# ---- design 1 ----
**Design 1: pin map**

Pins as bars across the die edge, other pins in gray.
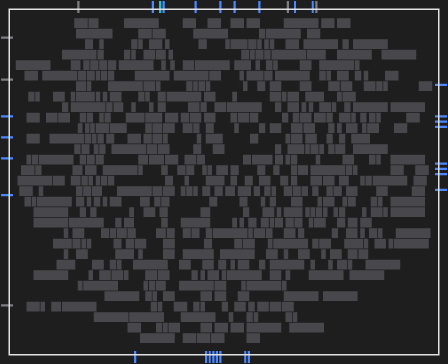
**Design 1: met4 routing**

Scale bar: 20 um.
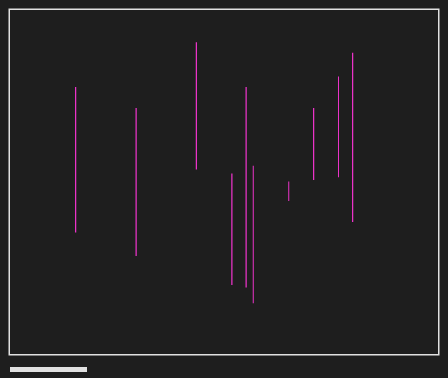
## src/rtl/rate_meter_pkg.sv

```systemverilog
// rate_meter_pkg: shared types and constants for the rate meter.
// Holds the FSM state encoding and default counter width.
package rate_meter_pkg;

  localparam int DEFAULT_WIDTH = 28;

  localparam logic [DEFAULT_WIDTH-1:0] COUNT_MAX = '1;

  typedef enum logic [1:0] {
    IDLE    = 2'd0,
    MEASURE = 2'd1,
    SAT     = 2'd2
  } state_t;

endpackage

```

## src/rtl/rising_edge_detect.sv

```systemverilog
// rising_edge_detect: one-bit history register, rise = level & ~history.
// Ports: clock, clear (async high), level in, rise strobe out.
module rising_edge_detect #(
  parameter logic RESET_VAL = 1'b1
) (
  input  logic clock,
  input  logic clear,
  input  logic level,
  output logic rise
);

  logic hist;

  always_ff @(posedge clock or posedge clear) begin
    if (clear) hist <= RESET_VAL;
    else       hist <= level;
  end

  assign rise = level & ~hist;

endmodule

```

## src/rtl/rate_meter.sv

```systemverilog
// rate_meter: measures tick spacing, reports divider reload (period-1).
// Ports: clock, clear, restart, pulse_in -> divisor, divisor_valid,
// locked, overflow. RATE_METER_STATS_EN adds min_divisor/max_divisor.
module rate_meter
  import rate_meter_pkg::*;
#(
  parameter int WIDTH      = DEFAULT_WIDTH,
  parameter int LOCK_MATCH = 2
) (
  input  logic             clock,
  input  logic             clear,
  input  logic             restart,
  input  logic             pulse_in,
  output logic [WIDTH-1:0] divisor,
  output logic             divisor_valid,
  output logic             locked,
`ifdef RATE_METER_STATS_EN
  output logic [WIDTH-1:0] min_divisor,
  output logic [WIDTH-1:0] max_divisor,
`endif
  output logic             overflow
);

  localparam logic [WIDTH-1:0] CNT_MAX = '1;
  localparam logic [WIDTH-1:0] ONE     = WIDTH'(1);
  localparam logic [3:0]       M_MAX   = 4'(LOCK_MATCH);

  state_t           state, state_n;
  logic [WIDTH-1:0] count, count_n;
  logic [WIDTH-1:0] div_n;
  logic [WIDTH-1:0] meas;
  logic             valid_n;
  logic             lock_n;
  logic             ovf_n;
  logic [3:0]       match, match_n;
  logic             rise;

`ifdef RATE_METER_STATS_EN
  logic [WIDTH-1:0] min_n, max_n;
`endif

  rising_edge_detect #(
    .RESET_VAL(1'b1)
  ) u_edge (
    .clock(clock),
    .clear(clear),
    .level(pulse_in),
    .rise (rise)
  );

  assign meas = count - ONE;

  always_ff @(posedge clock or posedge clear) begin
    if (clear) begin
      state         <= IDLE;
      count         <= '0;
      divisor       <= '0;
      divisor_valid <= 1'b0;
      locked        <= 1'b0;
      overflow      <= 1'b0;
      match         <= 4'd0;
`ifdef RATE_METER_STATS_EN
      min_divisor   <= '1;
      max_divisor   <= '0;
`endif
    end else begin
      state         <= state_n;
      count         <= count_n;
      divisor       <= div_n;
      divisor_valid <= valid_n;
      locked        <= lock_n;
      overflow      <= ovf_n;
      match         <= match_n;
`ifdef RATE_METER_STATS_EN
      min_divisor   <= min_n;
      max_divisor   <= max_n;
`endif
    end
  end

  always_comb begin
    state_n = state;
    count_n = count;
    div_n   = divisor;
    valid_n = 1'b0;
    lock_n  = locked;
    ovf_n   = overflow;
    match_n = match;
`ifdef RATE_METER_STATS_EN
    min_n   = min_divisor;
    max_n   = max_divisor;
`endif
    if (restart) begin
      state_n = IDLE;
      count_n = '0;
      lock_n  = 1'b0;
      match_n = 4'd0;
    end else begin
      case (state)
        IDLE: begin
          if (rise) begin
            state_n = MEASURE;
            count_n = ONE;
          end
        end
        MEASURE: begin
          if (rise) begin
            div_n   = meas;
            valid_n = 1'b1;
            ovf_n   = 1'b0;
            count_n = ONE;
            // match==0 marks the first interval after IDLE/SAT
            if (match == 4'd0)
              match_n = 4'd1;
            else if (meas == divisor)
              match_n = (match >= M_MAX) ? M_MAX
                                         : match + 4'd1;
            else
              match_n = 4'd1;
            lock_n = (match_n >= M_MAX);
`ifdef RATE_METER_STATS_EN
            if (meas < min_divisor) min_n = meas;
            if (meas > max_divisor) max_n = meas;
`endif
          end else if (count == CNT_MAX) begin
            state_n = SAT;
            ovf_n   = 1'b1;
            lock_n  = 1'b0;
            match_n = 4'd0;
          end else begin
            count_n = count + ONE;
          end
        end
        SAT: begin
          // interval spanning saturation is discarded
          if (rise) begin
            state_n = MEASURE;
            count_n = ONE;
          end
        end
        default: state_n = IDLE;
      endcase
    end
  end

endmodule

```

## config.mk

```make
export PLATFORM = sky130hd
export DESIGN_NAME = rate_meter
export DESIGN_NICKNAME = d
export VERILOG_FILES = /design/src/rtl/rate_meter_pkg.sv /design/src/rtl/rising_edge_detect.sv /design/src/rtl/rate_meter.sv
export SDC_FILE = /design/constraint.sdc
export NUM_CORES = 1
export LEC_CHECK = 0
export ABC_CLOCK_PERIOD_IN_PS = 3600
export CORE_ASPECT_RATIO = 0.8
export CORE_UTILIZATION = 45
export CTS_BUF_LIST = sky130_fd_sc_hd__clkbuf_8
export DETAILED_ROUTE_END_ITERATION = 8
export GPL_ROUTABILITY_DRIVEN = 0
export PLACE_DENSITY = 0.65
export SLEW_MARGIN = 30
export SYNTH_ARGS = -nofsm -noshare
export SYNTH_HDL_FRONTEND = slang
export SYNTH_SLANG_ARGS = --single-unit
```

## constraint.sdc

```tcl
create_clock -name clock -period 3.6 [get_ports clock]
set_input_delay 0.72 -clock clock [delete_from_list [all_inputs] [get_ports clock]]
set_output_delay 0.72 -clock clock [all_outputs]
set_load 0.005 [all_outputs]
```

==> results.txt <==
Physical implementation

The run finished with clean final reports. The share of synthesized cell area in full adder, half adder and majority cells is 1.47%. The number of flip-flops and latches is 66. Per the repair_timing log after CTS, setup buffers inserted total 0. The critical hold path startpoint is locked. The wire length of the first global-routing pass is 18600 um. The count of nets left with antenna violations once routing finished came out at 0.

The maximum vdd drop is 192 uV. The critical path data required time is 3.89 ns. Summing the sequential cell areas from Yosys gives 38.7% of the chip area. The power in sequential cells is 954 uW. Per the slew report, the remaining headroom to the max-slew limit stands at 44.8%. The register bit count reported by yosys is 66.

During I/O placement, the number of pins put on the boundary was 35. When the netlist entered floorplanning its net count stood at 514. After technology mapping, the gate count stands at 505. The flow reports power dissipated in combinational cells as 596 uW. The maximum buffer depth of the clock tree is 2. The met1 layer wirelength in the final routing is 5250 um.

Among all cell classes, the greatest summed area belongs to logic gates. The multi-input combinational gate total is 390. Sorting the synthesized cells by area gives the leading types as dfrtp_1 (38%), xnor2_1 (9.0%), xor2_1 (6.4%), nand2_1 (5.3%), o21ai_0 (4.9%).

The first detailed-routing pass ran for 5 iterations. The leading power group is registers. The layout report gives the register share of total cell area as 33.9%. The final number of max-transition violations is 0. The number of antenna violations at the first check in global routing is 0. The non-clock buffer contribution to total cell area is 8.98%. The total of plain and repair buffers excluding clock buffers is 47. Registers take 0.00165 mm2. Counting distinct cell types in the post-synthesis netlist gives 52. The end point of the critical path is match[2]. STA reports the tightest min-delay check as being of type reg2reg.

The worst register-to-register path has a setup slack of 0.34 ns. Summing over every cut layer, the via total after detailed routing is 3742. According to the timing report, the arrival time at the worst endpoint equals 3.55 ns.

Entering global routing, the biggest net connects 67 pins. The report lists the number of standard-cell rows as 31. The clock buffer count in the final layout is 11. The endpoint of the worst-slack reg-to-reg timing path is match[2].
About 'pin map' of design 1:
Key: cyan = overflow [pins 1, direction output, edge top]; blue = divisor [pins 28, direction output, edge 8 top, 8 bottom, 8 right, 4 left]
All pins by edge: 12 top, 8 bottom, 8 right, 7 left.
vertical die dimension: 89.1 um
Chip Width: 111 um
count of input and output buffers: 34

About 'met4 routing' of design 1:
8 nets have wire on it. The longest straight run is 51.7 um. The layer holds 2.8% of the routed length. The wires run mostly vertical.

==> worst max-delay path: cells and delay by family, from the launching register on <==
family	cells	cell delay, ns
AOI/OAI and AO/OA	1	0.18
xor gates and xnor gates	1	0.20
DFF	1	0.49
and+or+nand+nor	6	2.33
==> through the flow <==
step | hold WS (ns) | cells | cell area (um2) | setup WS (ns)
after CTS | 0.502 | 648 | 4880 | 0.353
after detailed placement | 0.486 | 635 | 4720 | 0.353
final | 0.500 | 648 | 4880 | 0.342
after global routing | 0.526 | 648 | 4880 | 0.111
after floorplan | 0.479 | 505 | 4270 | 0.737
after global placement | 0.473 | 635 | 4720 | 0.472

# ---- design 2 ----
**Design 2: cells by drive strength**

Scale bar: 50 um.
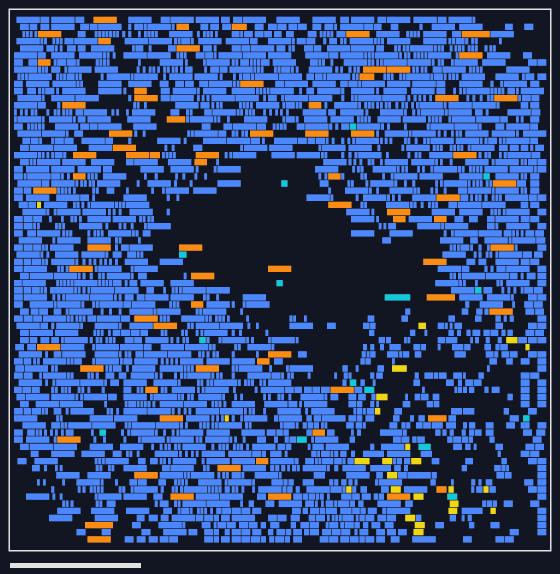
**Design 2: pin map**

Pins as bars across the die edge, other pins in gray.
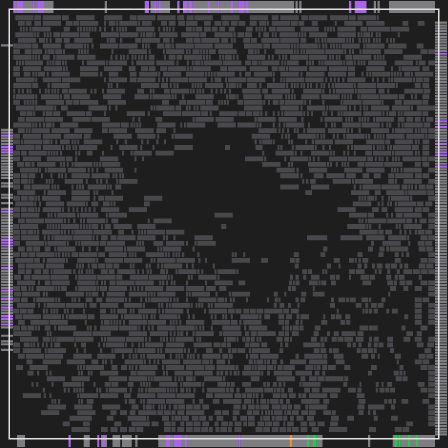
## src/rtl/sa_tile_ctrl_pkg.sv

```systemverilog
// rtl/sa_tile_ctrl_pkg.sv - shared state type and size helpers for the systolic tile controller
package sa_pkg;

   typedef enum logic [1:0] {IDLE, FEED, FLUSH, DRAIN} sa_state_t;

   // cycles the last operand needs to reach the far corner PE and settle there
   function automatic int flush_len(input int nr, input int nc, input int pl);
      return (nr - 1) + (nc - 1) + pl;
   endfunction

   function automatic int step_width(input int km, input int nr, input int nc, input int pl);
      return $clog2(km + nr + nc + pl);
   endfunction

endpackage

```

## src/rtl/sa_tile_ctrl_if.sv

```systemverilog
// rtl/sa_tile_ctrl_if.sv - operand, array and result signals of the systolic tile controller
interface sa_tile_ctrl_if #(
   parameter int data_width = 8,
   parameter int num_row    = 8,
   parameter int num_col    = 8,
   parameter int k_max      = 64
);
   logic                              start;
   logic [$clog2(k_max+1)-1:0]        k_len;
   logic                              op_valid;
   logic                              op_ready;
   logic [num_row:1][data_width-1:0]  a_vec;
   logic [num_col:1][data_width-1:0]  b_vec;
   logic                              sa_en;
   logic [num_row:1][num_col:1]       sa_clc;
   logic [num_row:1][data_width-1:0]  sa_row_in;
   logic [num_col:1][data_width-1:0]  sa_col_in;
   logic [num_row:1]                  sa_row_out_valid;
   logic [num_col:1][data_width-1:0]  sa_row_out;
   logic                              res_valid;
   logic                              res_ready;
   logic [num_col:1][data_width-1:0]  res_data;
   logic [$clog2(num_row+1)-1:0]      res_row;
   logic                              busy;
   logic                              done;

   modport master (
      input  start, k_len, op_valid, a_vec, b_vec, sa_row_out, res_ready,
      output op_ready, sa_en, sa_clc, sa_row_in, sa_col_in, sa_row_out_valid,
             res_valid, res_data, res_row, busy, done
   );

   modport slave (
      output start, k_len, op_valid, a_vec, b_vec, sa_row_out, res_ready,
      input  op_ready, sa_en, sa_clc, sa_row_in, sa_col_in, sa_row_out_valid,
             res_valid, res_data, res_row, busy, done
   );
endinterface

```

## src/rtl/sa_tile_ctrl_skew_line.sv

```systemverilog
// rtl/sa_tile_ctrl_skew_line.sv - enabled delay line for one operand lane, depth 0 is a wire
module sa_skew_line #(
   parameter int width = 8,
   parameter int depth = 0
) (
   input  logic             clk,
   input  logic             rst,
   input  logic             en,
   input  logic [width-1:0] din,
   output logic [width-1:0] dout
);
   if (depth == 0) begin : g_wire
      logic unused_ok;
      assign unused_ok = ^{clk, rst, en};
      assign dout      = din;
   end else begin : g_chain
      logic [depth-1:0][width-1:0] q;

      always_ff @(posedge clk or posedge rst) begin
         if (rst) begin
            q <= '0;
         end else if (en) begin
            q[0] <= din;
            for (int i = 1; i < depth; i++) q[i] <= q[i-1];
         end
      end

      assign dout = q[depth-1];
   end
endmodule

```

## src/rtl/sa_tile_ctrl.sv

```systemverilog
// rtl/sa_tile_ctrl.sv - operand skew, clc scheduling and row drain for one systolic tile
module sa_tile_ctrl
   import sa_pkg::*;
#(
   parameter int data_width = 8,
   parameter int num_row    = 8,
   parameter int num_col    = 8,
   parameter int k_max      = 64,
   parameter int pe_lat     = 1
) (
   input  logic           clk,
   input  logic           rst,
   sa_tile_ctrl_if.master bus
);
   localparam int KW = $clog2(k_max + 1);
   localparam int TW = step_width(k_max, num_row, num_col, pe_lat);
   localparam int FL = flush_len(num_row, num_col, pe_lat);
   localparam int FW = (FL > 1) ? $clog2(FL) : 1;
   localparam int RW = $clog2(num_row + 1);

   sa_state_t                        state_q, state_d;
   logic [KW-1:0]                    k_len_q;
   logic [TW-1:0]                    t_q, k_last;
   logic [FW-1:0]                    flush_q;
   logic [RW-1:0]                    row_q;
   logic                             done_q, en, op_ready, accept, drain;
   logic [num_row:1][data_width-1:0] row_feed, row_in;
   logic [num_col:1][data_width-1:0] col_feed, col_in;
   logic [num_row:1][num_col:1]      clc;

   assign k_last = TW'(k_len_q) - TW'(1);
   assign accept = (state_q == FEED) && bus.op_valid;
   assign drain  = (state_q == DRAIN);

   always_comb begin
      state_d  = state_q;
      en       = 1'b0;
      op_ready = 1'b0;
      case (state_q)
         IDLE: if (bus.start && bus.k_len != '0) state_d = FEED;
         FEED: begin
            op_ready = 1'b1;
            en       = bus.op_valid;
            if (accept && t_q == k_last) state_d = (FL == 0) ? DRAIN : FLUSH;
         end
         FLUSH: begin
            en = 1'b1;
            if (flush_q == FW'(FL - 1)) state_d = DRAIN;
         end
         DRAIN: if (bus.res_ready && row_q == RW'(1)) state_d = IDLE;
         default: state_d = IDLE;
      endcase
   end

   // t only moves on enabled cycles, so stalls shift every clc strobe together
   always_ff @(posedge clk or posedge rst) begin
      if (rst) begin
         state_q <= IDLE;
         k_len_q <= '0;
         t_q     <= '0;
         flush_q <= '0;
         row_q   <= '0;
         done_q  <= 1'b0;
      end else begin
         state_q <= state_d;
         done_q  <= 1'b0;
         case (state_q)
            IDLE: if (bus.start) begin
               k_len_q <= bus.k_len;
               t_q     <= '0;
               flush_q <= '0;
               row_q   <= RW'(num_row);
               done_q  <= (bus.k_len == '0);
            end
            FEED, FLUSH: begin
               if (en) t_q <= t_q + TW'(1);
               if (state_q == FLUSH) flush_q <= flush_q + FW'(1);
            end
            DRAIN: if (bus.res_ready) begin
               row_q  <= row_q - RW'(1);
               done_q <= (row_q == RW'(1));
            end
            default: ;
         endcase
      end
   end

   assign row_feed = accept ? bus.a_vec : '0;
   assign col_feed = accept ? bus.b_vec : '0;

   for (genvar r = 1; r <= num_row; r++) begin : g_row
      sa_skew_line #(.width(data_width), .depth(num_row - r)) u_skew (
         .clk  (clk),
         .rst  (rst),
         .en   (en),
         .din  (row_feed[r]),
         .dout (row_in[r])
      );
      for (genvar c = 1; c <= num_col; c++) begin : g_clc
         assign clc[r][c] = en && (t_q == k_last + TW'((num_row - r) + (num_col - c) + pe_lat));
      end
   end

   for (genvar c = 1; c <= num_col; c++) begin : g_col
      sa_skew_line #(.width(data_width), .depth(num_col - c)) u_skew (
         .clk  (clk),
         .rst  (rst),
         .en   (en),
         .din  (col_feed[c]),
         .dout (col_in[c])
      );
   end

   assign bus.op_ready         = op_ready;
   assign bus.sa_en            = en;
   assign bus.sa_clc           = clc;
   assign bus.sa_row_in        = row_in;
   assign bus.sa_col_in        = col_in;
   assign bus.sa_row_out_valid = drain ? (num_row'(1) << (row_q - RW'(1))) : '0;
   assign bus.res_valid        = drain;
   assign bus.res_data         = bus.sa_row_out;
   assign bus.res_row          = drain ? row_q : '0;
   assign bus.busy             = (state_q != IDLE);
   assign bus.done             = done_q;
endmodule

```

## src/flat_wrapper.sv

```systemverilog
// flat-port wrapper written by rule: the top's interface ports become plain ports
module sa_tile_ctrl_flat import sa_pkg::*;
#(
   parameter int data_width = 8,
   parameter int num_row    = 8,
   parameter int num_col    = 8,
   parameter int k_max      = 64,
   parameter int pe_lat     = 1
)
  (clk, rst, bus_start, bus_k_len, bus_op_valid, bus_a_vec, bus_b_vec, bus_sa_row_out, bus_res_ready, bus_op_ready, bus_sa_en, bus_sa_clc, bus_sa_row_in, bus_sa_col_in, bus_sa_row_out_valid, bus_res_valid, bus_res_data, bus_res_row, bus_busy, bus_done);
  sa_tile_ctrl_if #(.data_width(data_width), .num_row(num_row), .num_col(num_col), .k_max(k_max)) bus_i ();
  input  logic clk;
  input  logic rst;
  input wire logic [$bits(bus_i.start)-1:0] bus_start;
  input wire logic [$bits(bus_i.k_len)-1:0] bus_k_len;
  input wire logic [$bits(bus_i.op_valid)-1:0] bus_op_valid;
  input wire logic [$bits(bus_i.a_vec)-1:0] bus_a_vec;
  input wire logic [$bits(bus_i.b_vec)-1:0] bus_b_vec;
  input wire logic [$bits(bus_i.sa_row_out)-1:0] bus_sa_row_out;
  input wire logic [$bits(bus_i.res_ready)-1:0] bus_res_ready;
  output wire logic [$bits(bus_i.op_ready)-1:0] bus_op_ready;
  output wire logic [$bits(bus_i.sa_en)-1:0] bus_sa_en;
  output wire logic [$bits(bus_i.sa_clc)-1:0] bus_sa_clc;
  output wire logic [$bits(bus_i.sa_row_in)-1:0] bus_sa_row_in;
  output wire logic [$bits(bus_i.sa_col_in)-1:0] bus_sa_col_in;
  output wire logic [$bits(bus_i.sa_row_out_valid)-1:0] bus_sa_row_out_valid;
  output wire logic [$bits(bus_i.res_valid)-1:0] bus_res_valid;
  output wire logic [$bits(bus_i.res_data)-1:0] bus_res_data;
  output wire logic [$bits(bus_i.res_row)-1:0] bus_res_row;
  output wire logic [$bits(bus_i.busy)-1:0] bus_busy;
  output wire logic [$bits(bus_i.done)-1:0] bus_done;
  assign bus_i.start = bus_start;
  assign bus_i.k_len = bus_k_len;
  assign bus_i.op_valid = bus_op_valid;
  assign bus_i.a_vec = bus_a_vec;
  assign bus_i.b_vec = bus_b_vec;
  assign bus_i.sa_row_out = bus_sa_row_out;
  assign bus_i.res_ready = bus_res_ready;
  assign bus_op_ready = bus_i.op_ready;
  assign bus_sa_en = bus_i.sa_en;
  assign bus_sa_clc = bus_i.sa_clc;
  assign bus_sa_row_in = bus_i.sa_row_in;
  assign bus_sa_col_in = bus_i.sa_col_in;
  assign bus_sa_row_out_valid = bus_i.sa_row_out_valid;
  assign bus_res_valid = bus_i.res_valid;
  assign bus_res_data = bus_i.res_data;
  assign bus_res_row = bus_i.res_row;
  assign bus_busy = bus_i.busy;
  assign bus_done = bus_i.done;
  sa_tile_ctrl #(.data_width(data_width), .num_row(num_row), .num_col(num_col), .k_max(k_max), .pe_lat(pe_lat)) u_core (.clk(clk), .rst(rst), .bus(bus_i));
endmodule
```

## config.mk

```make
export PLATFORM = sky130hd
export DESIGN_NAME = sa_tile_ctrl_flat
export DESIGN_NICKNAME = d
export VERILOG_FILES = /design/src/rtl/sa_tile_ctrl_pkg.sv /design/src/rtl/sa_tile_ctrl_if.sv /design/src/rtl/sa_tile_ctrl_skew_line.sv /design/src/rtl/sa_tile_ctrl.sv /design/src/flat_wrapper.sv
export SDC_FILE = /design/constraint.sdc
export NUM_CORES = 1
export LEC_CHECK = 0
export ABC_AREA = 0
export CAP_MARGIN = 20
export CORE_UTILIZATION = 51
export CTS_CLUSTER_DIAMETER = 80
export DETAILED_ROUTE_END_ITERATION = 7
export PLACE_DENSITY = 0.85
export SLEW_MARGIN = 20
export SYNTH_ARGS = -nofsm -noshare
export SYNTH_HDL_FRONTEND = slang
export SYNTH_SLANG_ARGS = --single-unit
```

## constraint.sdc

```tcl
create_clock -name clk -period 27.1 [get_ports clk]
set_input_delay 4.065 -clock clk [delete_from_list [all_inputs] [get_ports clk]]
set_output_delay 4.065 -clock clk [all_outputs]
set_load 0.03 [all_outputs]
```

==> results.txt <==
Physical implementation

The flow ran to the end, but the final reports show violations. The checks that failed: DRC. STA lists the startpoint of the worst register-to-register path as u_core.state_q[1]. Per the OpenROAD timing report, the critical path contains 9 cells. Synthesis produced a netlist with a net count of 2530.

The number of clock sinks seen by CTS is 473. TritonCTS built the clock tree. The final max-slew violation count recorded for this run is 0. The element type at the critical path start is an input port. The post-detailed-route DRC marker count is 74. The most used cell along the critical path is clkdlybuf4s50_1. For this run, the post-layout net count is 2598.

The total of plain and repair buffers excluding clock buffers is 360. Among the non-sequential cells, simple AND/OR/NAND/NOR gates take the most area. The CTS clock-pin slew for the worst setup and hold paths is 0.06 ns. The total core area is 0.0410 mm2.

The post-CTS setup-driven buffer insertion count is 0. The registers reported with the highest flop counts are u_core.g_col.u_skew.g_chain.q x168, u_core.g_row.u_skew.g_chain.q x168. Per report_power, the Sequential row totals 1170 uW.
About 'cells by drive strength' of design 2:
Key: blue = drive 1 or less [cells 2298, share 95%, most used nand2_1]; cyan = drive 3 to 4 [cells 15, share 0.62%, most used buf_4]; yellow = drive 2 [cells 24, share 1.0%, most used mux2_2]; orange = drive 6 and up [cells 73, share 3.0%, most used clkbuf_16]

About 'pin map' of design 2:
Key: green = bus_k_len [pins 7, direction input, edge bottom]; orange = bus_res_ready [pins 1, direction input, edge bottom]; purple = bus_sa_row_in [pins 64, direction output, edge 31 top, 15 left, 11 bottom, 7 right]

[worst register-to-register path, cell delays in order, from the launching register on]
cell	delay, ns
dfrtp_1	0.40
inv_1	0.11
ha_1	0.53
a21oi_1	0.23
nand2b_4	0.21
buf_12	0.31
inv_8	0.61
buf_4	1.07
nand2_1	0.24
nand2_1	0.10
[metrics by stage]
stage | cells | worst slack [ns]
global placement | 2854 | 15.23
global route | 2942 | 14.82
CTS | 2941 | 15.11
detailed placement | 2854 | 15.13
finish | 2942 | 15.24
floorplan | 2305 | 9.84

# ---- design 3 ----
**Design 3: pin map**

Pins as bars across the die edge, other pins in gray.
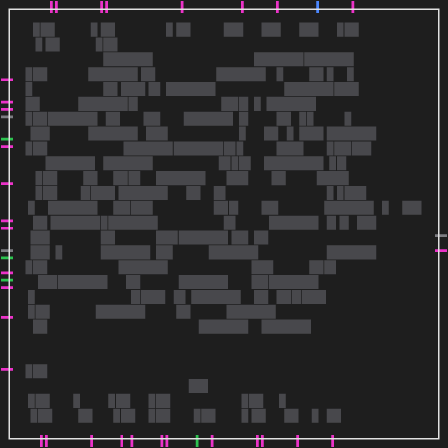
## config.mk

```make
export PLATFORM = sky130hd
export DESIGN_NAME = program_launcher
export DESIGN_NICKNAME = d
export VERILOG_FILES = /design/src/rtl/program_launcher.sv
export SDC_FILE = /design/constraint.sdc
export NUM_CORES = 1
export LEC_CHECK = 0
export CAP_MARGIN = 10
export CELL_PAD_IN_SITES_DETAIL_PLACEMENT = 0
export CELL_PAD_IN_SITES_GLOBAL_PLACEMENT = 1
export CORE_MARGIN = 2
export CORE_UTILIZATION = 30
export CTS_BUF_LIST = sky130_fd_sc_hd__clkbuf_4
export CTS_CLUSTER_DIAMETER = 120
export DETAILED_ROUTE_END_ITERATION = 6
export GPL_TIMING_DRIVEN = 0
export PLACE_DENSITY = 0.69
export SETUP_SLACK_MARGIN = 0.3
export SLEW_MARGIN = 10
export SYNTH_ARGS = -nofsm -noshare
export SYNTH_HDL_FRONTEND = slang
export SYNTH_SLANG_ARGS = --single-unit
```

## constraint.sdc

```tcl
create_clock -name clock -period 3.6 [get_ports clock]
set_clock_uncertainty 0.2 [all_clocks]
set_input_delay 0.72 -clock clock [delete_from_list [all_inputs] [get_ports clock]]
set_output_delay 0.72 -clock clock [all_outputs]
set_load 0.005 [all_outputs]
```

## src/rtl/program_launcher.sv

```systemverilog
// Push-button front end: synchronise, debounce and edge-detect each button, then
// launch the lowest-index pressed program for a fixed hold window and re-arm on release.
module program_launcher #(
  parameter int NUM_BTN         = 4,
  parameter int SEL_WIDTH       = 32,
  parameter int DEBOUNCE_CYCLES = 4,
  parameter int HOLD_CYCLES     = 8
) (
  input  logic                 clock,
  input  logic                 reset,
  input  logic [NUM_BTN-1:0]   btn,
  output logic [SEL_WIDTH-1:0] program_selector,
  output logic                 launch_pulse,
  output logic                 busy
);

  localparam int CW = $clog2(DEBOUNCE_CYCLES + 1);
  localparam int HW = (HOLD_CYCLES > 1) ? $clog2(HOLD_CYCLES) : 1;

  typedef enum logic [1:0] {IDLE, HOLD, WAIT_REL} state_t;

  state_t               r_state;
  state_t               w_state_next;
  logic [HW-1:0]        r_hold_cnt;
  logic [HW-1:0]        w_hold_cnt_next;
  logic [SEL_WIDTH-1:0] r_sel;
  logic [SEL_WIDTH-1:0] w_sel_next;
  logic                 r_launch;
  logic                 w_launch_next;

  logic [NUM_BTN-1:0]   w_db;
  logic [NUM_BTN-1:0]   w_rise;
  logic                 w_any_rise;
  logic [SEL_WIDTH-1:0] w_win_sel;

  genvar gi;
  generate
    for (gi = 0; gi < NUM_BTN; gi++) begin : g_btn
      logic          r_s1;
      logic          r_s2;
      logic          r_db;
      logic          r_db_d;
      logic [CW-1:0] r_cnt;

      // A level change is accepted only after DEBOUNCE_CYCLES consecutive disagreeing samples.
      always_ff @(posedge clock or posedge reset) begin
        if (reset) begin
          r_s1   <= 1'b0;
          r_s2   <= 1'b0;
          r_db   <= 1'b0;
          r_db_d <= 1'b0;
          r_cnt  <= '0;
        end else begin
          r_s1   <= btn[gi];
          r_s2   <= r_s1;
          r_db_d <= r_db;
          if (r_s2 == r_db) begin
            r_cnt <= '0;
          end else if (r_cnt == CW'(DEBOUNCE_CYCLES - 1)) begin
            r_db  <= r_s2;
            r_cnt <= '0;
          end else begin
            r_cnt <= r_cnt + CW'(1);
          end
        end
      end

      assign w_db[gi]   = r_db;
      assign w_rise[gi] = r_db & ~r_db_d;
    end
  endgenerate

  // Scan from the top down so the lowest set index overwrites the others.
  always_comb begin
    w_any_rise = |w_rise;
    w_win_sel  = '0;
    for (int i = NUM_BTN - 1; i >= 0; i--) begin
      if (w_rise[i]) begin
        w_win_sel = SEL_WIDTH'(i + 1);
      end
    end
  end

  always_ff @(posedge clock or posedge reset) begin
    if (reset) begin
      r_state    <= IDLE;
      r_hold_cnt <= '0;
      r_sel      <= '0;
      r_launch   <= 1'b0;
    end else begin
      r_state    <= w_state_next;
      r_hold_cnt <= w_hold_cnt_next;
      r_sel      <= w_sel_next;
      r_launch   <= w_launch_next;
    end
  end

  always_comb begin
    w_state_next    = r_state;
    w_hold_cnt_next = r_hold_cnt;
    w_sel_next      = r_sel;
    w_launch_next   = 1'b0;
    case (r_state)
      IDLE: begin
        if (w_any_rise) begin
          w_state_next    = HOLD;
          w_sel_next      = w_win_sel;
          w_hold_cnt_next = HW'(HOLD_CYCLES - 1);
          w_launch_next   = 1'b1;
        end
      end
      HOLD: begin
        if (r_hold_cnt == '0) begin
          w_sel_next   = '0;
          w_state_next = WAIT_REL;
        end else begin
          w_hold_cnt_next = r_hold_cnt - HW'(1);
        end
      end
      WAIT_REL: begin
        // Rises seen here are intentionally discarded; every button must be released first.
        w_sel_next = '0;
        if (w_db == '0) begin
          w_state_next = IDLE;
        end
      end
      default: begin
        w_state_next = IDLE;
        w_sel_next   = '0;
      end
    endcase
  end

  assign program_selector = r_sel;
  assign launch_pulse     = r_launch;
  assign busy             = (r_state != IDLE);

endmodule

```

==> results.txt <==
Physical implementation

For the combinational group, total power comes out at 466 uW. The highest-delay cell along the critical path is dfrtp_1. The flow ran to the end, and the final reports show no timing, DRC or antenna violations. The count of flip-flops with a built-in enable after synthesis is 0.

For the worst flop-to-flop path, the logic depth is 6. The clock network contribution to total cell area is 3.87%. The OpenROAD warning count is 26. The post-placement cell area is 0.00196 mm2.

The final number of max-transition violations is 0. The number of antenna violations at the first check in global routing is 0. Counting tap cells, the placed design contains a total of 248 instances. The count of distinct cell types in the synthesized netlist is 31. The startpoint of the worst register-to-register path is r_hold_cnt[0]. The iteration-0 DRC count of the detailed router is 26.

Multi-input gates account for 29.3% of the area. Per the layout area report, the combinational gate area comes to 596 um2. Setup repair after global routing left no endpoint under its margin. The net switching power is 429 uW. Per the synth log, the flip-flop and latch total comes to 37.

The total of plain and repair buffers excluding clock buffers is 39. The detailed router put a total of 974 um of wire on met1. The routed design could run at a clock period as short as 2.46 ns. Routing resource usage on met1 recorded by global route was 8.94%. In this run the static leakage power is 0.00103 uW. The count of nets left with antenna violations once routing finished came out at 0. The post-detailed-route wirelength per cell is 8.41 um. The die is 78.4 um tall. The reported clock group power is 282 uW. The global route stage reports its total congestion overflow as 0. The worst max-slew margin expressed relative to the limit is 50.9%. The internal portion of the total power is 946 uW. STA classifies the critical path endpoint as an output port. TritonCTS built the clock tree. The multi-input combinational gate total is 93.

Per report_power, the sequential group accounts for 45.6% of the total. The element type at the critical path start is a flip-flop.
About 'pin map' of design 3:
Key: blue = launch_pulse [pins 1, direction output, edge top]; green = btn [pins 4, direction input, edge 3 left, 1 bottom]; magenta = program_selector [pins 32, direction output, edge 12 bottom, 11 left, 8 top, 1 right]
All pins by edge: 16 left, 13 bottom, 9 top, 2 right.

==> cells by family (layout without fill, tap and decap cells) <==
kind of cell	after synthesis	in the layout	share of synthesized area (%)
AND/OR/NAND/NOR	38	38	14.9
flip-flops	37	37	55.8
buffers and inverters	36	54	14.7
AND-OR/OR-AND	11	11	4.45
adder cells (fa/ha/maj)	6	6	4.52
multiplexers	5	5	3.32
XOR/XNOR	4	4	2.11
other	1	29	0.226
==> critical path: cells and delay by family (launching register included) <==
kind | cells | cell delay [ns]
flip-flops | 1 | 0.49
buffers and inverters | 2 | 0.47
AND/OR/NAND/NOR | 1 | 0.25

# ---- design 4 ----
===== src/rtl/rr_arb2_pkg.sv =====
// rr_arb2_pkg: shared types and constants for the two-source registered arbiter.
// Rev 1.0
`default_nettype none

package rr_arb2_pkg;

    localparam int RR_ARB2_WIDTH = 4;

    typedef enum logic [0:0] {
        EMPTY = 1'b0,
        FULL  = 1'b1
    } state_t;

    localparam logic SEL_A = 1'b0;
    localparam logic SEL_B = 1'b1;

endpackage

`default_nettype wire


===== src/rtl/rr_arb2_pick.sv =====
// rr_arb2_pick: combinational grant selection for two sources.
// Contention policy: round-robin with RR_ARB2_ROUND_ROBIN_EN, else A wins. Rev 1.0
`default_nettype none

module rr_arb2_pick
    import rr_arb2_pkg::*;
(
    input  logic a_valid,
    input  logic b_valid,
    input  logic last_grant,
    input  logic accept,
    output logic grant_a,
    output logic grant_b
);

    always_comb begin
        grant_a = 1'b0;
        grant_b = 1'b0;
        if (accept) begin
            if (a_valid && b_valid) begin
`ifdef RR_ARB2_ROUND_ROBIN_EN
                // Contention goes to whichever source did not win last time.
                grant_a = (last_grant == SEL_B);
                grant_b = (last_grant == SEL_A);
`else
                grant_a = 1'b1;
`endif
            end else begin
                grant_a = a_valid;
                grant_b = b_valid;
            end
        end
    end

`ifndef RR_ARB2_ROUND_ROBIN_EN
    logic w_unused_last;
    assign w_unused_last = last_grant;
`endif

endmodule

`default_nettype wire


===== src/rtl/rr_arb2.sv =====
// rr_arb2: two-source arbiter feeding a one-deep output register, full throughput.
// Optional macro RR_ARB2_ROUND_ROBIN_EN selects round-robin contention. Rev 1.0
`default_nettype none

module rr_arb2
    import rr_arb2_pkg::*;
#(
    parameter int WIDTH = RR_ARB2_WIDTH
) (
    input  logic             clk,
    input  logic             rst_n,
    input  logic             a_valid,
    input  logic [WIDTH-1:0] a_data,
    output logic             a_ready,
    input  logic             b_valid,
    input  logic [WIDTH-1:0] b_data,
    output logic             b_ready,
    output logic             sel,
    output logic             y_valid,
    output logic [WIDTH-1:0] y_data,
    input  logic             y_ready
);

    state_t           r_state;
    state_t           w_state_nxt;
    logic [WIDTH-1:0] r_data;
    logic             r_last_grant;
    logic             w_accept;
    logic             w_grant_a;
    logic             w_grant_b;

    // Gating with rst_n keeps both readies low for the whole reset window.
    assign w_accept = rst_n && ((r_state == EMPTY) || y_ready);

    rr_arb2_pick u_pick (
        .a_valid    (a_valid),
        .b_valid    (b_valid),
        .last_grant (r_last_grant),
        .accept     (w_accept),
        .grant_a    (w_grant_a),
        .grant_b    (w_grant_b)
    );

    always_ff @(posedge clk or negedge rst_n) begin
        if (!rst_n) begin
            r_state <= EMPTY;
        end else begin
            r_state <= w_state_nxt;
        end
    end

    always_comb begin
        w_state_nxt = r_state;
        if (w_grant_a || w_grant_b) begin
            w_state_nxt = FULL;
        end else if ((r_state == FULL) && y_ready) begin
            w_state_nxt = EMPTY;
        end
    end

    always_comb begin
        y_valid = (r_state == FULL);
        a_ready = w_grant_a;
        b_ready = w_grant_b;
        if (w_grant_a) begin
            sel = SEL_A;
        end else if (w_grant_b) begin
            sel = SEL_B;
        end else begin
            sel = r_last_grant;
        end
    end

    always_ff @(posedge clk or negedge rst_n) begin
        if (!rst_n) begin
            r_data       <= '0;
            r_last_grant <= SEL_B;
        end else begin
            if (w_grant_a) begin
                r_data       <= a_data;
                r_last_grant <= SEL_A;
            end else if (w_grant_b) begin
                r_data       <= b_data;
                r_last_grant <= SEL_B;
            end
        end
    end

    assign y_data = r_data;

endmodule

`default_nettype wire


===== config.mk =====
export PLATFORM = sky130hd
export DESIGN_NAME = rr_arb2
export DESIGN_NICKNAME = d
export VERILOG_FILES = /design/src/rtl/rr_arb2_pkg.sv /design/src/rtl/rr_arb2_pick.sv /design/src/rtl/rr_arb2.sv
export SDC_FILE = /design/constraint.sdc
export NUM_CORES = 1
export LEC_CHECK = 0
export ABC_CLOCK_PERIOD_IN_PS = 1570
export CORE_AREA = 2 2 39 41
export DETAILED_ROUTE_END_ITERATION = 10
export DIE_AREA = 0 0 41 43
export SYNTH_ARGS = -nofsm -noshare
export SYNTH_HDL_FRONTEND = slang
export SYNTH_SLANG_ARGS = --single-unit
export TNS_END_PERCENT = 50

===== constraint.sdc =====
create_clock -name clk -period 1.57 [get_ports clk]
set_clock_uncertainty 0.05 [all_clocks]
set_input_delay 0.314 -clock clk [delete_from_list [all_inputs] [get_ports clk]]
set_output_delay 0.314 -clock clk [all_outputs]
set_load 0.1 [all_outputs]

==> results.txt <==
Physical implementation

The final cell utilization of the core is 57.0%. In the final layout, non-clock buffers account for 47.8% of the cell area. The tool flagged a number of max-cap violations equal to 0. Looking at the clock tree report, the H-tree level count equals 1. The via count of the first global-routing pass came to 402. The end-of-flow timing check tallies setup violations at 2. The script logs the mean routed wire length per placed instance as 13.1 um.

Setup repair after global routing could not meet its margin everywhere. Multi-input gates account for 26.7% of the area. The total power divided by cell area is 1120 mW/mm2. 0 antenna diodes ended up in the layout. Setup slack on the critical path of the routed design comes to -0.0523 ns.

The flow ran to the end, but the final reports show violations. Counting every net in the synthesized netlist gives 44. Synthesis produced 31 cells.

The root buffer selected by CTS is clkbuf_4. Among all stages on the critical path, the largest delay is contributed by dfrtp_4. Of the total synthesized cell area, the portion taken by AND-OR and OR-AND cells is 26.1%.

The final reports fail on setup timing.
-- registers in the layout, indices dropped and copies added (netlist names) --
register and flops:
r_last_grant 1, y_valid 1, y_data 4
-- through the flow --
step	cell area, um2	setup WS, ns	TNS [ns]	hold slack, ns
global route	788	-0.0935	-0.196	0.194
finish	788	-0.0523	-0.0714	0.182
CTS	771	-0.0756	-0.139	0.162
detailed placement	709	-0.314	-1.78	0.551
floorplan	388	-0.402	-0.900	-0.0316
global placement	709	-0.267	-1.60	0.537
-- layer usage --
layer,vias to the layer above,track usage [%]
met5,-,0
met4,0,8.00
met3,2,4.19
met2,15,22.2
met1,194,18.6
li1,191,-
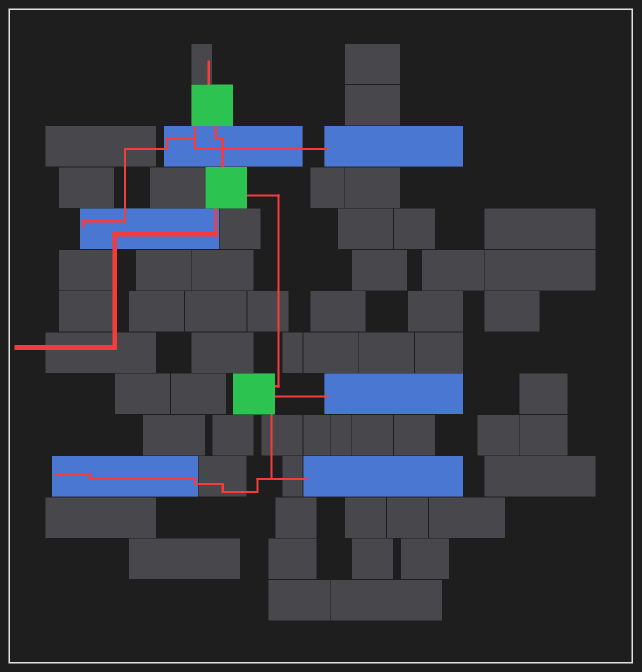
**Above:** design 4 (routed clock nets over the placement).
Key: red = clock wires [length 103 um]; green = cells driving clock nets [count 3]; blue = flip-flops [count 6]
There are 4 routed clock nets.

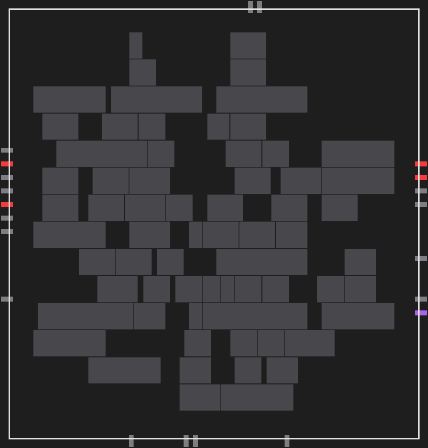
**Above:** design 4 (pin map).
Pins as bars across the die edge, other pins in gray.
Key: purple = y_valid [pins 1, direction output, edge right]; red = y_data [pins 4, direction output, edge 2 left, 2 right]
vertical die dimension: 43 um
Chip Width: 41 um
count of input and output buffers: 20

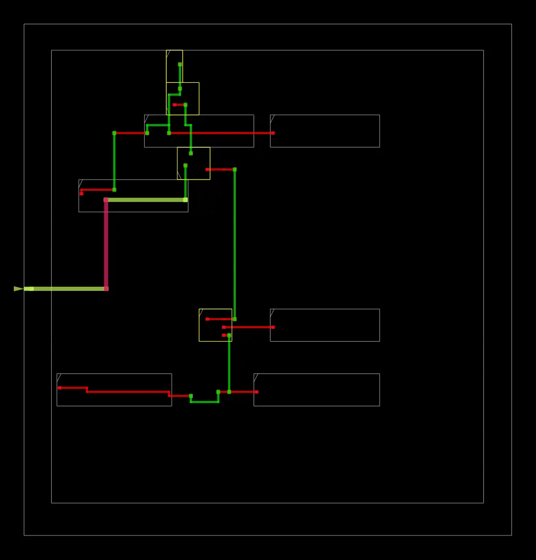
**Above:** design 4 (the clock network).
Clk power: 155 uW
number of buffers inserted during clock tree synthesis: 3
Clock buffer cells: 4


# ---- design 5 ----
**Design 5: routed clock nets over the placement**

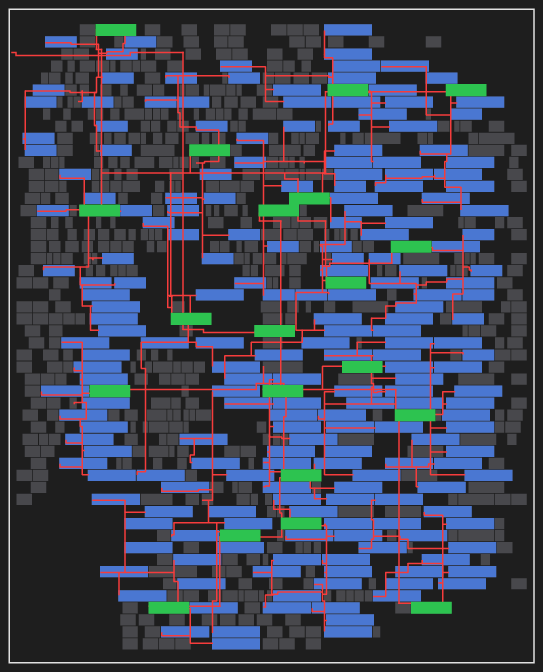
**Design 5: pin map**

Pins as bars across the die edge, other pins in gray.
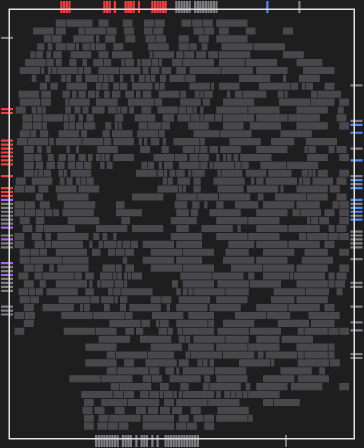
<file path="src/rtl/sat_pkg.sv">
// rtl/sat_pkg.sv - shared SAT solver types for the BCP clause path
package sat_pkg;

  localparam int DEF_VAR_W       = 7;
  localparam int DEF_CLAUSE_ID_W = 10;

  typedef enum logic [1:0] {
    SAT        = 2'd0,
    UNIT       = 2'd1,
    CONFLICT   = 2'd2,
    UNRESOLVED = 2'd3
  } clause_status_t;

  typedef struct packed {
    logic [DEF_VAR_W-1:0]       lit_var;
    logic                       val;
    logic [DEF_CLAUSE_ID_W-1:0] clause_id;
  } implication_t;

endpackage

</file>
<file path="src/rtl/clause_eval_fifo.sv">
// rtl/clause_eval_fifo.sv - synchronous implication FIFO with count and clear
module clause_eval_fifo
  import sat_pkg::*;
#(
  parameter type T          = implication_t,
  parameter int  DEPTH      = 4,
  localparam int AW         = $clog2(DEPTH),
  localparam int CW         = AW + 1
) (
  input  logic          clock,
  input  logic          reset,
  input  logic          clear,
  input  logic          push,
  input  T              push_data,
  input  logic          pop,
  output T              head,
  output logic [CW-1:0] count
);

  T              r_mem [DEPTH];
  logic [AW-1:0] r_wr;
  logic [AW-1:0] r_rd;
  logic [CW-1:0] r_count;
  logic          w_push;
  logic          w_pop;

  assign w_push = push && (r_count != CW'(DEPTH));
  assign w_pop  = pop && (r_count != '0);
  assign count  = r_count;
  // Head reads as zero when empty so the outputs are clean after reset or clear.
  assign head   = (r_count != '0) ? r_mem[r_rd] : '0;

  always_ff @(posedge clock) begin
    if (reset || clear) begin
      r_wr    <= '0;
      r_rd    <= '0;
      r_count <= '0;
    end else begin
      if (w_push) begin
        r_mem[r_wr] <= push_data;
        r_wr        <= r_wr + AW'(1);
      end
      if (w_pop) r_rd <= r_rd + AW'(1);
      if (w_push && !w_pop)      r_count <= r_count + CW'(1);
      else if (!w_push && w_pop) r_count <= r_count - CW'(1);
    end
  end

endmodule

</file>
<file path="src/rtl/clause_eval_pipe.sv">
// rtl/clause_eval_pipe.sv - two-stage streaming clause classifier with implication FIFO
module clause_eval_pipe
  import sat_pkg::*;
#(
  parameter int  NUM_VARIABLE   = 128,
  parameter int  VAR_PER_CLAUSE = 5,
  parameter int  CLAUSE_ID_W    = DEF_CLAUSE_ID_W,
  parameter int  FIFO_DEPTH     = 4,
  localparam int VAR_W          = $clog2(NUM_VARIABLE),
  localparam int CNT_W          = $clog2(FIFO_DEPTH) + 1
) (
  input  logic                              clock,
  input  logic                              reset,
  input  logic                              in_valid,
  output logic                              in_ready,
  input  logic [CLAUSE_ID_W-1:0]            in_clause_id,
  input  logic [VAR_PER_CLAUSE-1:0]         in_mask,
  input  logic [VAR_PER_CLAUSE-1:0]         in_pole,
  input  logic [VAR_PER_CLAUSE-1:0]         in_unassign,
  input  logic [VAR_PER_CLAUSE-1:0]         in_val,
  input  logic [VAR_PER_CLAUSE*VAR_W-1:0]   in_var,
  output logic                              out_valid,
  input  logic                              out_ready,
  output logic [VAR_W-1:0]                  out_var,
  output logic                              out_val,
  output logic [CLAUSE_ID_W-1:0]            out_clause_id,
  output logic                              conflict,
  output logic [CLAUSE_ID_W-1:0]            conflict_clause_id,
  input  logic                              clear_conflict,
  input  logic                              flush,
  output logic                              busy,
  output logic [31:0]                       num_evaluated
);

  typedef struct packed {
    logic [VAR_W-1:0]       lit_var;
    logic                   val;
    logic [CLAUSE_ID_W-1:0] clause_id;
  } impl_t;

  logic                            r_s1_valid;
  logic [VAR_PER_CLAUSE-1:0]       r_s1_true;
  logic [VAR_PER_CLAUSE-1:0]       r_s1_unas;
  logic [VAR_PER_CLAUSE-1:0]       r_s1_pole;
  logic [VAR_PER_CLAUSE*VAR_W-1:0] r_s1_var;
  logic [CLAUSE_ID_W-1:0]          r_s1_id;
  logic                            r_s2_valid;
  clause_status_t                  r_s2_status;
  impl_t                           r_s2_impl;
  logic                            r_conflict;
  logic [CLAUSE_ID_W-1:0]          r_conflict_id;
  logic [31:0]                     r_num_eval;

  logic                            w_accept;
  logic [1:0]                      w_cnt;
  logic [VAR_W-1:0]                w_k_var;
  logic                            w_k_val;
  clause_status_t                  w_status;
  logic                            w_s2_conflict;
  logic                            w_s2_unit;
  logic                            w_clear;
  logic [CNT_W-1:0]                w_count;
  logic [CNT_W:0]                  w_used;
  impl_t                           w_head;

  assign w_accept = in_valid & in_ready;

  // Saturating unassigned count; the lowest unassigned slot supplies the implication.
  always_comb begin
    w_cnt   = 2'd0;
    w_k_var = '0;
    w_k_val = 1'b0;
    for (int i = VAR_PER_CLAUSE - 1; i >= 0; i--) begin
      if (r_s1_unas[i]) begin
        w_k_var = r_s1_var[i*VAR_W +: VAR_W];
        w_k_val = r_s1_pole[i];
        if (w_cnt != 2'd2) w_cnt = w_cnt + 2'd1;
      end
    end
    if (|r_s1_true)         w_status = SAT;
    else if (w_cnt == 2'd0) w_status = CONFLICT;
    else if (w_cnt == 2'd1) w_status = UNIT;
    else                    w_status = UNRESOLVED;
  end

  assign w_s2_conflict = r_s2_valid & (r_s2_status == CONFLICT) & ~flush;
  assign w_s2_unit     = r_s2_valid & (r_s2_status == UNIT) & ~flush;
  assign w_clear       = flush | w_s2_conflict;

  always_ff @(posedge clock) begin
    if (reset) begin
      r_s1_valid    <= 1'b0;
      r_s2_valid    <= 1'b0;
      r_conflict    <= 1'b0;
      r_conflict_id <= '0;
      r_num_eval    <= '0;
    end else begin
      r_s1_valid <= w_accept & ~w_clear;
      r_s2_valid <= r_s1_valid & ~w_clear;
      if (r_s2_valid & ~flush) r_num_eval <= r_num_eval + 32'd1;
      if (w_s2_conflict) begin
        r_conflict <= 1'b1;
        if (!r_conflict || clear_conflict) r_conflict_id <= r_s2_impl.clause_id;
      end else if (clear_conflict) begin
        r_conflict    <= 1'b0;
        r_conflict_id <= '0;
      end
    end
  end

  always_ff @(posedge clock) begin
    if (w_accept) begin
      r_s1_true <= in_mask & ~in_unassign & ~(in_val ^ in_pole);
      r_s1_unas <= in_mask & in_unassign;
      r_s1_pole <= in_pole;
      r_s1_var  <= in_var;
      r_s1_id   <= in_clause_id;
    end
    if (r_s1_valid) begin
      r_s2_status <= w_status;
      r_s2_impl   <= '{lit_var: w_k_var, val: w_k_val, clause_id: r_s1_id};
    end
  end

  clause_eval_fifo #(
    .T     (impl_t),
    .DEPTH (FIFO_DEPTH)
  ) u_fifo (
    .clock     (clock),
    .reset     (reset),
    .clear     (w_clear),
    .push      (w_s2_unit),
    .push_data (r_s2_impl),
    .pop       (out_valid & out_ready),
    .head      (w_head),
    .count     (w_count)
  );

  // Credit counts every clause that could still land in the FIFO.
  assign w_used   = (CNT_W+1)'(w_count) + (CNT_W+1)'(r_s1_valid) + (CNT_W+1)'(r_s2_valid);
  assign in_ready = ~r_conflict & ~flush & (w_used < (CNT_W+1)'(FIFO_DEPTH));

  assign out_valid          = (w_count != '0);
  assign out_var            = w_head.lit_var;
  assign out_val            = w_head.val;
  assign out_clause_id      = w_head.clause_id;
  assign conflict           = r_conflict;
  assign conflict_clause_id = r_conflict_id;
  assign busy               = r_s1_valid | r_s2_valid | out_valid;
  assign num_evaluated      = r_num_eval;

endmodule
</file>
<file path="config.mk">
export PLATFORM = sky130hd
export DESIGN_NAME = clause_eval_pipe
export DESIGN_NICKNAME = d
export VERILOG_FILES = /design/src/rtl/sat_pkg.sv /design/src/rtl/clause_eval_fifo.sv /design/src/rtl/clause_eval_pipe.sv
export SDC_FILE = /design/constraint.sdc
export NUM_CORES = 1
export LEC_CHECK = 0
export ABC_CLOCK_PERIOD_IN_PS = 4250
export CORE_ASPECT_RATIO = 1.25
export CORE_UTILIZATION = 50
export DETAILED_ROUTE_END_ITERATION = 10
export PLACE_DENSITY = 0.75
export SLEW_MARGIN = 20
export SYNTH_ARGS = -nofsm -noshare
export SYNTH_HDL_FRONTEND = slang
export SYNTH_HIERARCHICAL = 1
export SYNTH_SLANG_ARGS = --single-unit
</file>
<file path="constraint.sdc">
create_clock -name clock -period 4.25 [get_ports clock]
set_input_delay 0.425 -clock clock [delete_from_list [all_inputs] [get_ports clock]]
set_output_delay 0.425 -clock clock [all_outputs]
set_load 0.05 [all_outputs]
</file>
==> results.txt <==
Physical implementation

STA classifies the critical path endpoint as an output port. The pre-CTS setup slack is 0.900 ns. In the hold report, the worst path ends at r_s2_impl[6]. Per the synth stats, the proportion of register bits with asynchronous set or reset is 0%. After synthesis, the cell types taking the most area are edfxtp_1 (54%), dfxtp_1 (13%), mux4_2 (4.8%), a21oi_1 (2.6%), nor2b_1 (2.1%). The part of the cycle the worst path needs is 75.2%. After synthesis, the most frequently instantiated cells are edfxtp_1 (152), dfxtp_1 (54), a21oi_1 (44). The biggest area contributor in the post-synthesis netlist is edfxtp_1.

The root buffer selected by CTS is clkbuf_16. The power report attributes to the sequential group a share of 54.9%. In the finished layout, the clock tree contains a buffer count of 25. The met2 usage is 36.7%. The global placement routability congestion is 0.758. The critical path data required time is 3.83 ns.

The flow reports power dissipated in combinational cells as 166 uW. The logic depth of the worst register-to-register path is 9. The antenna diode count is 0. In this run, power in flip-flops and latches comes to 2240 uW. The power report shows net switching accounting for 19.9% of the total. Clock-pin slew was measured on the worst setup and hold paths at 0.06 ns. The flow reports an fmax of 313 MHz.

Post-CTS repair ended up resizing 0 cells. The kind of cell with the highest combined delay on the critical path is buffers and inverters. The proportion of netlist area held by the largest area contributor is 54.0%. The leading power group is registers. The well-tap cell count is 216. TritonCTS created 20 clock buffers.

The critical hold path startpoint is r_s1_id[6]. Relative to the synthesized area, the layout overhead comes to 25.1%. Combinational cells account for 4.1% of the total power. The register with the most flip-flops is u_fifo/r_mem.

Setup repair after global routing left no endpoint under its margin. STA classifies the critical path startpoint as a flip-flop. The number of clock sinks seen by CTS is 206.

The detailed-placement wirelength estimate is 11400 um. The data arrival time at the worst-slack endpoint is 2.77 ns. The most critical min-delay path falls under reg2reg. The run finished with clean final reports.

Per the GRT log, the top usage layer is met2. The detailed router reports a met2 wire length of 9240 um. The highest-delay cell along the critical path is clkdlybuf4s50_1. For this run, combinational gates with multiple inputs come to 332. The via count of the first global-routing pass is 5340. The post-detailed-route DRC marker count is 0.
Notes on 'routed clock nets over the placement' of design 5 above:
Key: green = cells driving clock nets [count 20]; red = clock wires [length 2190 um]; blue = flip-flops [count 206]
There are 21 routed clock nets.
worst clock skew on the final layout: 0.00970 ns
Clk power: 1670 uW
Clock Latency Late Sink: 0.48 ns

Notes on 'pin map' of design 5 above:
Key: blue = conflict_clause_id [pins 10, direction output, edge 9 right, 1 top]; purple = in_mask [pins 5, direction input, edge left]; red = num_evaluated [pins 32, direction output, edge 19 top, 13 left]
All pins by edge: 37 left, 36 top, 33 bottom, 29 right.
count of input and output buffers: 134
Chip Width: 118 um
vertical die dimension: 147 um

through the flow:
step | util, % | total power (uW) | cell area, um2
2_1_floorplan | - | 2350 | 8450
3_3_place_gp | 60.9 | 2440 | 9940
3_5_place_dp | 60.9 | 2450 | 9940
4_1_cts | 64.7 | 4120 | 10600
5_1_grt | 64.7 | 4210 | 10600
6_report | 64.7 | 4080 | 10600
kinds of logic after synthesis:
kind of cell,count (synthesis),share of synthesized area [%]
adders and majority gates,13,2.01
and+or+nand+nor,169,12.5
DFF,206,66.8
xor gates and xnor gates,19,1.97
muxes,21,5.16
AOI/OAI and AO/OA,110,8.64
buffers and inverters,50,2.89

# ---- design 6 ----
==> src/rtl/ram_arb_pkg.sv <==
// ram_arb_pkg: shared port indices, state encoding and default widths for
// the SRAM arbiter (ram_arbiter and ram_arb_pick).
package ram_arb_pkg;

    localparam int RAM_ARB_ADDR_W = 20;
    localparam int RAM_ARB_DATA_W = 32;
    localparam int NUM_PORTS      = 3;

    localparam logic [1:0] PORT_VGA  = 2'd0;
    localparam logic [1:0] PORT_CAM  = 2'd1;
    localparam logic [1:0] PORT_HOST = 2'd2;

    typedef enum logic [1:0] {
        IDLE    = 2'd0,
        BUSY    = 2'd1,
        RECOVER = 2'd2
    } arb_state_e;

    // Index 3 shifts out and yields an all-zero vector, which keeps ack one-hot or zero.
    function automatic logic [NUM_PORTS-1:0] port_onehot(input logic [1:0] id);
        return 3'b001 << id;
    endfunction

endpackage

==> src/rtl/ram_arb_pick.sv <==
// ram_arb_pick: combinational winner select. VGA has fixed top priority and
// camera/host alternate according to the round-robin preference bit.
module ram_arb_pick
    import ram_arb_pkg::*;
(
    input  logic [NUM_PORTS-1:0] req,
    input  logic                 prefer_host,
    output logic [1:0]           win_id,
    output logic                 win_valid
);

    always_comb begin
        win_id    = PORT_VGA;
        win_valid = |req;
        if (req[PORT_VGA]) begin
            win_id = PORT_VGA;
        end else if (req[PORT_CAM] && (!prefer_host || !req[PORT_HOST])) begin
            win_id = PORT_CAM;
        end else if (req[PORT_HOST]) begin
            win_id = PORT_HOST;
        end
    end

endmodule

==> src/rtl/ram_arbiter.sv <==
// ram_arbiter: shares one SRAM controller between VGA, camera and host ports.
// Optional BUSY watchdog enabled with `define RAM_ARB_WATCHDOG_EN.
module ram_arbiter
    import ram_arb_pkg::*;
#(
    parameter int ADDR_W  = RAM_ARB_ADDR_W,
    parameter int DATA_W  = RAM_ARB_DATA_W
`ifdef RAM_ARB_WATCHDOG_EN
    ,
    parameter int TIMEOUT = 64
`endif
) (
    input  logic                        clk,
    input  logic                        rst,
    input  logic [NUM_PORTS-1:0]        req,
    input  logic [NUM_PORTS-1:0]        req_we,
    input  logic [NUM_PORTS*ADDR_W-1:0] req_addr,
    input  logic [NUM_PORTS*DATA_W-1:0] req_wdata,
    output logic [NUM_PORTS-1:0]        ack,
    output logic [DATA_W-1:0]           rdata,
    output logic                        busy,
    output logic [1:0]                  grant_id,
    output logic                        mem_read,
    output logic                        mem_write,
    output logic [ADDR_W-1:0]           mem_addr,
    output logic [DATA_W-1:0]           mem_wdata,
    input  logic                        mem_workdone,
    input  logic [DATA_W-1:0]           mem_rdata,
    output logic                        timeout_err
);

    arb_state_e            state_q, state_d;
    logic [1:0]            grant_q, grant_d;
    logic                  we_q, we_d;
    logic [ADDR_W-1:0]     addr_q, addr_d;
    logic [DATA_W-1:0]     wdata_q, wdata_d;
    logic                  read_q, read_d;
    logic                  write_q, write_d;
    logic [NUM_PORTS-1:0]  ack_q, ack_d;
    logic [DATA_W-1:0]     rdata_q, rdata_d;
    logic                  busy_q, busy_d;
    logic                  prefer_host_q, prefer_host_d;
    logic [1:0]            win_id;
    logic                  win_valid;

`ifdef RAM_ARB_WATCHDOG_EN
    localparam int WD_W = $clog2(TIMEOUT + 1);
    logic [WD_W-1:0]       wd_cnt_q, wd_cnt_d;
    logic                  timeout_q, timeout_d;
`endif

    ram_arb_pick u_pick (
        .req         (req),
        .prefer_host (prefer_host_q),
        .win_id      (win_id),
        .win_valid   (win_valid)
    );

    always_ff @(posedge clk or negedge rst) begin
        if (!rst) begin
            state_q       <= IDLE;
            grant_q       <= '0;
            we_q          <= 1'b0;
            addr_q        <= '0;
            wdata_q       <= '0;
            read_q        <= 1'b0;
            write_q       <= 1'b0;
            ack_q         <= '0;
            rdata_q       <= '0;
            busy_q        <= 1'b0;
            prefer_host_q <= 1'b0;
`ifdef RAM_ARB_WATCHDOG_EN
            wd_cnt_q      <= '0;
            timeout_q     <= 1'b0;
`endif
        end else begin
            state_q       <= state_d;
            grant_q       <= grant_d;
            we_q          <= we_d;
            addr_q        <= addr_d;
            wdata_q       <= wdata_d;
            read_q        <= read_d;
            write_q       <= write_d;
            ack_q         <= ack_d;
            rdata_q       <= rdata_d;
            busy_q        <= busy_d;
            prefer_host_q <= prefer_host_d;
`ifdef RAM_ARB_WATCHDOG_EN
            wd_cnt_q      <= wd_cnt_d;
            timeout_q     <= timeout_d;
`endif
        end
    end

    // All outputs are registered, so every next value is computed here and
    // presented one cycle after the condition that produced it.
    always_comb begin
        state_d       = state_q;
        grant_d       = grant_q;
        we_d          = we_q;
        addr_d        = addr_q;
        wdata_d       = wdata_q;
        read_d        = read_q;
        write_d       = write_q;
        ack_d         = '0;
        rdata_d       = rdata_q;
        busy_d        = busy_q;
        prefer_host_d = prefer_host_q;
`ifdef RAM_ARB_WATCHDOG_EN
        wd_cnt_d      = wd_cnt_q;
        timeout_d     = 1'b0;
`endif
        case (state_q)
            IDLE: begin
                if (win_valid) begin
                    grant_d = win_id;
                    we_d    = req_we[win_id];
                    addr_d  = req_addr[win_id*ADDR_W +: ADDR_W];
                    wdata_d = req_wdata[win_id*DATA_W +: DATA_W];
                    read_d  = !req_we[win_id];
                    write_d = req_we[win_id];
                    busy_d  = 1'b1;
                    state_d = BUSY;
                    if (win_id == PORT_CAM) begin
                        prefer_host_d = 1'b1;
                    end else if (win_id == PORT_HOST) begin
                        prefer_host_d = 1'b0;
                    end
`ifdef RAM_ARB_WATCHDOG_EN
                    wd_cnt_d = '0;
`endif
                end
            end
            BUSY: begin
                if (mem_workdone) begin
                    read_d  = 1'b0;
                    write_d = 1'b0;
                    ack_d   = port_onehot(grant_q);
                    state_d = RECOVER;
                    if (!we_q) begin
                        rdata_d = mem_rdata;
                    end
`ifdef RAM_ARB_WATCHDOG_EN
                end else if (wd_cnt_q == WD_W'(TIMEOUT - 1)) begin
                    read_d    = 1'b0;
                    write_d   = 1'b0;
                    ack_d     = port_onehot(grant_q);
                    timeout_d = 1'b1;
                    state_d   = RECOVER;
                end else begin
                    wd_cnt_d = wd_cnt_q + 1'b1;
`endif
                end
            end
            RECOVER: begin
                // Wait for the controller to drop workdone so a stale level is never
                // mistaken for completion of the next command.
                if (!mem_workdone) begin
                    busy_d  = 1'b0;
                    state_d = IDLE;
                end
            end
            default: begin
                state_d = IDLE;
            end
        endcase
    end

    assign ack       = ack_q;
    assign rdata     = rdata_q;
    assign busy      = busy_q;
    assign grant_id  = grant_q;
    assign mem_read  = read_q;
    assign mem_write = write_q;
    assign mem_addr  = addr_q;
    assign mem_wdata = wdata_q;

`ifdef RAM_ARB_WATCHDOG_EN
    assign timeout_err = timeout_q;
`else
    assign timeout_err = 1'b0;
`endif

endmodule
==> config.mk <==
export PLATFORM = sky130hd
export DESIGN_NAME = ram_arbiter
export DESIGN_NICKNAME = d
export VERILOG_FILES = /design/src/rtl/ram_arb_pkg.sv /design/src/rtl/ram_arb_pick.sv /design/src/rtl/ram_arbiter.sv
export SDC_FILE = /design/constraint.sdc
export NUM_CORES = 1
export LEC_CHECK = 0
export CORE_MARGIN = 2
export CORE_UTILIZATION = 38
export CTS_CLUSTER_DIAMETER = 60
export DETAILED_ROUTE_END_ITERATION = 12
export HOLD_SLACK_MARGIN = 0.02
export PLACE_DENSITY = 0.85
export SYNTH_ARGS = -nofsm -noshare
export SYNTH_HDL_FRONTEND = slang
export SYNTH_HIERARCHICAL = 1
export SYNTH_SLANG_ARGS = --single-unit
==> constraint.sdc <==
create_clock -name clk -period 2.4 [get_ports clk]
set_clock_uncertainty 0.15 [all_clocks]
set_input_delay 0.48 -clock clk [delete_from_list [all_inputs] [get_ports clk]]
set_output_delay 0.48 -clock clk [all_outputs]
set_load 0.05 [all_outputs]
==> results.txt <==
Physical implementation

The I/O pin total is 290. The total chip power is 10800 uW. The final timing summary puts the cycle share of the worst path at 94.0%. The tightest min-delay check is of the reg2reg type. The post-route utilization of the core is recorded as 65.9%. The count of placed standard cells including taps is 859.

The transition time at the pin with the least slew margin is 0.543 ns. The setup slack of the critical path after layout is 0.143 ns. The pre-antenna-repair detailed-routing pass consisted of 4 iterations. The detailed-route vias per instance is 4.98. Global route summary, busiest routing layer listed as met2. The dominant combinational cell family by area after synthesis is AND-OR/OR-AND gates. The worst path needs 2.26 ns of the cycle, external delays included. Following the worst setup path forward leads to its endpoint at grant_id[0].

The final hold violation count recorded for this run is 0. The mux cell area share after synthesis is 18.8%. In the global route stage, met3 resource usage came out at 5.45%. The leading power group is combinational cells. The number of antenna-violating nets in the routed design is 0. The antenna diode count is 0. For this block, the routed nets add up to 14300 um of wire.

The run finished with clean final reports. The worst max-slew margin expressed relative to the limit is 63.7%. Per STA, the highest per-stage delay on the worst path measures 0.85 ns.

The number of setup violations in the final report is 0. The highest-delay cell along the critical path is clkdlybuf4s50_1. The cell total in the yosys stat output is 412. The routed design shows a wire length per standard cell of 16.4 um.

Combinational logic is responsible for 61.3% of the overall power. According to the cell report, flip-flops and latches in the layout number 96. The flow reports power dissipated in sequential cells as 2840 uW. The post-detailed-route DRC marker count is 0. The critical path data required time is 1.77 ns.

The peak fanout along the critical path is 5. The kind of cell with the highest combined delay along the critical path is buffers and inverters. The number of clock sinks seen by CTS is 96.
## Yosys cell counts, types with 2 or more instances
cell type,count,area share [%]
nor3b_1,3,0.47
o21ai_1,25,2.6
clkbuf_1,11,0.86
a21oi_1,2,0.21
nand2_1,55,4.3
inv_1,4,0.31
mux2i_1,53,11
o21ai_0,3,0.31
a2bb2oi_1,53,9.6
o21ai_2,30,5.4
dfrtp_1,96,50
mux2_2,31,7.2
nor2b_1,2,0.26
nor2_1,2,0.16
buf_6,11,2.6
buf_4,6,0.93
buf_2,7,0.73
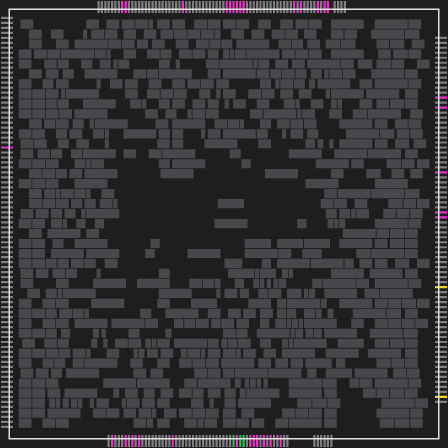
**Above:** design 6 (pin map).
Pins as bars across the die edge, other pins in gray.
Key: magenta = mem_wdata [pins 32, direction output, edge 14 top, 12 bottom, 5 right, 1 left]; yellow = grant_id [pins 2, direction output, edge right]; green = req_we [pins 3, direction input, edge bottom]
vertical die dimension: 117 um
Chip Width: 117 um
count of input and output buffers: 288

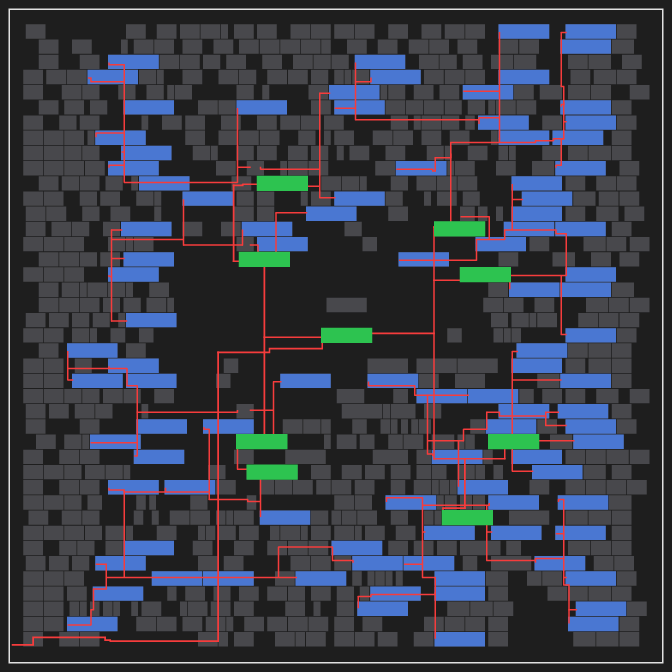
**Above:** design 6 (routed clock nets over the placement).
Key: red = clock wires [length 1180 um]; blue = flip-flops [count 96]; green = cells driving clock nets [count 9]
Position of the flops: all over the die. There are 10 routed clock nets.


# ---- design 7 ----
**Design 7: the clock network**

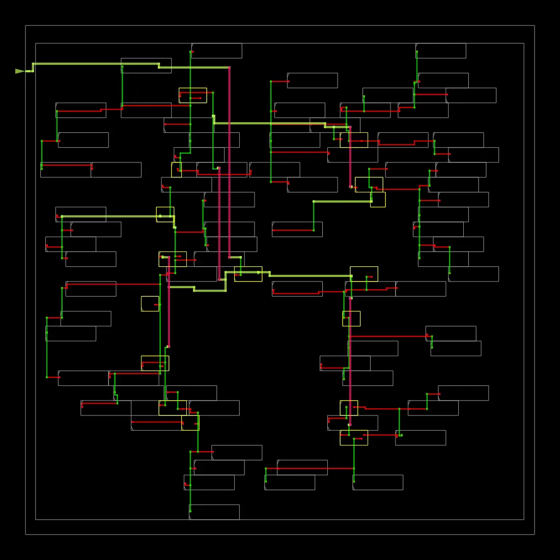
**Design 7: met4 routing**

Scale bar: 20 um.
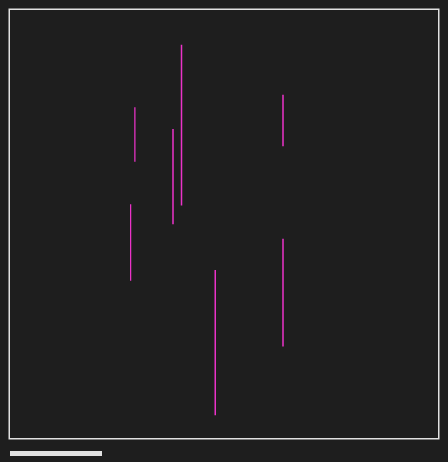
**Design 7: routed clock nets over the placement**

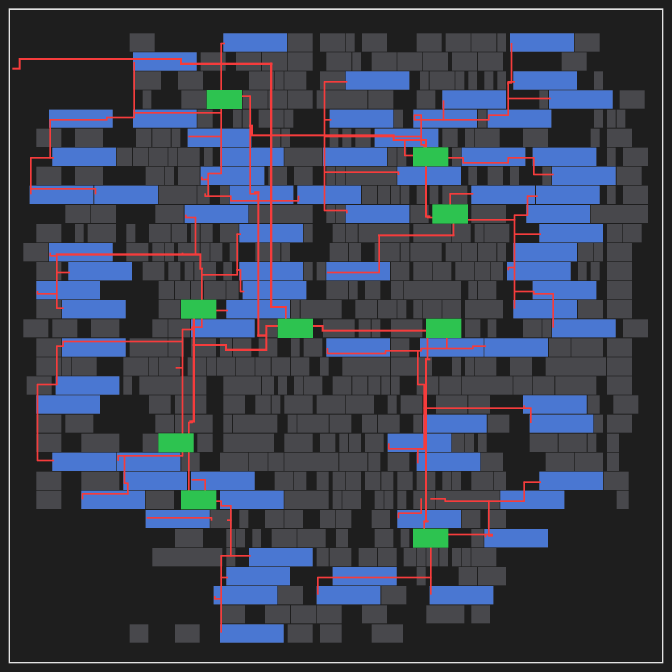
==> config.mk <==
export PLATFORM = sky130hd
export DESIGN_NAME = matmul_sequencer
export DESIGN_NICKNAME = d
export VERILOG_FILES = /design/src/rtl/matmul_sequencer.sv
export SDC_FILE = /design/constraint.sdc
export NUM_CORES = 1
export LEC_CHECK = 0
export CAP_MARGIN = 10
export CORE_MARGIN = 1.5
export CORE_UTILIZATION = 47
export CTS_CLUSTER_SIZE = 24
export DETAILED_ROUTE_END_ITERATION = 16
export GPL_TIMING_DRIVEN = 0
export MAX_ROUTING_LAYER = met4
export PLACE_DENSITY = 0.77
export SLEW_MARGIN = 5
export SYNTH_ARGS = -nofsm -noshare
export SYNTH_HDL_FRONTEND = slang
export SYNTH_SLANG_ARGS = --single-unit
==> constraint.sdc <==
create_clock -name clk -period 3.7 [get_ports clk]
set_input_delay 0.74 -clock clk [delete_from_list [all_inputs] [get_ports clk]]
set_output_delay 0.74 -clock clk [all_outputs]
set_load 0.02 [all_outputs]
==> src/rtl/matmul_sequencer.sv <==
// Multi-tile job scheduler for the 2x2 systolic datapath: per tile it loads weights and inputs,
// streams valid until the accumulators fill, stores the result, then issues one final ext readout.
module matmul_sequencer #(
    parameter int ADDR_W     = 13,
    parameter int TILE_W     = 4,
    parameter int W_STRIDE   = 4,
    parameter int IN_STRIDE  = 4,
    parameter int OUT_STRIDE = 4,
    parameter int TIMEOUT    = 16
) (
    input  logic              clk,
    input  logic              reset,
    input  logic              start,
    input  logic              abort,
    input  logic [TILE_W-1:0] num_tiles,
    input  logic [ADDR_W-1:0] w_base,
    input  logic [ADDR_W-1:0] in_base,
    input  logic [ADDR_W-1:0] out_base,
    input  logic              acc_full,
    output logic              load_weight,
    output logic              load_input,
    output logic              valid,
    output logic              store,
    output logic              ext,
    output logic [ADDR_W-1:0] base_address,
    output logic [TILE_W-1:0] tile_idx,
    output logic              busy,
    output logic              done,
    output logic              err,
    output logic [2:0]        fsm_state
);

    localparam int CNT_W = $clog2(TIMEOUT + 1);

    typedef enum logic [2:0] {
        IDLE    = 3'd0,
        LOAD_W  = 3'd1,
        LOAD_IN = 3'd2,
        COMPUTE = 3'd3,
        STORE   = 3'd4,
        EXT     = 3'd5,
        FIN     = 3'd6
    } state_t;

    state_t state, next_state;

    logic [TILE_W-1:0] ntiles_q, ntiles_sel;
    logic [ADDR_W-1:0] w_q, in_q, out_q;
    logic [ADDR_W-1:0] w_sel, in_sel, out_sel;
    logic [TILE_W-1:0] tile, tile_n;
    logic [CNT_W-1:0]  cnt, cnt_n;
    logic              err_n, latch, zero_done, in_job;

    logic              load_weight_n, load_input_n, valid_n, store_n, ext_n, busy_n, done_n;
    logic [ADDR_W-1:0] addr_n;

    assign fsm_state = state;
    assign tile_idx  = tile;
    assign in_job    = (state == LOAD_W) || (state == LOAD_IN) || (state == COMPUTE) ||
                       (state == STORE)  || (state == EXT);

    always_comb begin
        next_state = state;
        tile_n     = tile;
        cnt_n      = cnt;
        err_n      = err;
        latch      = 1'b0;
        zero_done  = 1'b0;
        case (state)
            IDLE: begin
                if (start && !abort) begin
                    err_n = 1'b0;
                    if (num_tiles != '0) begin
                        latch      = 1'b1;
                        tile_n     = '0;
                        next_state = LOAD_W;
                    end else begin
                        zero_done = 1'b1;
                    end
                end
            end
            LOAD_W:  next_state = LOAD_IN;
            LOAD_IN: begin
                cnt_n      = '0;
                next_state = COMPUTE;
            end
            COMPUTE: begin
                cnt_n = cnt + CNT_W'(1);
                // A fill on the final allowed cycle still counts as success.
                if (acc_full) begin
                    next_state = STORE;
                end else if (cnt == CNT_W'(TIMEOUT - 1)) begin
                    err_n      = 1'b1;
                    next_state = FIN;
                end
            end
            STORE: begin
                if (tile == ntiles_q - TILE_W'(1)) begin
                    next_state = EXT;
                end else begin
                    tile_n     = tile + TILE_W'(1);
                    next_state = LOAD_W;
                end
            end
            EXT:     next_state = FIN;
            FIN:     next_state = IDLE;
            default: next_state = IDLE;
        endcase
        if (abort && in_job) begin
            next_state = IDLE;
            tile_n     = tile;
            cnt_n      = cnt;
            err_n      = err;
        end
    end

    // Address for the entering state uses the freshly latched config on the start edge.
    assign ntiles_sel = latch ? num_tiles : ntiles_q;
    assign w_sel      = latch ? w_base    : w_q;
    assign in_sel     = latch ? in_base   : in_q;
    assign out_sel    = latch ? out_base  : out_q;

    always_comb begin
        load_weight_n = 1'b0;
        load_input_n  = 1'b0;
        valid_n       = 1'b0;
        store_n       = 1'b0;
        ext_n         = 1'b0;
        busy_n        = 1'b0;
        addr_n        = '0;
        case (next_state)
            LOAD_W: begin
                load_weight_n = 1'b1;
                busy_n        = 1'b1;
                addr_n        = w_sel + ADDR_W'(tile_n) * ADDR_W'(W_STRIDE);
            end
            LOAD_IN: begin
                load_input_n = 1'b1;
                busy_n       = 1'b1;
                addr_n       = in_sel + ADDR_W'(tile_n) * ADDR_W'(IN_STRIDE);
            end
            COMPUTE: begin
                valid_n = 1'b1;
                busy_n  = 1'b1;
                addr_n  = in_sel + ADDR_W'(tile_n) * ADDR_W'(IN_STRIDE);
            end
            STORE: begin
                store_n = 1'b1;
                busy_n  = 1'b1;
                addr_n  = out_sel + ADDR_W'(tile_n) * ADDR_W'(OUT_STRIDE);
            end
            EXT: begin
                ext_n  = 1'b1;
                busy_n = 1'b1;
                addr_n = out_sel;
            end
            default: ;
        endcase
        done_n = (next_state == FIN) || zero_done;
    end

    always_ff @(posedge clk or negedge reset) begin
        if (!reset) begin
            state        <= IDLE;
            ntiles_q     <= '0;
            w_q          <= '0;
            in_q         <= '0;
            out_q        <= '0;
            tile         <= '0;
            cnt          <= '0;
            err          <= 1'b0;
            load_weight  <= 1'b0;
            load_input   <= 1'b0;
            valid        <= 1'b0;
            store        <= 1'b0;
            ext          <= 1'b0;
            busy         <= 1'b0;
            done         <= 1'b0;
            base_address <= '0;
        end else begin
            state        <= next_state;
            ntiles_q     <= ntiles_sel;
            w_q          <= w_sel;
            in_q         <= in_sel;
            out_q        <= out_sel;
            tile         <= tile_n;
            cnt          <= cnt_n;
            err          <= err_n;
            load_weight  <= load_weight_n;
            load_input   <= load_input_n;
            valid        <= valid_n;
            store        <= store_n;
            ext          <= ext_n;
            busy         <= busy_n;
            done         <= done_n;
            base_address <= addr_n;
        end
    end

endmodule

==> results.txt <==
Physical implementation

Per the cell usage report, the commonest logic cells after layout are dfrtp_1 (76), nand2_1 (71), clkdlybuf4s50_1 (67). After global routing, the most crowded layer is met2. The top cell type by total area after synthesis is dfrtp_1. The post-detailed-route wirelength per cell is 15.7 um.

The report lists the number of standard-cell rows as 32. In the final report, the number of hold violations comes to 0. Per the layout area report, the combinational fraction of cell area is 34.7%. The detailed router put a total of 3940 um of wire on met1.

The number of antenna violations at the first check in global routing is 0. The largest cell class by area is sequential cells. Per the placement report, the placed cell count is 549. The run finished with clean final reports. The length of the first detailed-routing pass in iterations is 4. The parity-gate share of the synthesized area counting xor and xnor cells is 2.92%. Per the repair_timing log after CTS, setup buffers inserted total 21.

The setup slack of the critical path after layout is 0.0100 ns. After the flow finishes, the layout carries non-filler instances totaling 595. The finished layout reports a core utilization of 69.1%. The vertical die dimension is 93.0 um. The initial standard-cell utilization of the core is 49.0%. After layout the clock buffers and inverters come to 3.36% of cell area. After routing the design area is 0.00536 mm2. The iteration-0 DRC count of the detailed router is 203.

Sorting the synthesized cells by how often they occur yields dfrtp_1 (76), nand2_1 (74), inv_1 (27). The non-clock buffer contribution to total cell area is 22.0%. Setup repair after global routing could not meet its margin everywhere. By area the synthesized netlist is led by dfrtp_1 (50%), nand2_1 (7.3%), mux2_2 (3.0%), mux2i_1 (2.9%), inv_1 (2.7%). The total vias in the final route is 3191. Yosys stat counts 371 cells in the synthesized netlist. The total of plain and repair buffers excluding clock buffers is 123.
Notes on 'the clock network' of design 7 above:
count of clock tree sinks: 76
number of buffers inserted during clock tree synthesis: 9
Clk power: 590 uW

Notes on 'met4 routing' of design 7 above:
4 nets have wire on it. The longest straight run is 34.7 um. The layer carries 148 um of wire. The wires run mostly vertical.

Notes on 'routed clock nets over the placement' of design 7 above:
Key: blue = flip-flops [count 76]; green = cells driving clock nets [count 9]; red = clock wires [length 901 um]
Position of the flops: all over the die.

## worst max-delay path: stages, from the launching register on
cell	delay, ns
dfrtp_1	0.41
inv_1	0.07
ha_1	0.30
xnor2_1	0.16
nor3_4	0.27
nand3b_4	0.14
a21o_1	0.19
buf_8	0.13
buf_4	0.14
o221ai_2	0.20
inv_1	0.09
fa_2	0.37
inv_2	0.05
a21o_1	0.14
a21oi_4	0.07
or2_1	0.25
o41a_1	0.41
o31ai_1	0.21
## where the power goes
part	switching (uW)	internal (uW)
Combinational	932	845
Clock	338	253
Sequential	139	1170

# ---- design 8 ----
**Design 8: routed clock nets over the placement**

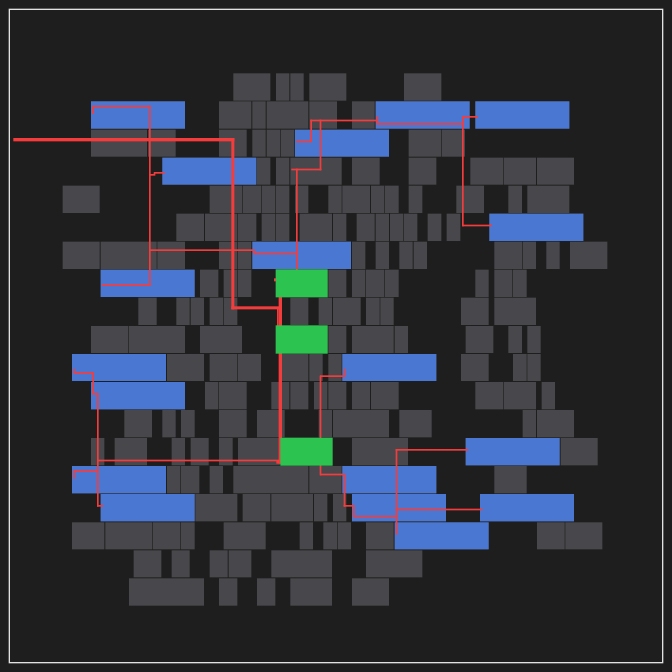
**Design 8: pin map**

Pins as bars across the die edge, other pins in gray.
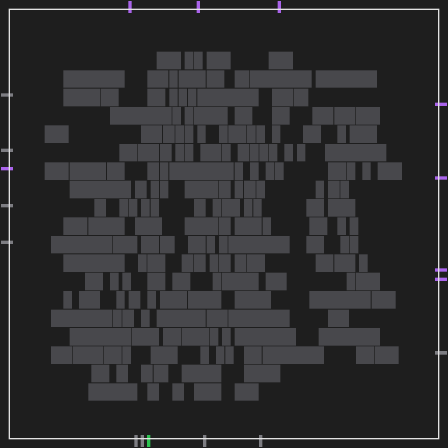
### src/rtl/uart_tx_frame_serializer.sv
// UART transmit framer: start, DATA_WIDTH data bits, optional parity, one or two stop bits, one bit per CLK.
// Define UART_TX_HOLD_BUF_EN to add a one-word hold buffer that chains frames with no idle gap.
module uart_tx_frame_serializer #(
    parameter int unsigned DATA_WIDTH = 8,
    parameter bit          LSB_FIRST  = 1'b1
) (
    input  logic                  CLK,
    input  logic                  RST,
    input  logic [DATA_WIDTH-1:0] P_DATA,
    input  logic                  Data_valid,
    input  logic                  PAR_EN,
    input  logic                  PAR_TYP,
    input  logic                  STOP2,
    output logic                  ready,
    output logic                  busy,
    output logic                  frame_done,
    output logic                  TX_OUT
);

    localparam int unsigned   CW       = $clog2(DATA_WIDTH);
    localparam logic [CW-1:0] LAST_BIT = CW'(DATA_WIDTH - 1);

    localparam logic [2:0] IDLE   = 3'd0;
    localparam logic [2:0] START  = 3'd1;
    localparam logic [2:0] DATA   = 3'd2;
    localparam logic [2:0] PARITY = 3'd3;
    localparam logic [2:0] STOP   = 3'd4;

    logic [2:0]            state_r;
    logic [CW-1:0]         bit_cnt_r;
    logic                  stop_cnt_r;
    logic [DATA_WIDTH-1:0] data_r;
    logic                  par_en_r;
    logic                  par_typ_r;
    logic                  stop2_r;

    logic                  accept;
    logic                  last_stop;
    logic                  load_in;
    logic                  load_buf;
    logic                  load;
    logic [DATA_WIDTH-1:0] ld_data;
    logic                  ld_par_en;
    logic                  ld_par_typ;
    logic                  ld_stop2;
    logic [CW-1:0]         bit_idx;
    logic                  par_bit;

    assign accept     = Data_valid && ready;
    assign last_stop  = (state_r == STOP) && (stop_cnt_r == stop2_r);
    assign load       = load_in || load_buf;
    assign busy       = (state_r != IDLE);
    assign frame_done = last_stop;

`ifdef UART_TX_HOLD_BUF_EN
    logic                  hb_valid_r;
    logic [DATA_WIDTH-1:0] hb_data_r;
    logic                  hb_par_en_r;
    logic                  hb_par_typ_r;
    logic                  hb_stop2_r;

    assign ready = ~hb_valid_r;

    // A word arriving while a frame runs parks in the buffer unless this is
    // the final stop cycle, where it chains straight into START instead.
    always_comb begin
        load_buf   = last_stop && hb_valid_r;
        load_in    = accept && ((state_r == IDLE) || last_stop);
        ld_data    = load_buf ? hb_data_r    : P_DATA;
        ld_par_en  = load_buf ? hb_par_en_r  : PAR_EN;
        ld_par_typ = load_buf ? hb_par_typ_r : PAR_TYP;
        ld_stop2   = load_buf ? hb_stop2_r   : STOP2;
    end

    always_ff @(posedge CLK or negedge RST) begin
        if (!RST) begin
            hb_valid_r   <= 1'b0;
            hb_data_r    <= '0;
            hb_par_en_r  <= 1'b0;
            hb_par_typ_r <= 1'b0;
            hb_stop2_r   <= 1'b0;
        end else if (load_buf) begin
            hb_valid_r <= 1'b0;
        end else if (accept && !load_in) begin
            hb_valid_r   <= 1'b1;
            hb_data_r    <= P_DATA;
            hb_par_en_r  <= PAR_EN;
            hb_par_typ_r <= PAR_TYP;
            hb_stop2_r   <= STOP2;
        end
    end
`else
    assign ready = (state_r == IDLE);

    always_comb begin
        load_buf   = 1'b0;
        load_in    = accept;
        ld_data    = P_DATA;
        ld_par_en  = PAR_EN;
        ld_par_typ = PAR_TYP;
        ld_stop2   = STOP2;
    end
`endif

    always_ff @(posedge CLK or negedge RST) begin
        if (!RST) begin
            state_r    <= IDLE;
            bit_cnt_r  <= '0;
            stop_cnt_r <= 1'b0;
            data_r     <= '0;
            par_en_r   <= 1'b0;
            par_typ_r  <= 1'b0;
            stop2_r    <= 1'b0;
        end else begin
            if (load) begin
                data_r    <= ld_data;
                par_en_r  <= ld_par_en;
                par_typ_r <= ld_par_typ;
                stop2_r   <= ld_stop2;
            end
            case (state_r)
                IDLE: begin
                    if (load) state_r <= START;
                end
                START: begin
                    bit_cnt_r <= '0;
                    state_r   <= DATA;
                end
                DATA: begin
                    if (bit_cnt_r == LAST_BIT) begin
                        bit_cnt_r  <= '0;
                        stop_cnt_r <= 1'b0;
                        state_r    <= par_en_r ? PARITY : STOP;
                    end else begin
                        bit_cnt_r <= bit_cnt_r + 1'b1;
                    end
                end
                PARITY: begin
                    stop_cnt_r <= 1'b0;
                    state_r    <= STOP;
                end
                STOP: begin
                    if (last_stop) begin
                        stop_cnt_r <= 1'b0;
                        state_r    <= load ? START : IDLE;
                    end else begin
                        stop_cnt_r <= 1'b1;
                    end
                end
                default: state_r <= IDLE;
            endcase
        end
    end

    // The latched word stays intact for the whole frame, so parity reads it directly.
    always_comb begin
        bit_idx = LSB_FIRST ? bit_cnt_r : (LAST_BIT - bit_cnt_r);
        par_bit = par_typ_r ? ~(^data_r) : (^data_r);
        case (state_r)
            START:   TX_OUT = 1'b0;
            DATA:    TX_OUT = data_r[bit_idx];
            PARITY:  TX_OUT = par_bit;
            default: TX_OUT = 1'b1;
        endcase
    end

endmodule

### config.mk
export PLATFORM = sky130hd
export DESIGN_NAME = uart_tx_frame_serializer
export DESIGN_NICKNAME = d
export VERILOG_FILES = /design/src/rtl/uart_tx_frame_serializer.sv
export SDC_FILE = /design/constraint.sdc
export NUM_CORES = 1
export LEC_CHECK = 0
export ABC_AREA = 1
export CORE_MARGIN = 5
export CORE_UTILIZATION = 40
export CTS_BUF_LIST = sky130_fd_sc_hd__clkbuf_8
export CTS_CLUSTER_SIZE = 40
export DETAILED_ROUTE_END_ITERATION = 8
export PLACE_DENSITY_LB_ADDON = 0.15
export REMOVE_ABC_BUFFERS = 1
export SYNTH_ARGS = -nofsm -noshare
export SYNTH_HDL_FRONTEND = slang
export SYNTH_SLANG_ARGS = --single-unit
export TNS_END_PERCENT = 20
### constraint.sdc
create_clock -name CLK -period 1.5 [get_ports CLK]
set_clock_uncertainty 0.2 [all_clocks]
set_input_delay 0.3 -clock CLK [delete_from_list [all_inputs] [get_ports CLK]]
set_output_delay 0.3 -clock CLK [all_outputs]
set_load 0.005 [all_outputs]
==> results.txt <==
Physical implementation

Total power normalized to cell area comes to 2170 mW/mm2. The maximum buffer depth of the clock tree is 2. The length of the first detailed-routing pass in iterations is 4. In the final layout, flip-flops and latches take up 27.3% of the cell area. The CTS buffer count is 3. The final weighted congestion recorded by global placement is 0.790. Walking the critical path from launch to capture passes 8 cell instances.

Between the synthesized netlist and the finished layout, the area growth was recorded as 45.8%. Setup repair after global routing could not meet its margin everywhere. The critical path in the final layout is reported with a setup slack of -0.423 ns. Endpoints with negative setup slack in the final report add up to 14. The sequential cell area is 452 um2. The final reports fail on setup timing. Summed over its instances, the top area cell type makes up 39.7% of the synthesized netlist area. The leakage power in the latest report is 0.000848 uW. The wire length of the first global-routing pass is 4490 um. The minimum clock period is 1.92 ns.

CTS built an H-tree with a depth of 1. The data arrival time reported for the critical path is 1.42 ns. The finished layout holds 220 standard cells, fillers aside. The internal portion of the total power is 2090 uW. The final layout contains routed wiring with a total length of 2630 um. The multi-input combinational gate total is 98. The chip occupies 0.00400 mm2. The timing startpoint of the critical path is data_r[4].

The completed layout was analyzed and its total power is 3580 uW. The flow ran to the end, but the final reports show violations. The worst reg-to-reg setup slack is -0.16 ns. The layout report lists the non-clock buffer share of cell area as 25.0%. The most used flip-flop cell after synthesis is dfrtp_1.
## Picture notes: 'routed clock nets over the placement' of design 8
Key: red = clock wires [length 254 um]; green = cells driving clock nets [count 3]; blue = flip-flops [count 18]
There are 4 routed clock nets.
Clock Latency Late Sink: 0.25 ns
Clk power: 404 uW

## Picture notes: 'pin map' of design 8
Key: green = ready [pins 1, direction output, edge bottom]; purple = P_DATA [pins 8, direction input, edge 4 right, 3 top, 1 left]
Chip Width: 63.2 um
vertical die dimension: 63.2 um
count of input and output buffers: 17

metal layers:
layer,GRT usage [%],up-vias,wire [um]
met3,3.02,7,98
met1,16.7,489,1130
li1,-,537,-
met4,5.19,0,50
met5,0,-,0
met2,24.4,18,1350
worst register-to-register path, delay by kind of cell, from the launching register on:
kind                       cells  cell delay, ns
adders and majority gates      2            0.34
AOI/OAI and AO/OA              2            0.18
and+or+nand+nor                1            0.06
DFF                            1            0.45
buffers and inverters          3            0.32
registers in the layout, summed over array words and instances, names as in the netlist:
name        count
par_en_r        1
data_r          8
bit_cnt_r       3
stop2_r         1
stop_cnt_r      1
par_typ_r       1
state_r         3

# ---- design 9 ----
===== src/rtl/alu_pkg.sv =====
// Shared types and constants for the add/sub arbiter slice.
package alu_pkg;

    localparam logic OP_ADD = 1'b0;
    localparam logic OP_SUB = 1'b1;

    localparam int unsigned OPND_W = 3;
    localparam int unsigned RES_W  = 4;

    typedef enum logic [1:0] {
        StIdle,
        StExec,
        StResp
    } state_t;

    // True when a sign-magnitude result has zero magnitude, whatever its sign bit.
    function automatic logic is_zero_mag(input logic [RES_W-1:0] r);
        return r[RES_W-2:0] == '0;
    endfunction

endpackage


===== src/rtl/add_sub.sv =====
// Sign-magnitude add/sub execution unit. Equal-magnitude cancellation keeps A's sign,
// so it can emit -0; DZF flags that case.
module add_sub
    import alu_pkg::*;
(
    input  logic              OP,
    input  logic [OPND_W-1:0] A,
    input  logic [OPND_W-1:0] B,
    output logic [RES_W-1:0]  R,
    output logic              ZF,
    output logic              SF,
    output logic              DZF
);

    logic       w_b_sign;
    logic [2:0] w_a_mag;
    logic [2:0] w_b_mag;

    assign w_b_sign = B[2] ^ (OP == OP_SUB);
    assign w_a_mag  = {1'b0, A[1:0]};
    assign w_b_mag  = {1'b0, B[1:0]};

    // Magnitude add when effective signs agree, otherwise subtract smaller from larger.
    always_comb begin
        R = '0;
        if (A[2] == w_b_sign) begin
            R = {A[2], w_a_mag + w_b_mag};
        end else if (w_a_mag >= w_b_mag) begin
            R = {A[2], w_a_mag - w_b_mag};
        end else begin
            R = {w_b_sign, w_b_mag - w_a_mag};
        end
    end

    assign ZF  = is_zero_mag(R);
    assign SF  = R[3];
    assign DZF = ZF & R[3];

endmodule


===== src/rtl/rr_arb2.sv =====
// Two-way round-robin grant; the last winner loses the next tie.
module rr_arb2 (
    input  logic       clk,
    input  logic       rst,
    input  logic [1:0] i_req,
    input  logic       i_take,
    output logic       o_valid,
    output logic       o_id
);

    logic r_last;

    assign o_valid = |i_req;
    assign o_id    = (&i_req) ? ~r_last : i_req[1];

    // Remember who won; reset to 1 so requester 0 wins the first tie.
    always_ff @(posedge clk) begin
        if (rst) begin
            r_last <= 1'b1;
        end else if (i_take) begin
            r_last <= o_id;
        end
    end

endmodule


===== src/rtl/alu_addsub_arbiter.sv =====
// Shares one add_sub unit between two requesters with a single response channel.
module alu_addsub_arbiter
    import alu_pkg::*;
#(
    parameter int unsigned EXEC_CYCLES = 1
) (
    input  logic              clk,
    input  logic              rst,
    input  logic              req0_valid,
    output logic              req0_ready,
    input  logic              req0_op,
    input  logic [OPND_W-1:0] req0_a,
    input  logic [OPND_W-1:0] req0_b,
    input  logic              req1_valid,
    output logic              req1_ready,
    input  logic              req1_op,
    input  logic [OPND_W-1:0] req1_a,
    input  logic [OPND_W-1:0] req1_b,
    output logic              rsp_valid,
    input  logic              rsp_ready,
    output logic              rsp_id,
    output logic [RES_W-1:0]  rsp_r,
    output logic              rsp_zf,
    output logic              rsp_sf
);

    localparam logic [2:0] LAST_CNT = 3'(EXEC_CYCLES);

    state_t            r_state;
    state_t            w_state_next;
    logic              w_gnt_valid;
    logic              w_gnt_id;
    logic              w_take;
    logic              w_capture;
    logic              w_release;
    logic              r_op;
    logic              r_id;
    logic [OPND_W-1:0] r_a;
    logic [OPND_W-1:0] r_b;
    logic [2:0]        r_cnt;
    logic [RES_W-1:0]  w_r;
    logic              w_zf;
    logic              w_sf;
    logic              w_dzf_unused;
    logic              r_rsp_valid;
    logic              r_rsp_id;
    logic [RES_W-1:0]  r_rsp_r;
    logic              r_rsp_zf;
    logic              r_rsp_sf;

    rr_arb2 u_arb (
        .clk     (clk),
        .rst     (rst),
        .i_req   ({req1_valid, req0_valid}),
        .i_take  (w_take),
        .o_valid (w_gnt_valid),
        .o_id    (w_gnt_id)
    );

    add_sub u_add_sub (
        .OP  (r_op),
        .A   (r_a),
        .B   (r_b),
        .R   (w_r),
        .ZF  (w_zf),
        .SF  (w_sf),
        .DZF (w_dzf_unused)
    );

    // Next-state and handshake strobes; accepts are suppressed while reset is held.
    always_comb begin
        w_state_next = r_state;
        w_take       = 1'b0;
        w_capture    = 1'b0;
        w_release    = 1'b0;
        unique case (r_state)
            StIdle: begin
                if (w_gnt_valid && !rst) begin
                    w_take       = 1'b1;
                    w_state_next = StExec;
                end
            end
            StExec: begin
                if (r_cnt == LAST_CNT) begin
                    w_capture    = 1'b1;
                    w_state_next = StResp;
                end
            end
            StResp: begin
                if (rsp_ready) begin
                    w_release    = 1'b1;
                    w_state_next = StIdle;
                end
            end
            default: w_state_next = StIdle;
        endcase
    end

    assign req0_ready = w_take & ~w_gnt_id;
    assign req1_ready = w_take &  w_gnt_id;

    // FSM state register.
    always_ff @(posedge clk) begin
        if (rst) begin
            r_state <= StIdle;
        end else begin
            r_state <= w_state_next;
        end
    end

    // Latch the granted requester's operation in the accept cycle.
    always_ff @(posedge clk) begin
        if (rst) begin
            r_op <= OP_ADD;
            r_id <= 1'b0;
            r_a  <= '0;
            r_b  <= '0;
        end else if (w_take) begin
            r_op <= w_gnt_id ? req1_op : req0_op;
            r_id <= w_gnt_id;
            r_a  <= w_gnt_id ? req1_a  : req0_a;
            r_b  <= w_gnt_id ? req1_b  : req0_b;
        end
    end

    // Execution counter: 1 on the first EXEC cycle, capture when it reaches EXEC_CYCLES.
    always_ff @(posedge clk) begin
        if (rst) begin
            r_cnt <= '0;
        end else if (w_take) begin
            r_cnt <= 3'd1;
        end else if (w_capture) begin
            r_cnt <= '0;
        end else if (r_state == StExec) begin
            r_cnt <= r_cnt + 3'd1;
        end
    end

    // Response registers; a zero magnitude always leaves as +0 with zf set.
    always_ff @(posedge clk) begin
        if (rst) begin
            r_rsp_valid <= 1'b0;
            r_rsp_id    <= 1'b0;
            r_rsp_r     <= '0;
            r_rsp_zf    <= 1'b0;
            r_rsp_sf    <= 1'b0;
        end else if (w_capture) begin
            r_rsp_valid <= 1'b1;
            r_rsp_id    <= r_id;
            r_rsp_r     <= w_zf ? '0 : w_r;
            r_rsp_zf    <= w_zf;
            r_rsp_sf    <= w_sf & ~w_zf;
        end else if (w_release) begin
            r_rsp_valid <= 1'b0;
        end
    end

    assign rsp_valid = r_rsp_valid;
    assign rsp_id    = r_rsp_id;
    assign rsp_r     = r_rsp_r;
    assign rsp_zf    = r_rsp_zf;
    assign rsp_sf    = r_rsp_sf;

endmodule


===== config.mk =====
export PLATFORM = sky130hd
export DESIGN_NAME = alu_addsub_arbiter
export DESIGN_NICKNAME = d
export VERILOG_FILES = /design/src/rtl/alu_pkg.sv /design/src/rtl/add_sub.sv /design/src/rtl/rr_arb2.sv /design/src/rtl/alu_addsub_arbiter.sv
export SDC_FILE = /design/constraint.sdc
export NUM_CORES = 1
export LEC_CHECK = 0
export CORE_MARGIN = 2
export CORE_UTILIZATION = 51
export DETAILED_ROUTE_END_ITERATION = 7
export PLACE_DENSITY_LB_ADDON = 0.25
export SETUP_SLACK_MARGIN = 0.2
export SKIP_LAST_GASP = 1
export SYNTH_ARGS = -nofsm -noshare
export SYNTH_HDL_FRONTEND = slang
export SYNTH_SLANG_ARGS = --single-unit

===== constraint.sdc =====
create_clock -name clk -period 5.7 [get_ports clk]
set_clock_uncertainty 0.1 [all_clocks]
set_input_delay 0.57 -clock clk [delete_from_list [all_inputs] [get_ports clk]]
set_output_delay 0.57 -clock clk [all_outputs]
set_load 0.03 [all_outputs]

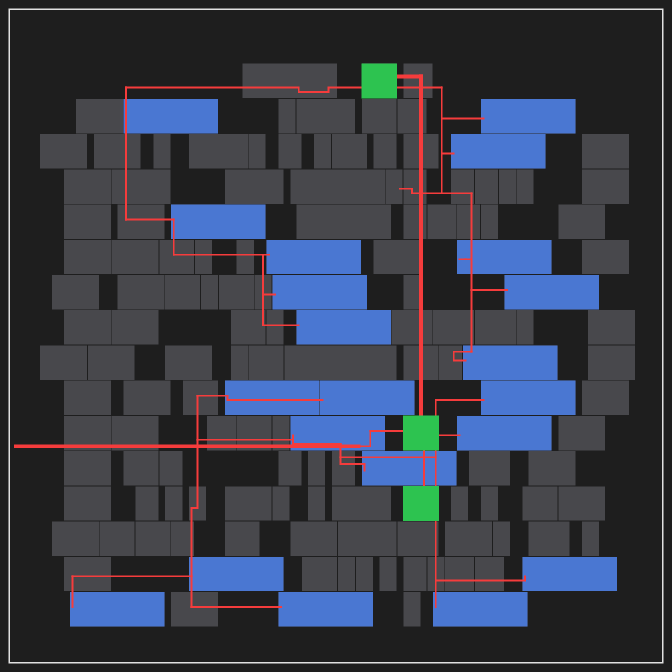
**Above:** design 9 (routed clock nets over the placement).
Key: red = clock wires [length 262 um]; blue = flip-flops [count 21]; green = cells driving clock nets [count 3]
There are 4 routed clock nets.

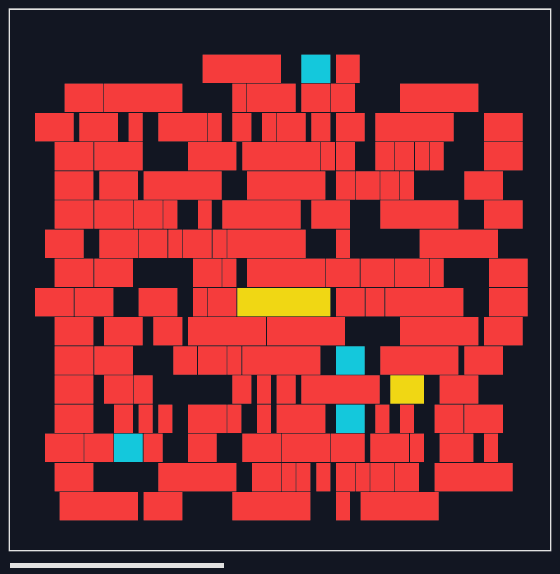
**Above:** design 9 (cells by drive strength).
Scale bar: 20 um.
Key: yellow = drive 2 [cells 2, share 1.4%]; cyan = drive 3 to 4 [cells 4, share 2.7%, most used clkbuf_4]; red = drive 1 or less [cells 140, share 96%, most used clkdlybuf4s50_1]
post-route cell area: 0.00142 mm2
area grow syn2layout: 29.6%
post-route worst setup slack: 2.63 ns
total of plain and repair buffers excluding clock buffers: 29

==> registers in the layout (all words and copies together) (netlist names) <==
register and count:
rsp_id 1, r_cnt 3, r_op 1, rsp_valid 1, u_arb.r_last 1, r_state 2, r_id 1, r_a 3
rsp_zf 1, r_b 3, rsp_r 4
==> cell families after synthesis <==
family                     Yosys count
muxes                                8
AOI/OAI and AO/OA                   31
DFF                                 21
xor gates and xnor gates             3
buffers and inverters               13
and+or+nand+nor                     33
adders and majority gates            9
==> critical path, cell delays in order <==
cell and delay [ns]:
clkdlybuf4s50_1 0.49, o21a_1 0.44, and3_1 0.23, clkdlybuf4s50_1 0.67
==> results.txt <==
Physical implementation

The run finished with clean final reports. The share of the core area taken by cells at floorplan is 54.7%. The final layout contains 175 nets. The worst setup path category is in2out. After floorplanning, the core was sized to cover 0.00200 mm2.

The pre-CTS setup slack is 2.64 ns. TritonCTS built the clock tree. TritonRoute output was used to compute an average wire per cell of 11.4 um. On the final layout, the worst hold slack is 0.369 ns.

The routed layout reports a DRC error count of 0. The count of port buffers added during placement is 28. The number of antenna-violating nets in the routed design is 0. The number of setup violations in the final report is 0.

The I/O pin total is 29. Combinational cells account for 34.4% of the total power. In this run, the synthesized area fraction spent on xor and xnor cells is recorded as 3.77%. Grouping non-sequential cells by family puts the most area in AND-OR/OR-AND gates. The logic area is 622 um2.

For reference, the critical path is captured by req1_ready. Per the post-synthesis report, the number of cells in the design is 118. After synthesis, the chip area reported by Yosys is 0.00110 mm2. Fill cells in the final layout number 160.

# ---- design 10 ----
**Design 10: routed clock nets over the placement**

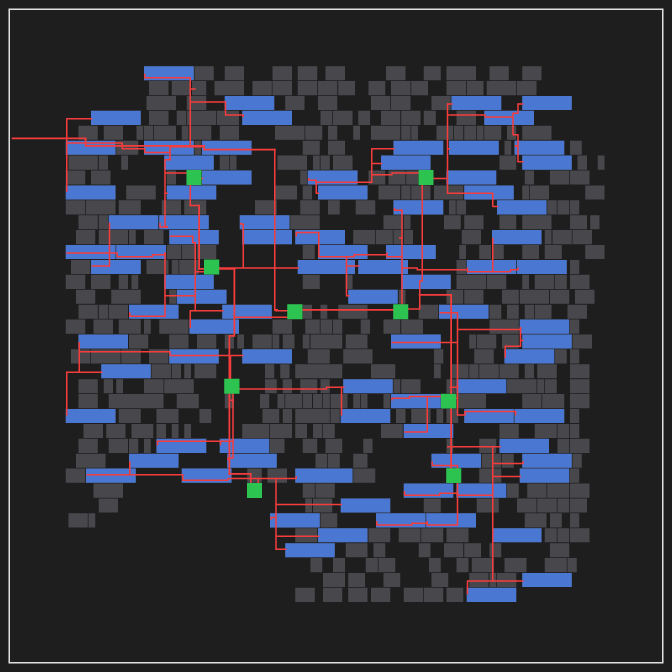
**Design 10: the clock network**

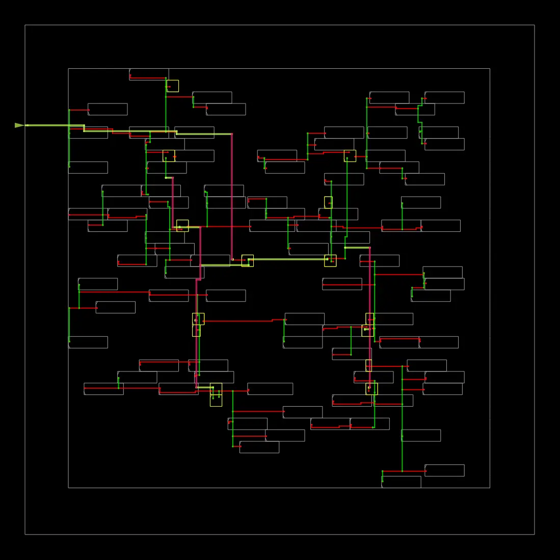
`config.mk`:
```
export PLATFORM = sky130hd
export DESIGN_NAME = alu_mul_ctrl
export DESIGN_NICKNAME = d
export VERILOG_FILES = /design/src/rtl/alu_mul_ctrl_pkg.sv /design/src/rtl/alu_mul_ctrl.sv
export SDC_FILE = /design/constraint.sdc
export NUM_CORES = 1
export LEC_CHECK = 0
export CORE_MARGIN = 10
export CORE_UTILIZATION = 45
export CTS_BUF_LIST = sky130_fd_sc_hd__clkbuf_4
export DETAILED_ROUTE_END_ITERATION = 10
export GPL_TIMING_DRIVEN = 0
export HOLD_SLACK_MARGIN = 0.15
export PLACE_DENSITY = 0.79
export RECOVER_POWER = 100
export REMOVE_ABC_BUFFERS = 1
export SLEW_MARGIN = 20
export SYNTH_ARGS = -nofsm -noshare
export SYNTH_HDL_FRONTEND = slang
export SYNTH_SLANG_ARGS = --single-unit
export TNS_END_PERCENT = 1
```
`constraint.sdc`:
```
create_clock -name clk -period 2.4 [get_ports clk]
set_input_delay 0.36 -clock clk [delete_from_list [all_inputs] [get_ports clk]]
set_output_delay 0.36 -clock clk [all_outputs]
set_load 0.01 [all_outputs]
```
`src/rtl/alu_mul_ctrl_pkg.sv`:
```
// Shared mips_16 definitions used by the multiply sequencer: ALU command
// encodings and the 2-bit multiply-sequencer state encodings.
package alu_mul_ctrl_pkg;

   localparam logic [2:0] ALU_NC  = 3'd0;
   localparam logic [2:0] ALU_ADD = 3'd1;

   typedef enum logic [1:0] {
      MUL_IDLE = 2'd0,
      MUL_RUN  = 2'd1,
      MUL_DONE = 2'd2
   } mul_state_e;

endpackage

```
`src/rtl/alu_mul_ctrl.sv`:
```
// Shift-add multiply sequencer that borrows the shared EX-stage ALU for its
// add steps, yielding to the pipeline whenever ex_req is high.
module alu_mul_ctrl
   import alu_mul_ctrl_pkg::*;
#(
   parameter int WIDTH = 16,
   parameter int CNT_W = 5
) (
   input  logic               clk,
   input  logic               rst,
   input  logic               start,
   input  logic               abort,
   input  logic [WIDTH-1:0]   a,
   input  logic [WIDTH-1:0]   b,
   input  logic               ex_req,
   input  logic [WIDTH-1:0]   alu_r,
   input  logic               alu_cy,
   output logic               alu_own,
   output logic [WIDTH-1:0]   alu_a,
   output logic [WIDTH-1:0]   alu_b,
   output logic [2:0]         alu_cmd,
   output logic               busy,
   output logic               done,
   output logic [2*WIDTH-1:0] prod
);

   mul_state_e           state_q, state_d;
   logic [WIDTH-1:0]     mcand_q, mcand_d;
   logic [WIDTH-1:0]     hi_q, hi_d;
   logic [WIDTH-1:0]     lo_q, lo_d;
   logic [CNT_W-1:0]     cnt_q, cnt_d;
   logic [2*WIDTH-1:0]   prod_q, prod_d;
   logic                 step;

   always_ff @(posedge clk or posedge rst) begin
      if (rst) begin
         state_q <= MUL_IDLE;
         mcand_q <= '0;
         hi_q    <= '0;
         lo_q    <= '0;
         cnt_q   <= '0;
         prod_q  <= '0;
      end else begin
         state_q <= state_d;
         mcand_q <= mcand_d;
         hi_q    <= hi_d;
         lo_q    <= lo_d;
         cnt_q   <= cnt_d;
         prod_q  <= prod_d;
      end
   end

   always_comb begin
      state_d = state_q;
      mcand_d = mcand_q;
      hi_d    = hi_q;
      lo_d    = lo_q;
      cnt_d   = cnt_q;
      prod_d  = prod_q;
      step    = 1'b0;
      alu_own = 1'b0;
      alu_a   = '0;
      alu_b   = '0;
      alu_cmd = ALU_NC;
      busy    = 1'b0;
      done    = 1'b0;

      case (state_q)
         MUL_IDLE: begin
            if (start) begin
               mcand_d = a;
               hi_d    = '0;
               lo_d    = b;
               cnt_d   = CNT_W'(WIDTH);
               state_d = MUL_RUN;
            end
         end

         MUL_RUN: begin
            busy = 1'b1;
            // A zero multiplier bit is a pure shift and never waits for the ALU.
            if (!lo_q[0]) begin
               hi_d = {1'b0, hi_q[WIDTH-1:1]};
               lo_d = {hi_q[0], lo_q[WIDTH-1:1]};
               step = 1'b1;
            end else if (!ex_req) begin
               alu_own = 1'b1;
               alu_cmd = ALU_ADD;
               alu_a   = hi_q;
               alu_b   = mcand_q;
               hi_d    = {alu_cy, alu_r[WIDTH-1:1]};
               lo_d    = {alu_r[0], lo_q[WIDTH-1:1]};
               step    = 1'b1;
            end

            if (step) begin
               cnt_d = cnt_q - 1'b1;
               if (cnt_d == '0) begin
                  prod_d  = {hi_d, lo_d};
                  state_d = MUL_DONE;
               end
            end
         end

         MUL_DONE: begin
            done    = 1'b1;
            state_d = MUL_IDLE;
            if (start) begin
               mcand_d = a;
               hi_d    = '0;
               lo_d    = b;
               cnt_d   = CNT_W'(WIDTH);
               state_d = MUL_RUN;
            end
         end

         default: state_d = MUL_IDLE;
      endcase

      // Abort discards any step or new load and leaves the last product intact.
      if (abort) begin
         state_d = MUL_IDLE;
         mcand_d = mcand_q;
         hi_d    = hi_q;
         lo_d    = lo_q;
         cnt_d   = cnt_q;
         prod_d  = prod_q;
      end
   end

   assign prod = prod_q;

endmodule

```
==> results.txt <==
Physical implementation

The run finished, with violations left. The checks that failed: capacitance limit, slew limit, setup timing. The number of setup violations in the final report is 30. The final number of max-transition violations is 38.

Ranked by instance count, the synthesized netlist is headed by dfrtp_1 (87), mux2_2 (35), mux2i_1 (33). Sequential cells consume a total of 2220 uW. The synthesis stat section lists a flop and latch total of 87. The clock tree from TritonCTS is yes. According to the floorplan report, the placeable core area is 0.00964 mm2. The count of distinct cell types in the synthesized netlist is 36. The analysis attributes to cell leakage a power of 0.00289 uW. The setup slack of the critical path after layout is -0.0234 ns. The delay of the slowest cell on the worst path is 0.60 ns. The layout summary lists the proportion of cells stronger than drive strength 1 as 23.1%. In this run the maximum-capacitance check reported violations numbering 1. Net switching is 34.6% of the power. The final layout reports a setup TNS of -0.385 ns. Looking at the clock tree report, the H-tree level count equals 3. The most common cell in the synthesized netlist is dfrtp_1. The global route stage reports its total congestion overflow as 0. Final hold analysis gives a worst-case slack of 0.511 ns. For reference, the critical path cell chain is buf_6 -> and2_4 -> nor4b_4 -> nand3_4 -> mux2_4. Endpoints failing hold in the final report were tallied at 0. Per the synthesis report, the single largest cell type by area occupies 49.4% of cell area. The detailed-route vias per instance is 5.13. The final report gives the standard cell area, fillers excluded, as 0.00578 mm2. The routed design uses 5060 um of met2 wire. The maximum vdd drop is 438 uV. The relative contribution of sequential cells to total power is 46.4%. The timing startpoint of the critical path is lo_q[0].

Yosys printed 0 warnings. Looking at the cell usage after synthesis, the top flip-flop cell is dfrtp_1. Setup repair after global routing could not meet its margin everywhere. After detailed routing, the total wire length is 10900 um. For this run, design rule violations remaining after detail routing come to 0.
About 'routed clock nets over the placement' of design 10:
Key: red = clock wires [length 1030 um]; green = cells driving clock nets [count 9]; blue = flip-flops [count 87]
There are 10 routed clock nets.
Clk network pwr share: 14.4%
Clk power: 688 uW
worst clock skew on the final layout: 0.0152 ns
Clock Latency Late Sink: 0.42 ns

About 'the clock network' of design 10:
number of flip-flops and latches: 87
number of buffers inserted during clock tree synthesis: 9
count of clock tree sinks: 87
Clock buffer cells: 10

[cells by family after synthesis]
family	synth area share, %
buffers and inverters	4.29
other	0.0851
XOR/XNOR	0.397
multiplexers	25.6
flip-flops	49.4
AND/OR/NAND/NOR	10.8
adder cells (fa/ha/maj)	0.568
AND-OR/OR-AND	8.83
[final cells by class]
type                    count  share of cell area (%)
clock inverters             5                   0.454
multi-input cells         249                    35.9
inverters                   8                   0.519
repair buffers            131                    21.2
well taps                 133                    2.88
flip-flops and latches     87                    37.8
clock buffers              10                    1.30

# ---- design 11 ----
$ cat config.mk
export PLATFORM = sky130hd
export DESIGN_NAME = pkt_assembler
export DESIGN_NICKNAME = d
export VERILOG_FILES = /design/src/rtl/pkt_pkg.sv /design/src/rtl/pkt_timeout_ctr.sv /design/src/rtl/pkt_assembler.sv
export SDC_FILE = /design/constraint.sdc
export NUM_CORES = 1
export LEC_CHECK = 0
export ABC_AREA = 1
export CAP_MARGIN = 20
export CORE_ASPECT_RATIO = 0.6
export CORE_UTILIZATION = 35
export DETAILED_ROUTE_END_ITERATION = 16
export GPL_ROUTABILITY_DRIVEN = 0
export PLACE_DENSITY_LB_ADDON = 0.3
export SYNTH_ARGS = -nofsm -noshare
export SYNTH_HDL_FRONTEND = slang
export SYNTH_SLANG_ARGS = --single-unit
$ cat constraint.sdc
create_clock -name clk -period 1.5 [get_ports clk]
set_input_delay 0.3 -clock clk [delete_from_list [all_inputs] [get_ports clk]]
set_output_delay 0.3 -clock clk [all_outputs]
set_load 0.01 [all_outputs]
$ cat src/rtl/pkt_pkg.sv
// Shared packet definitions for the SPI packet transmit/receive blocks.
package pkt_pkg;

  localparam int PKT_SIZE_DEF = 24;
  localparam int BYTE_W       = 8;
  localparam int TIMEOUT_DEF  = 1024;

  typedef enum logic [1:0] {
    ST_IDLE    = 2'd0,
    ST_COLLECT = 2'd1,
    ST_HOLD    = 2'd2
  } pkt_state_e;

  function automatic logic [BYTE_W-1:0] chk_fold(input logic [BYTE_W-1:0] acc,
                                                 input logic [BYTE_W-1:0] b);
    return acc ^ b;
  endfunction

endpackage

$ cat src/rtl/pkt_timeout_ctr.sv
// Saturating idle-cycle counter with synchronous clear; expire_o flags the last allowed idle cycle.
module pkt_timeout_ctr
  import pkt_pkg::*;
#(
  parameter int LIMIT = TIMEOUT_DEF,
  parameter int W     = $clog2(LIMIT + 1)
) (
  input  logic clk,
  input  logic rst,
  input  logic clr_i,
  input  logic en_i,
  output logic expire_o
);

  logic [W-1:0] cnt_q, cnt_d;

  // next count: clear wins, otherwise count up and hold at LIMIT
  always_comb begin
    cnt_d = cnt_q;
    if (clr_i) begin
      cnt_d = {W{1'b0}};
    end else if (en_i && (cnt_q != W'(LIMIT))) begin
      cnt_d = cnt_q + W'(1);
    end else begin
      cnt_d = cnt_q;
    end
  end

  // count register
  always_ff @(posedge clk or negedge rst) begin
    if (!rst) cnt_q <= {W{1'b0}};
    else      cnt_q <= cnt_d;
  end

  assign expire_o = (cnt_q == W'(LIMIT - 1));

endmodule

$ cat src/rtl/pkt_assembler.sv
// Assembles a byte stream (first byte in the MSBs) into one packet with a valid/ready handoff.
// Build option: define PKT_CHECKSUM_EN to require a trailing XOR checksum byte per packet.
module pkt_assembler
  import pkt_pkg::*;
#(
  parameter int PACKET_SIZE    = PKT_SIZE_DEF,
  parameter int TIMEOUT_CYCLES = TIMEOUT_DEF
) (
  input  logic                   clk,
  input  logic                   rst,
  input  logic [BYTE_W-1:0]      byte_in,
  input  logic                   byte_valid,
  input  logic                   pkt_ready,
  output logic [PACKET_SIZE-1:0] pkt_out,
  output logic                   pkt_valid,
  output logic                   busy,
  output logic                   overrun,
  output logic                   timeout_err,
  output logic                   chk_err
);

  localparam int NBYTES = PACKET_SIZE / BYTE_W;
  localparam int TO_W   = $clog2(TIMEOUT_CYCLES + 1);
`ifdef PKT_CHECKSUM_EN
  localparam int FRAME_BYTES = NBYTES + 1;
`else
  localparam int FRAME_BYTES = NBYTES;
`endif
  localparam int CNT_W = $clog2(FRAME_BYTES + 1);

  pkt_state_e             state_q, state_d;
  logic [PACKET_SIZE-1:0] sreg_q, sreg_d, pkt_out_q, pkt_out_d, shift_s, done_val_s;
  logic [CNT_W-1:0]       cnt_q, cnt_d;
  logic                   pkt_valid_q, busy_q;
  logic                   overrun_q, overrun_d, timeout_q, timeout_d;
  logic                   expire_s, last_byte_s, frame_ok_s, start_s;

  assign shift_s     = PACKET_SIZE'({sreg_q, byte_in});
  assign last_byte_s = (cnt_q == CNT_W'(FRAME_BYTES - 1));
  // a byte starts a new packet from IDLE, or from HOLD when it rides along with the handoff
  assign start_s     = byte_valid && ((state_q == ST_IDLE) || ((state_q == ST_HOLD) && pkt_ready));

  pkt_timeout_ctr #(.LIMIT(TIMEOUT_CYCLES), .W(TO_W)) u_timeout (
    .clk      (clk),
    .rst      (rst),
    .clr_i    ((state_q != ST_COLLECT) || byte_valid),
    .en_i     (state_q == ST_COLLECT),
    .expire_o (expire_s)
  );

`ifdef PKT_CHECKSUM_EN
  logic [BYTE_W-1:0] xor_q, xor_d;
  logic              chk_err_q, mismatch_s;

  assign frame_ok_s = (byte_in == xor_q);
  assign done_val_s = sreg_q;
  assign mismatch_s = byte_valid && (state_q == ST_COLLECT) && last_byte_s && !frame_ok_s;

  // running XOR of the data bytes of the current packet
  always_comb begin
    xor_d = xor_q;
    if (start_s) begin
      xor_d = byte_in;
    end else if (byte_valid && (state_q == ST_COLLECT) && !last_byte_s) begin
      xor_d = chk_fold(xor_q, byte_in);
    end else begin
      xor_d = xor_q;
    end
  end

  // checksum accumulator and mismatch pulse
  always_ff @(posedge clk or negedge rst) begin
    if (!rst) begin
      xor_q     <= {BYTE_W{1'b0}};
      chk_err_q <= 1'b0;
    end else begin
      xor_q     <= xor_d;
      chk_err_q <= mismatch_s;
    end
  end

  assign chk_err = chk_err_q;
`else
  assign frame_ok_s = 1'b1;
  assign done_val_s = shift_s;
  assign chk_err    = 1'b0;
`endif

  // state and datapath registers
  always_ff @(posedge clk or negedge rst) begin
    if (!rst) begin
      state_q     <= ST_IDLE;
      sreg_q      <= {PACKET_SIZE{1'b0}};
      cnt_q       <= {CNT_W{1'b0}};
      pkt_out_q   <= {PACKET_SIZE{1'b0}};
      pkt_valid_q <= 1'b0;
      busy_q      <= 1'b0;
      overrun_q   <= 1'b0;
      timeout_q   <= 1'b0;
    end else begin
      state_q     <= state_d;
      sreg_q      <= sreg_d;
      cnt_q       <= cnt_d;
      pkt_out_q   <= pkt_out_d;
      pkt_valid_q <= (state_d == ST_HOLD);
      busy_q      <= (state_d == ST_COLLECT);
      overrun_q   <= overrun_d;
      timeout_q   <= timeout_d;
    end
  end

  // next-state logic
  always_comb begin
    state_d = state_q;
    case (state_q)
      ST_IDLE, ST_HOLD: begin
        if (start_s)                       state_d = (FRAME_BYTES == 1) ? ST_HOLD : ST_COLLECT;
        else if (state_q == ST_HOLD && pkt_ready) state_d = ST_IDLE;
        else                               state_d = state_q;
      end
      ST_COLLECT: begin
        if (byte_valid && last_byte_s)     state_d = frame_ok_s ? ST_HOLD : ST_IDLE;
        else if (byte_valid)               state_d = ST_COLLECT;
        else if (expire_s)                 state_d = ST_IDLE;
        else                               state_d = ST_COLLECT;
      end
      default:                             state_d = ST_IDLE;
    endcase
  end

  // datapath and error-pulse next values
  always_comb begin
    sreg_d    = sreg_q;
    cnt_d     = cnt_q;
    pkt_out_d = pkt_out_q;
    overrun_d = 1'b0;
    timeout_d = 1'b0;
    case (state_q)
      ST_IDLE, ST_HOLD: begin
        if (start_s && (FRAME_BYTES == 1)) begin
          pkt_out_d = shift_s;
          sreg_d    = {PACKET_SIZE{1'b0}};
          cnt_d     = {CNT_W{1'b0}};
        end else if (start_s) begin
          sreg_d = shift_s;
          cnt_d  = CNT_W'(1);
        end else if (byte_valid && (state_q == ST_HOLD)) begin
          overrun_d = 1'b1;
        end else begin
          overrun_d = 1'b0;
        end
      end
      ST_COLLECT: begin
        if (byte_valid && last_byte_s) begin
          pkt_out_d = frame_ok_s ? done_val_s : pkt_out_q;
          sreg_d    = {PACKET_SIZE{1'b0}};
          cnt_d     = {CNT_W{1'b0}};
        end else if (byte_valid) begin
          sreg_d = shift_s;
          cnt_d  = cnt_q + CNT_W'(1);
        end else if (expire_s) begin
          timeout_d = 1'b1;
          sreg_d    = {PACKET_SIZE{1'b0}};
          cnt_d     = {CNT_W{1'b0}};
        end else begin
          timeout_d = 1'b0;
        end
      end
      default: begin
        sreg_d = {PACKET_SIZE{1'b0}};
        cnt_d  = {CNT_W{1'b0}};
      end
    endcase
  end

  assign pkt_out     = pkt_out_q;
  assign pkt_valid   = pkt_valid_q;
  assign busy        = busy_q;
  assign overrun     = overrun_q;
  assign timeout_err = timeout_q;

endmodule
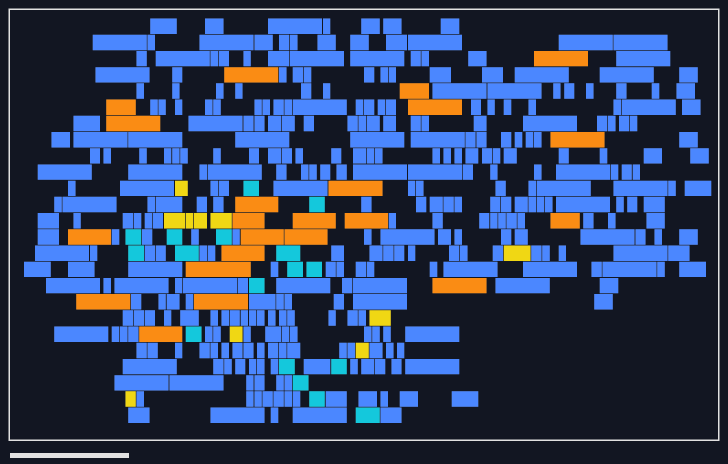
**Above:** design 11 (cells by drive strength).
Scale bar: 20 um.
Key: blue = drive 1 or less [cells 359, share 88%, most used nand2_1]; yellow = drive 2 [cells 10, share 2.5%]; cyan = drive 3 to 4 [cells 17, share 4.2%, most used buf_4]; orange = drive 6 and up [cells 22, share 5.4%, most used clkbuf_16]

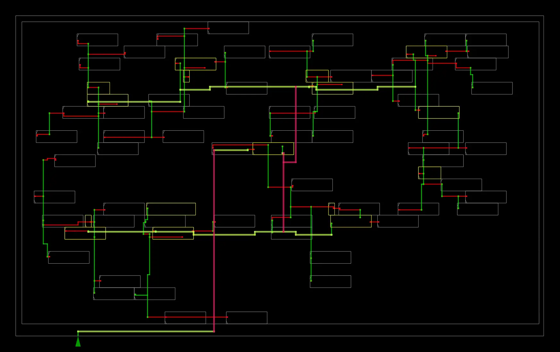
**Above:** design 11 (the clock network).
count of clock tree sinks: 59
Clock buffer cells: 15
Clk power: 2080 uW
Clock Latency Late Sink: 0.33 ns

==> results.txt <==
Physical implementation

Among the stages of the critical path, the cell type that occurs most often is nand2_1. The largest single stage delay on the critical path is 0.43 ns. The worst path uses 92.9% of the clock period. The instance count of the mapped netlist is 346. The clock tree from TritonCTS is yes.

The share of the core area taken by cells at floorplan is 36.2%. In the post-synthesis netlist, the biggest area contributors are dfrtp_1 (52%), nand2_1 (11%), nand3_1 (7.7%), inv_1 (5.8%), o21ai_0 (4.7%). Counting I/O delays and the setup requirement, the final critical path takes 1.39 ns. The number of flip-flops under the largest register name is 24. The via count of the first global-routing pass was 2225. The power in sequential cells is 2350 uW.

The count of distinct cell types in the synthesized netlist is 26. The run finished with clean final reports. The detailed-route vias per instance is 4.75. For reference, the final report shows the hold violation count at 0. In this run, synthesis inferred 0 flip-flops with an integrated enable.

The net count after synthesis is 361. The worst setup path category is reg2reg. The post-synthesis simple-gate area fraction is 27.4%. Setup violations remaining at the end of the flow were counted as 0.
## worst max-delay path by stage
stage,from,endpoint,cells after the start
2_1_floorplan,u_timeout.cnt_q[0],sreg_q[0],9
4_1_cts,pkt_out[9],pkt_out[9],1
6_report,u_timeout.cnt_q[2],sreg_q[13],7
3_5_place_dp,byte_valid,sreg_q[7],7
5_1_grt,u_timeout.cnt_q[0],sreg_q[13],8
3_3_place_gp,byte_valid,sreg_q[8],7
## per-layer routing
layer  track usage, %  up-vias  share of wire (%)
met2             22.7       69                 41
met4             6.75        0                1.2
met5                0        -                  0
met1             24.8     1131                 51
met3             6.37        5                6.7
li1                 -     1247                  -


==> notes/layouts.md <==
Pictures saved along the way, in no particular order.

Routed clock nets over the placement.
image #1
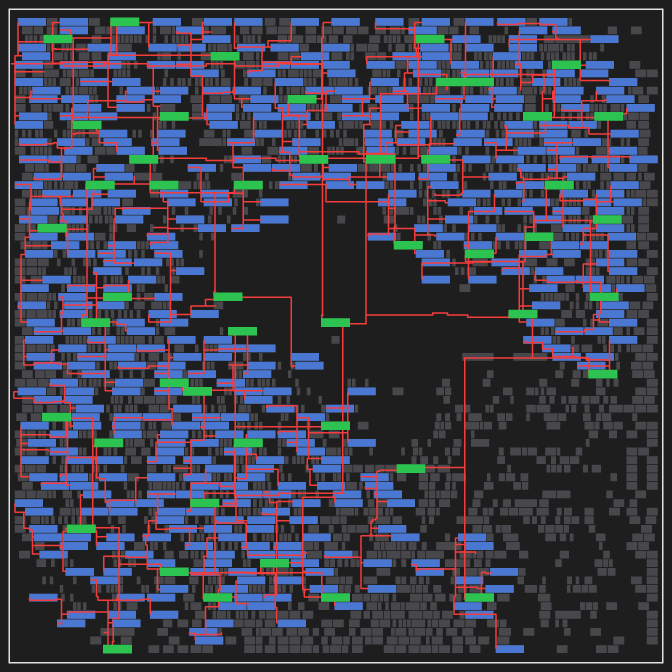
image #2
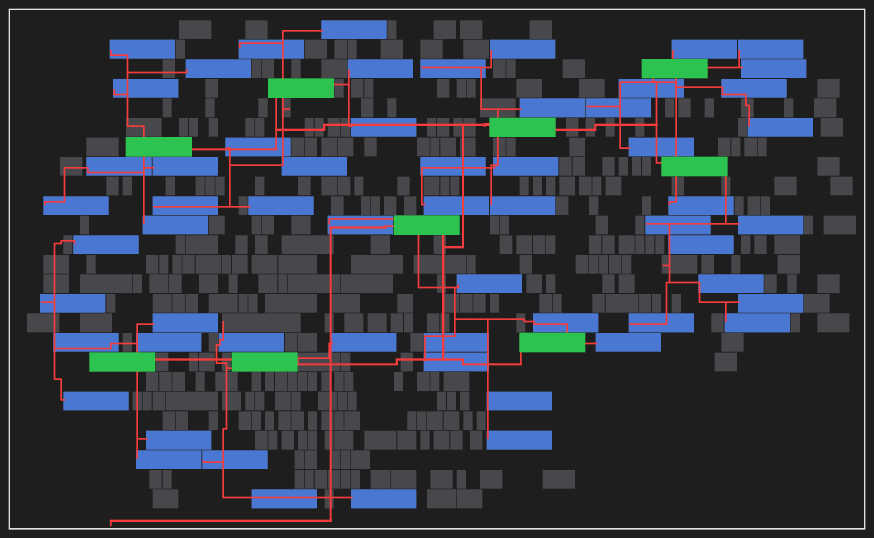
image #3
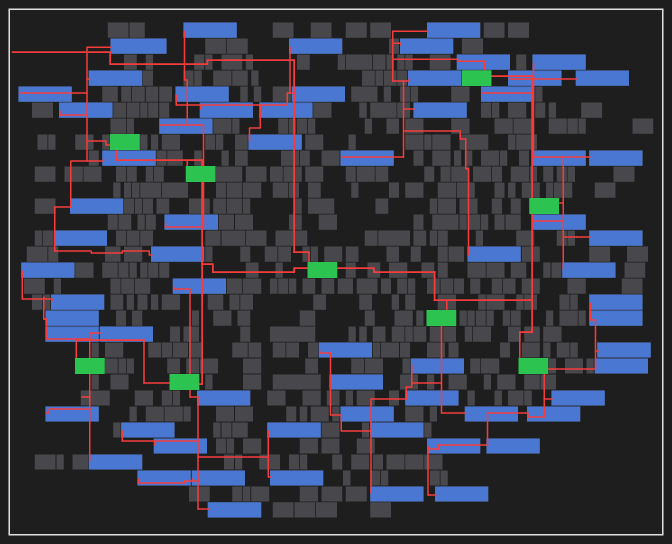
image #4
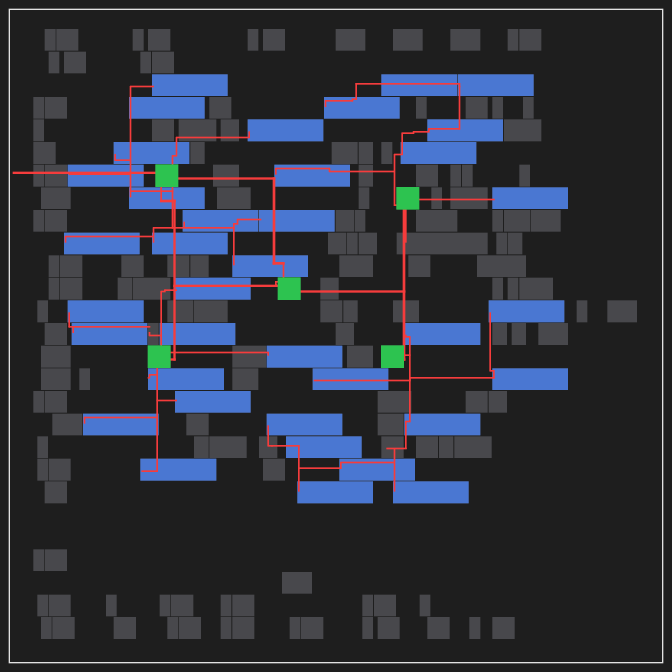
- image #4 = design 3
- image #1 = design 2
- image #2 = design 11
- image #3 = design 1

Key to image #1:
Key: green = cells driving clock nets [count 48]; red = clock wires [length 5560 um]; blue = flip-flops [count 473]
There are 49 routed clock nets. Position of the flops: all over the die.


==> gallery <==
Cells by drive strength.
(a)
Scale bar: 20 um.
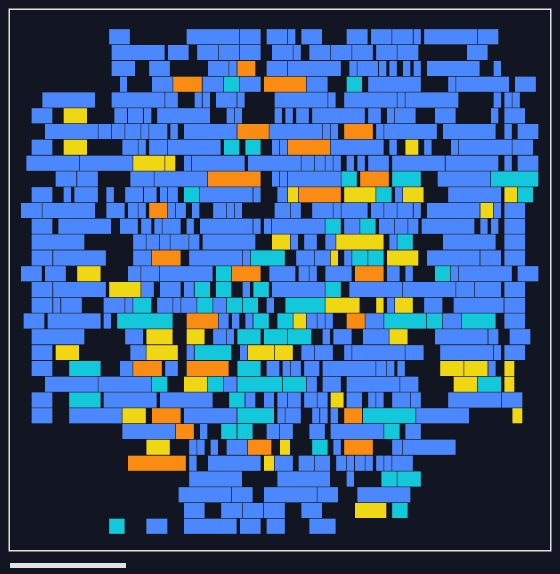
(b)
Scale bar: 20 um.
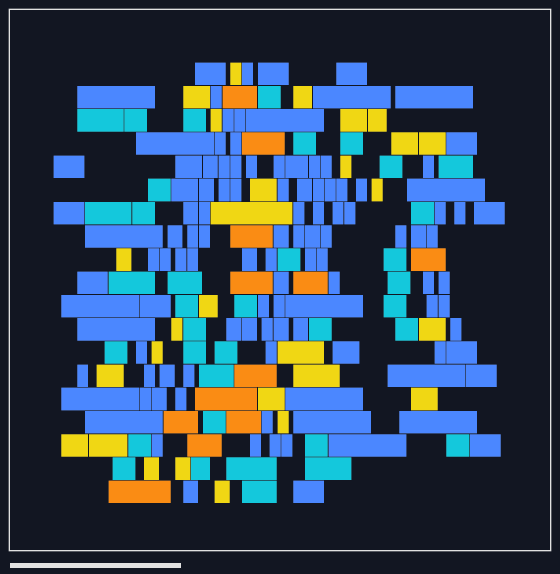
(c)
Scale bar: 20 um.
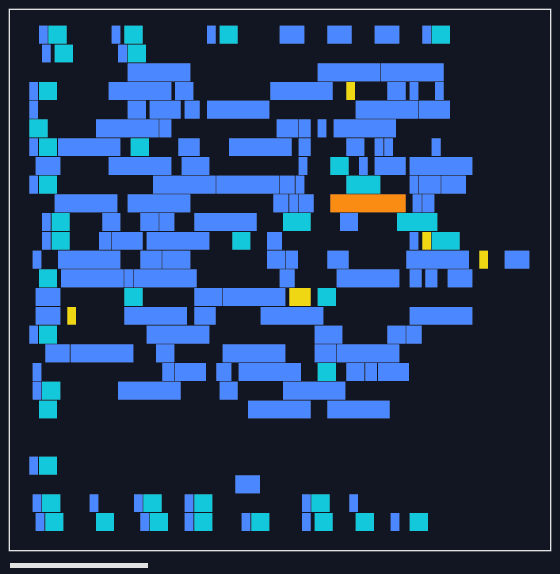
(d)
Scale bar: 20 um.
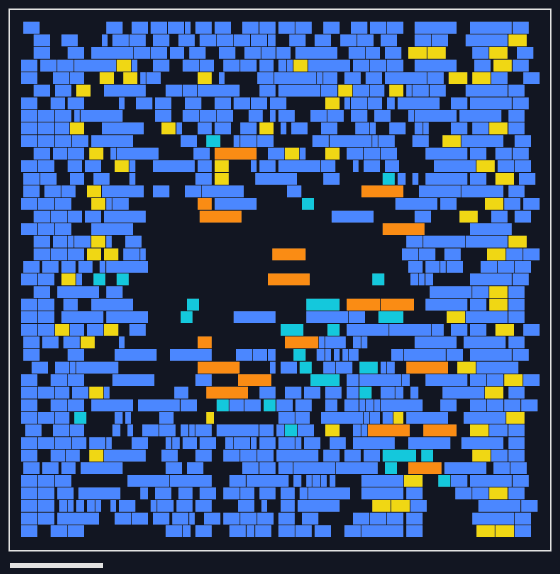
(e)
Scale bar: 10 um.
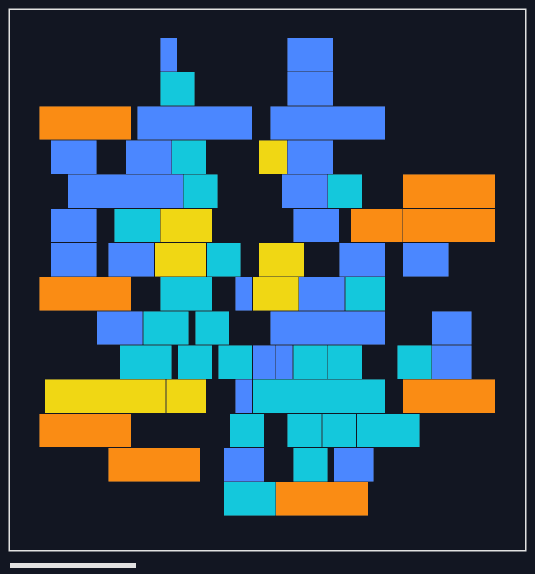
The one with the most cells is (d).
The one with the largest die is (d).
For design 6, see (d).
For design 8, see (b).
For design 7, see (a).
For design 4, see (e).
For design 3, see (c).

No activity file was given, so power comes from the tool's default toggle rates.
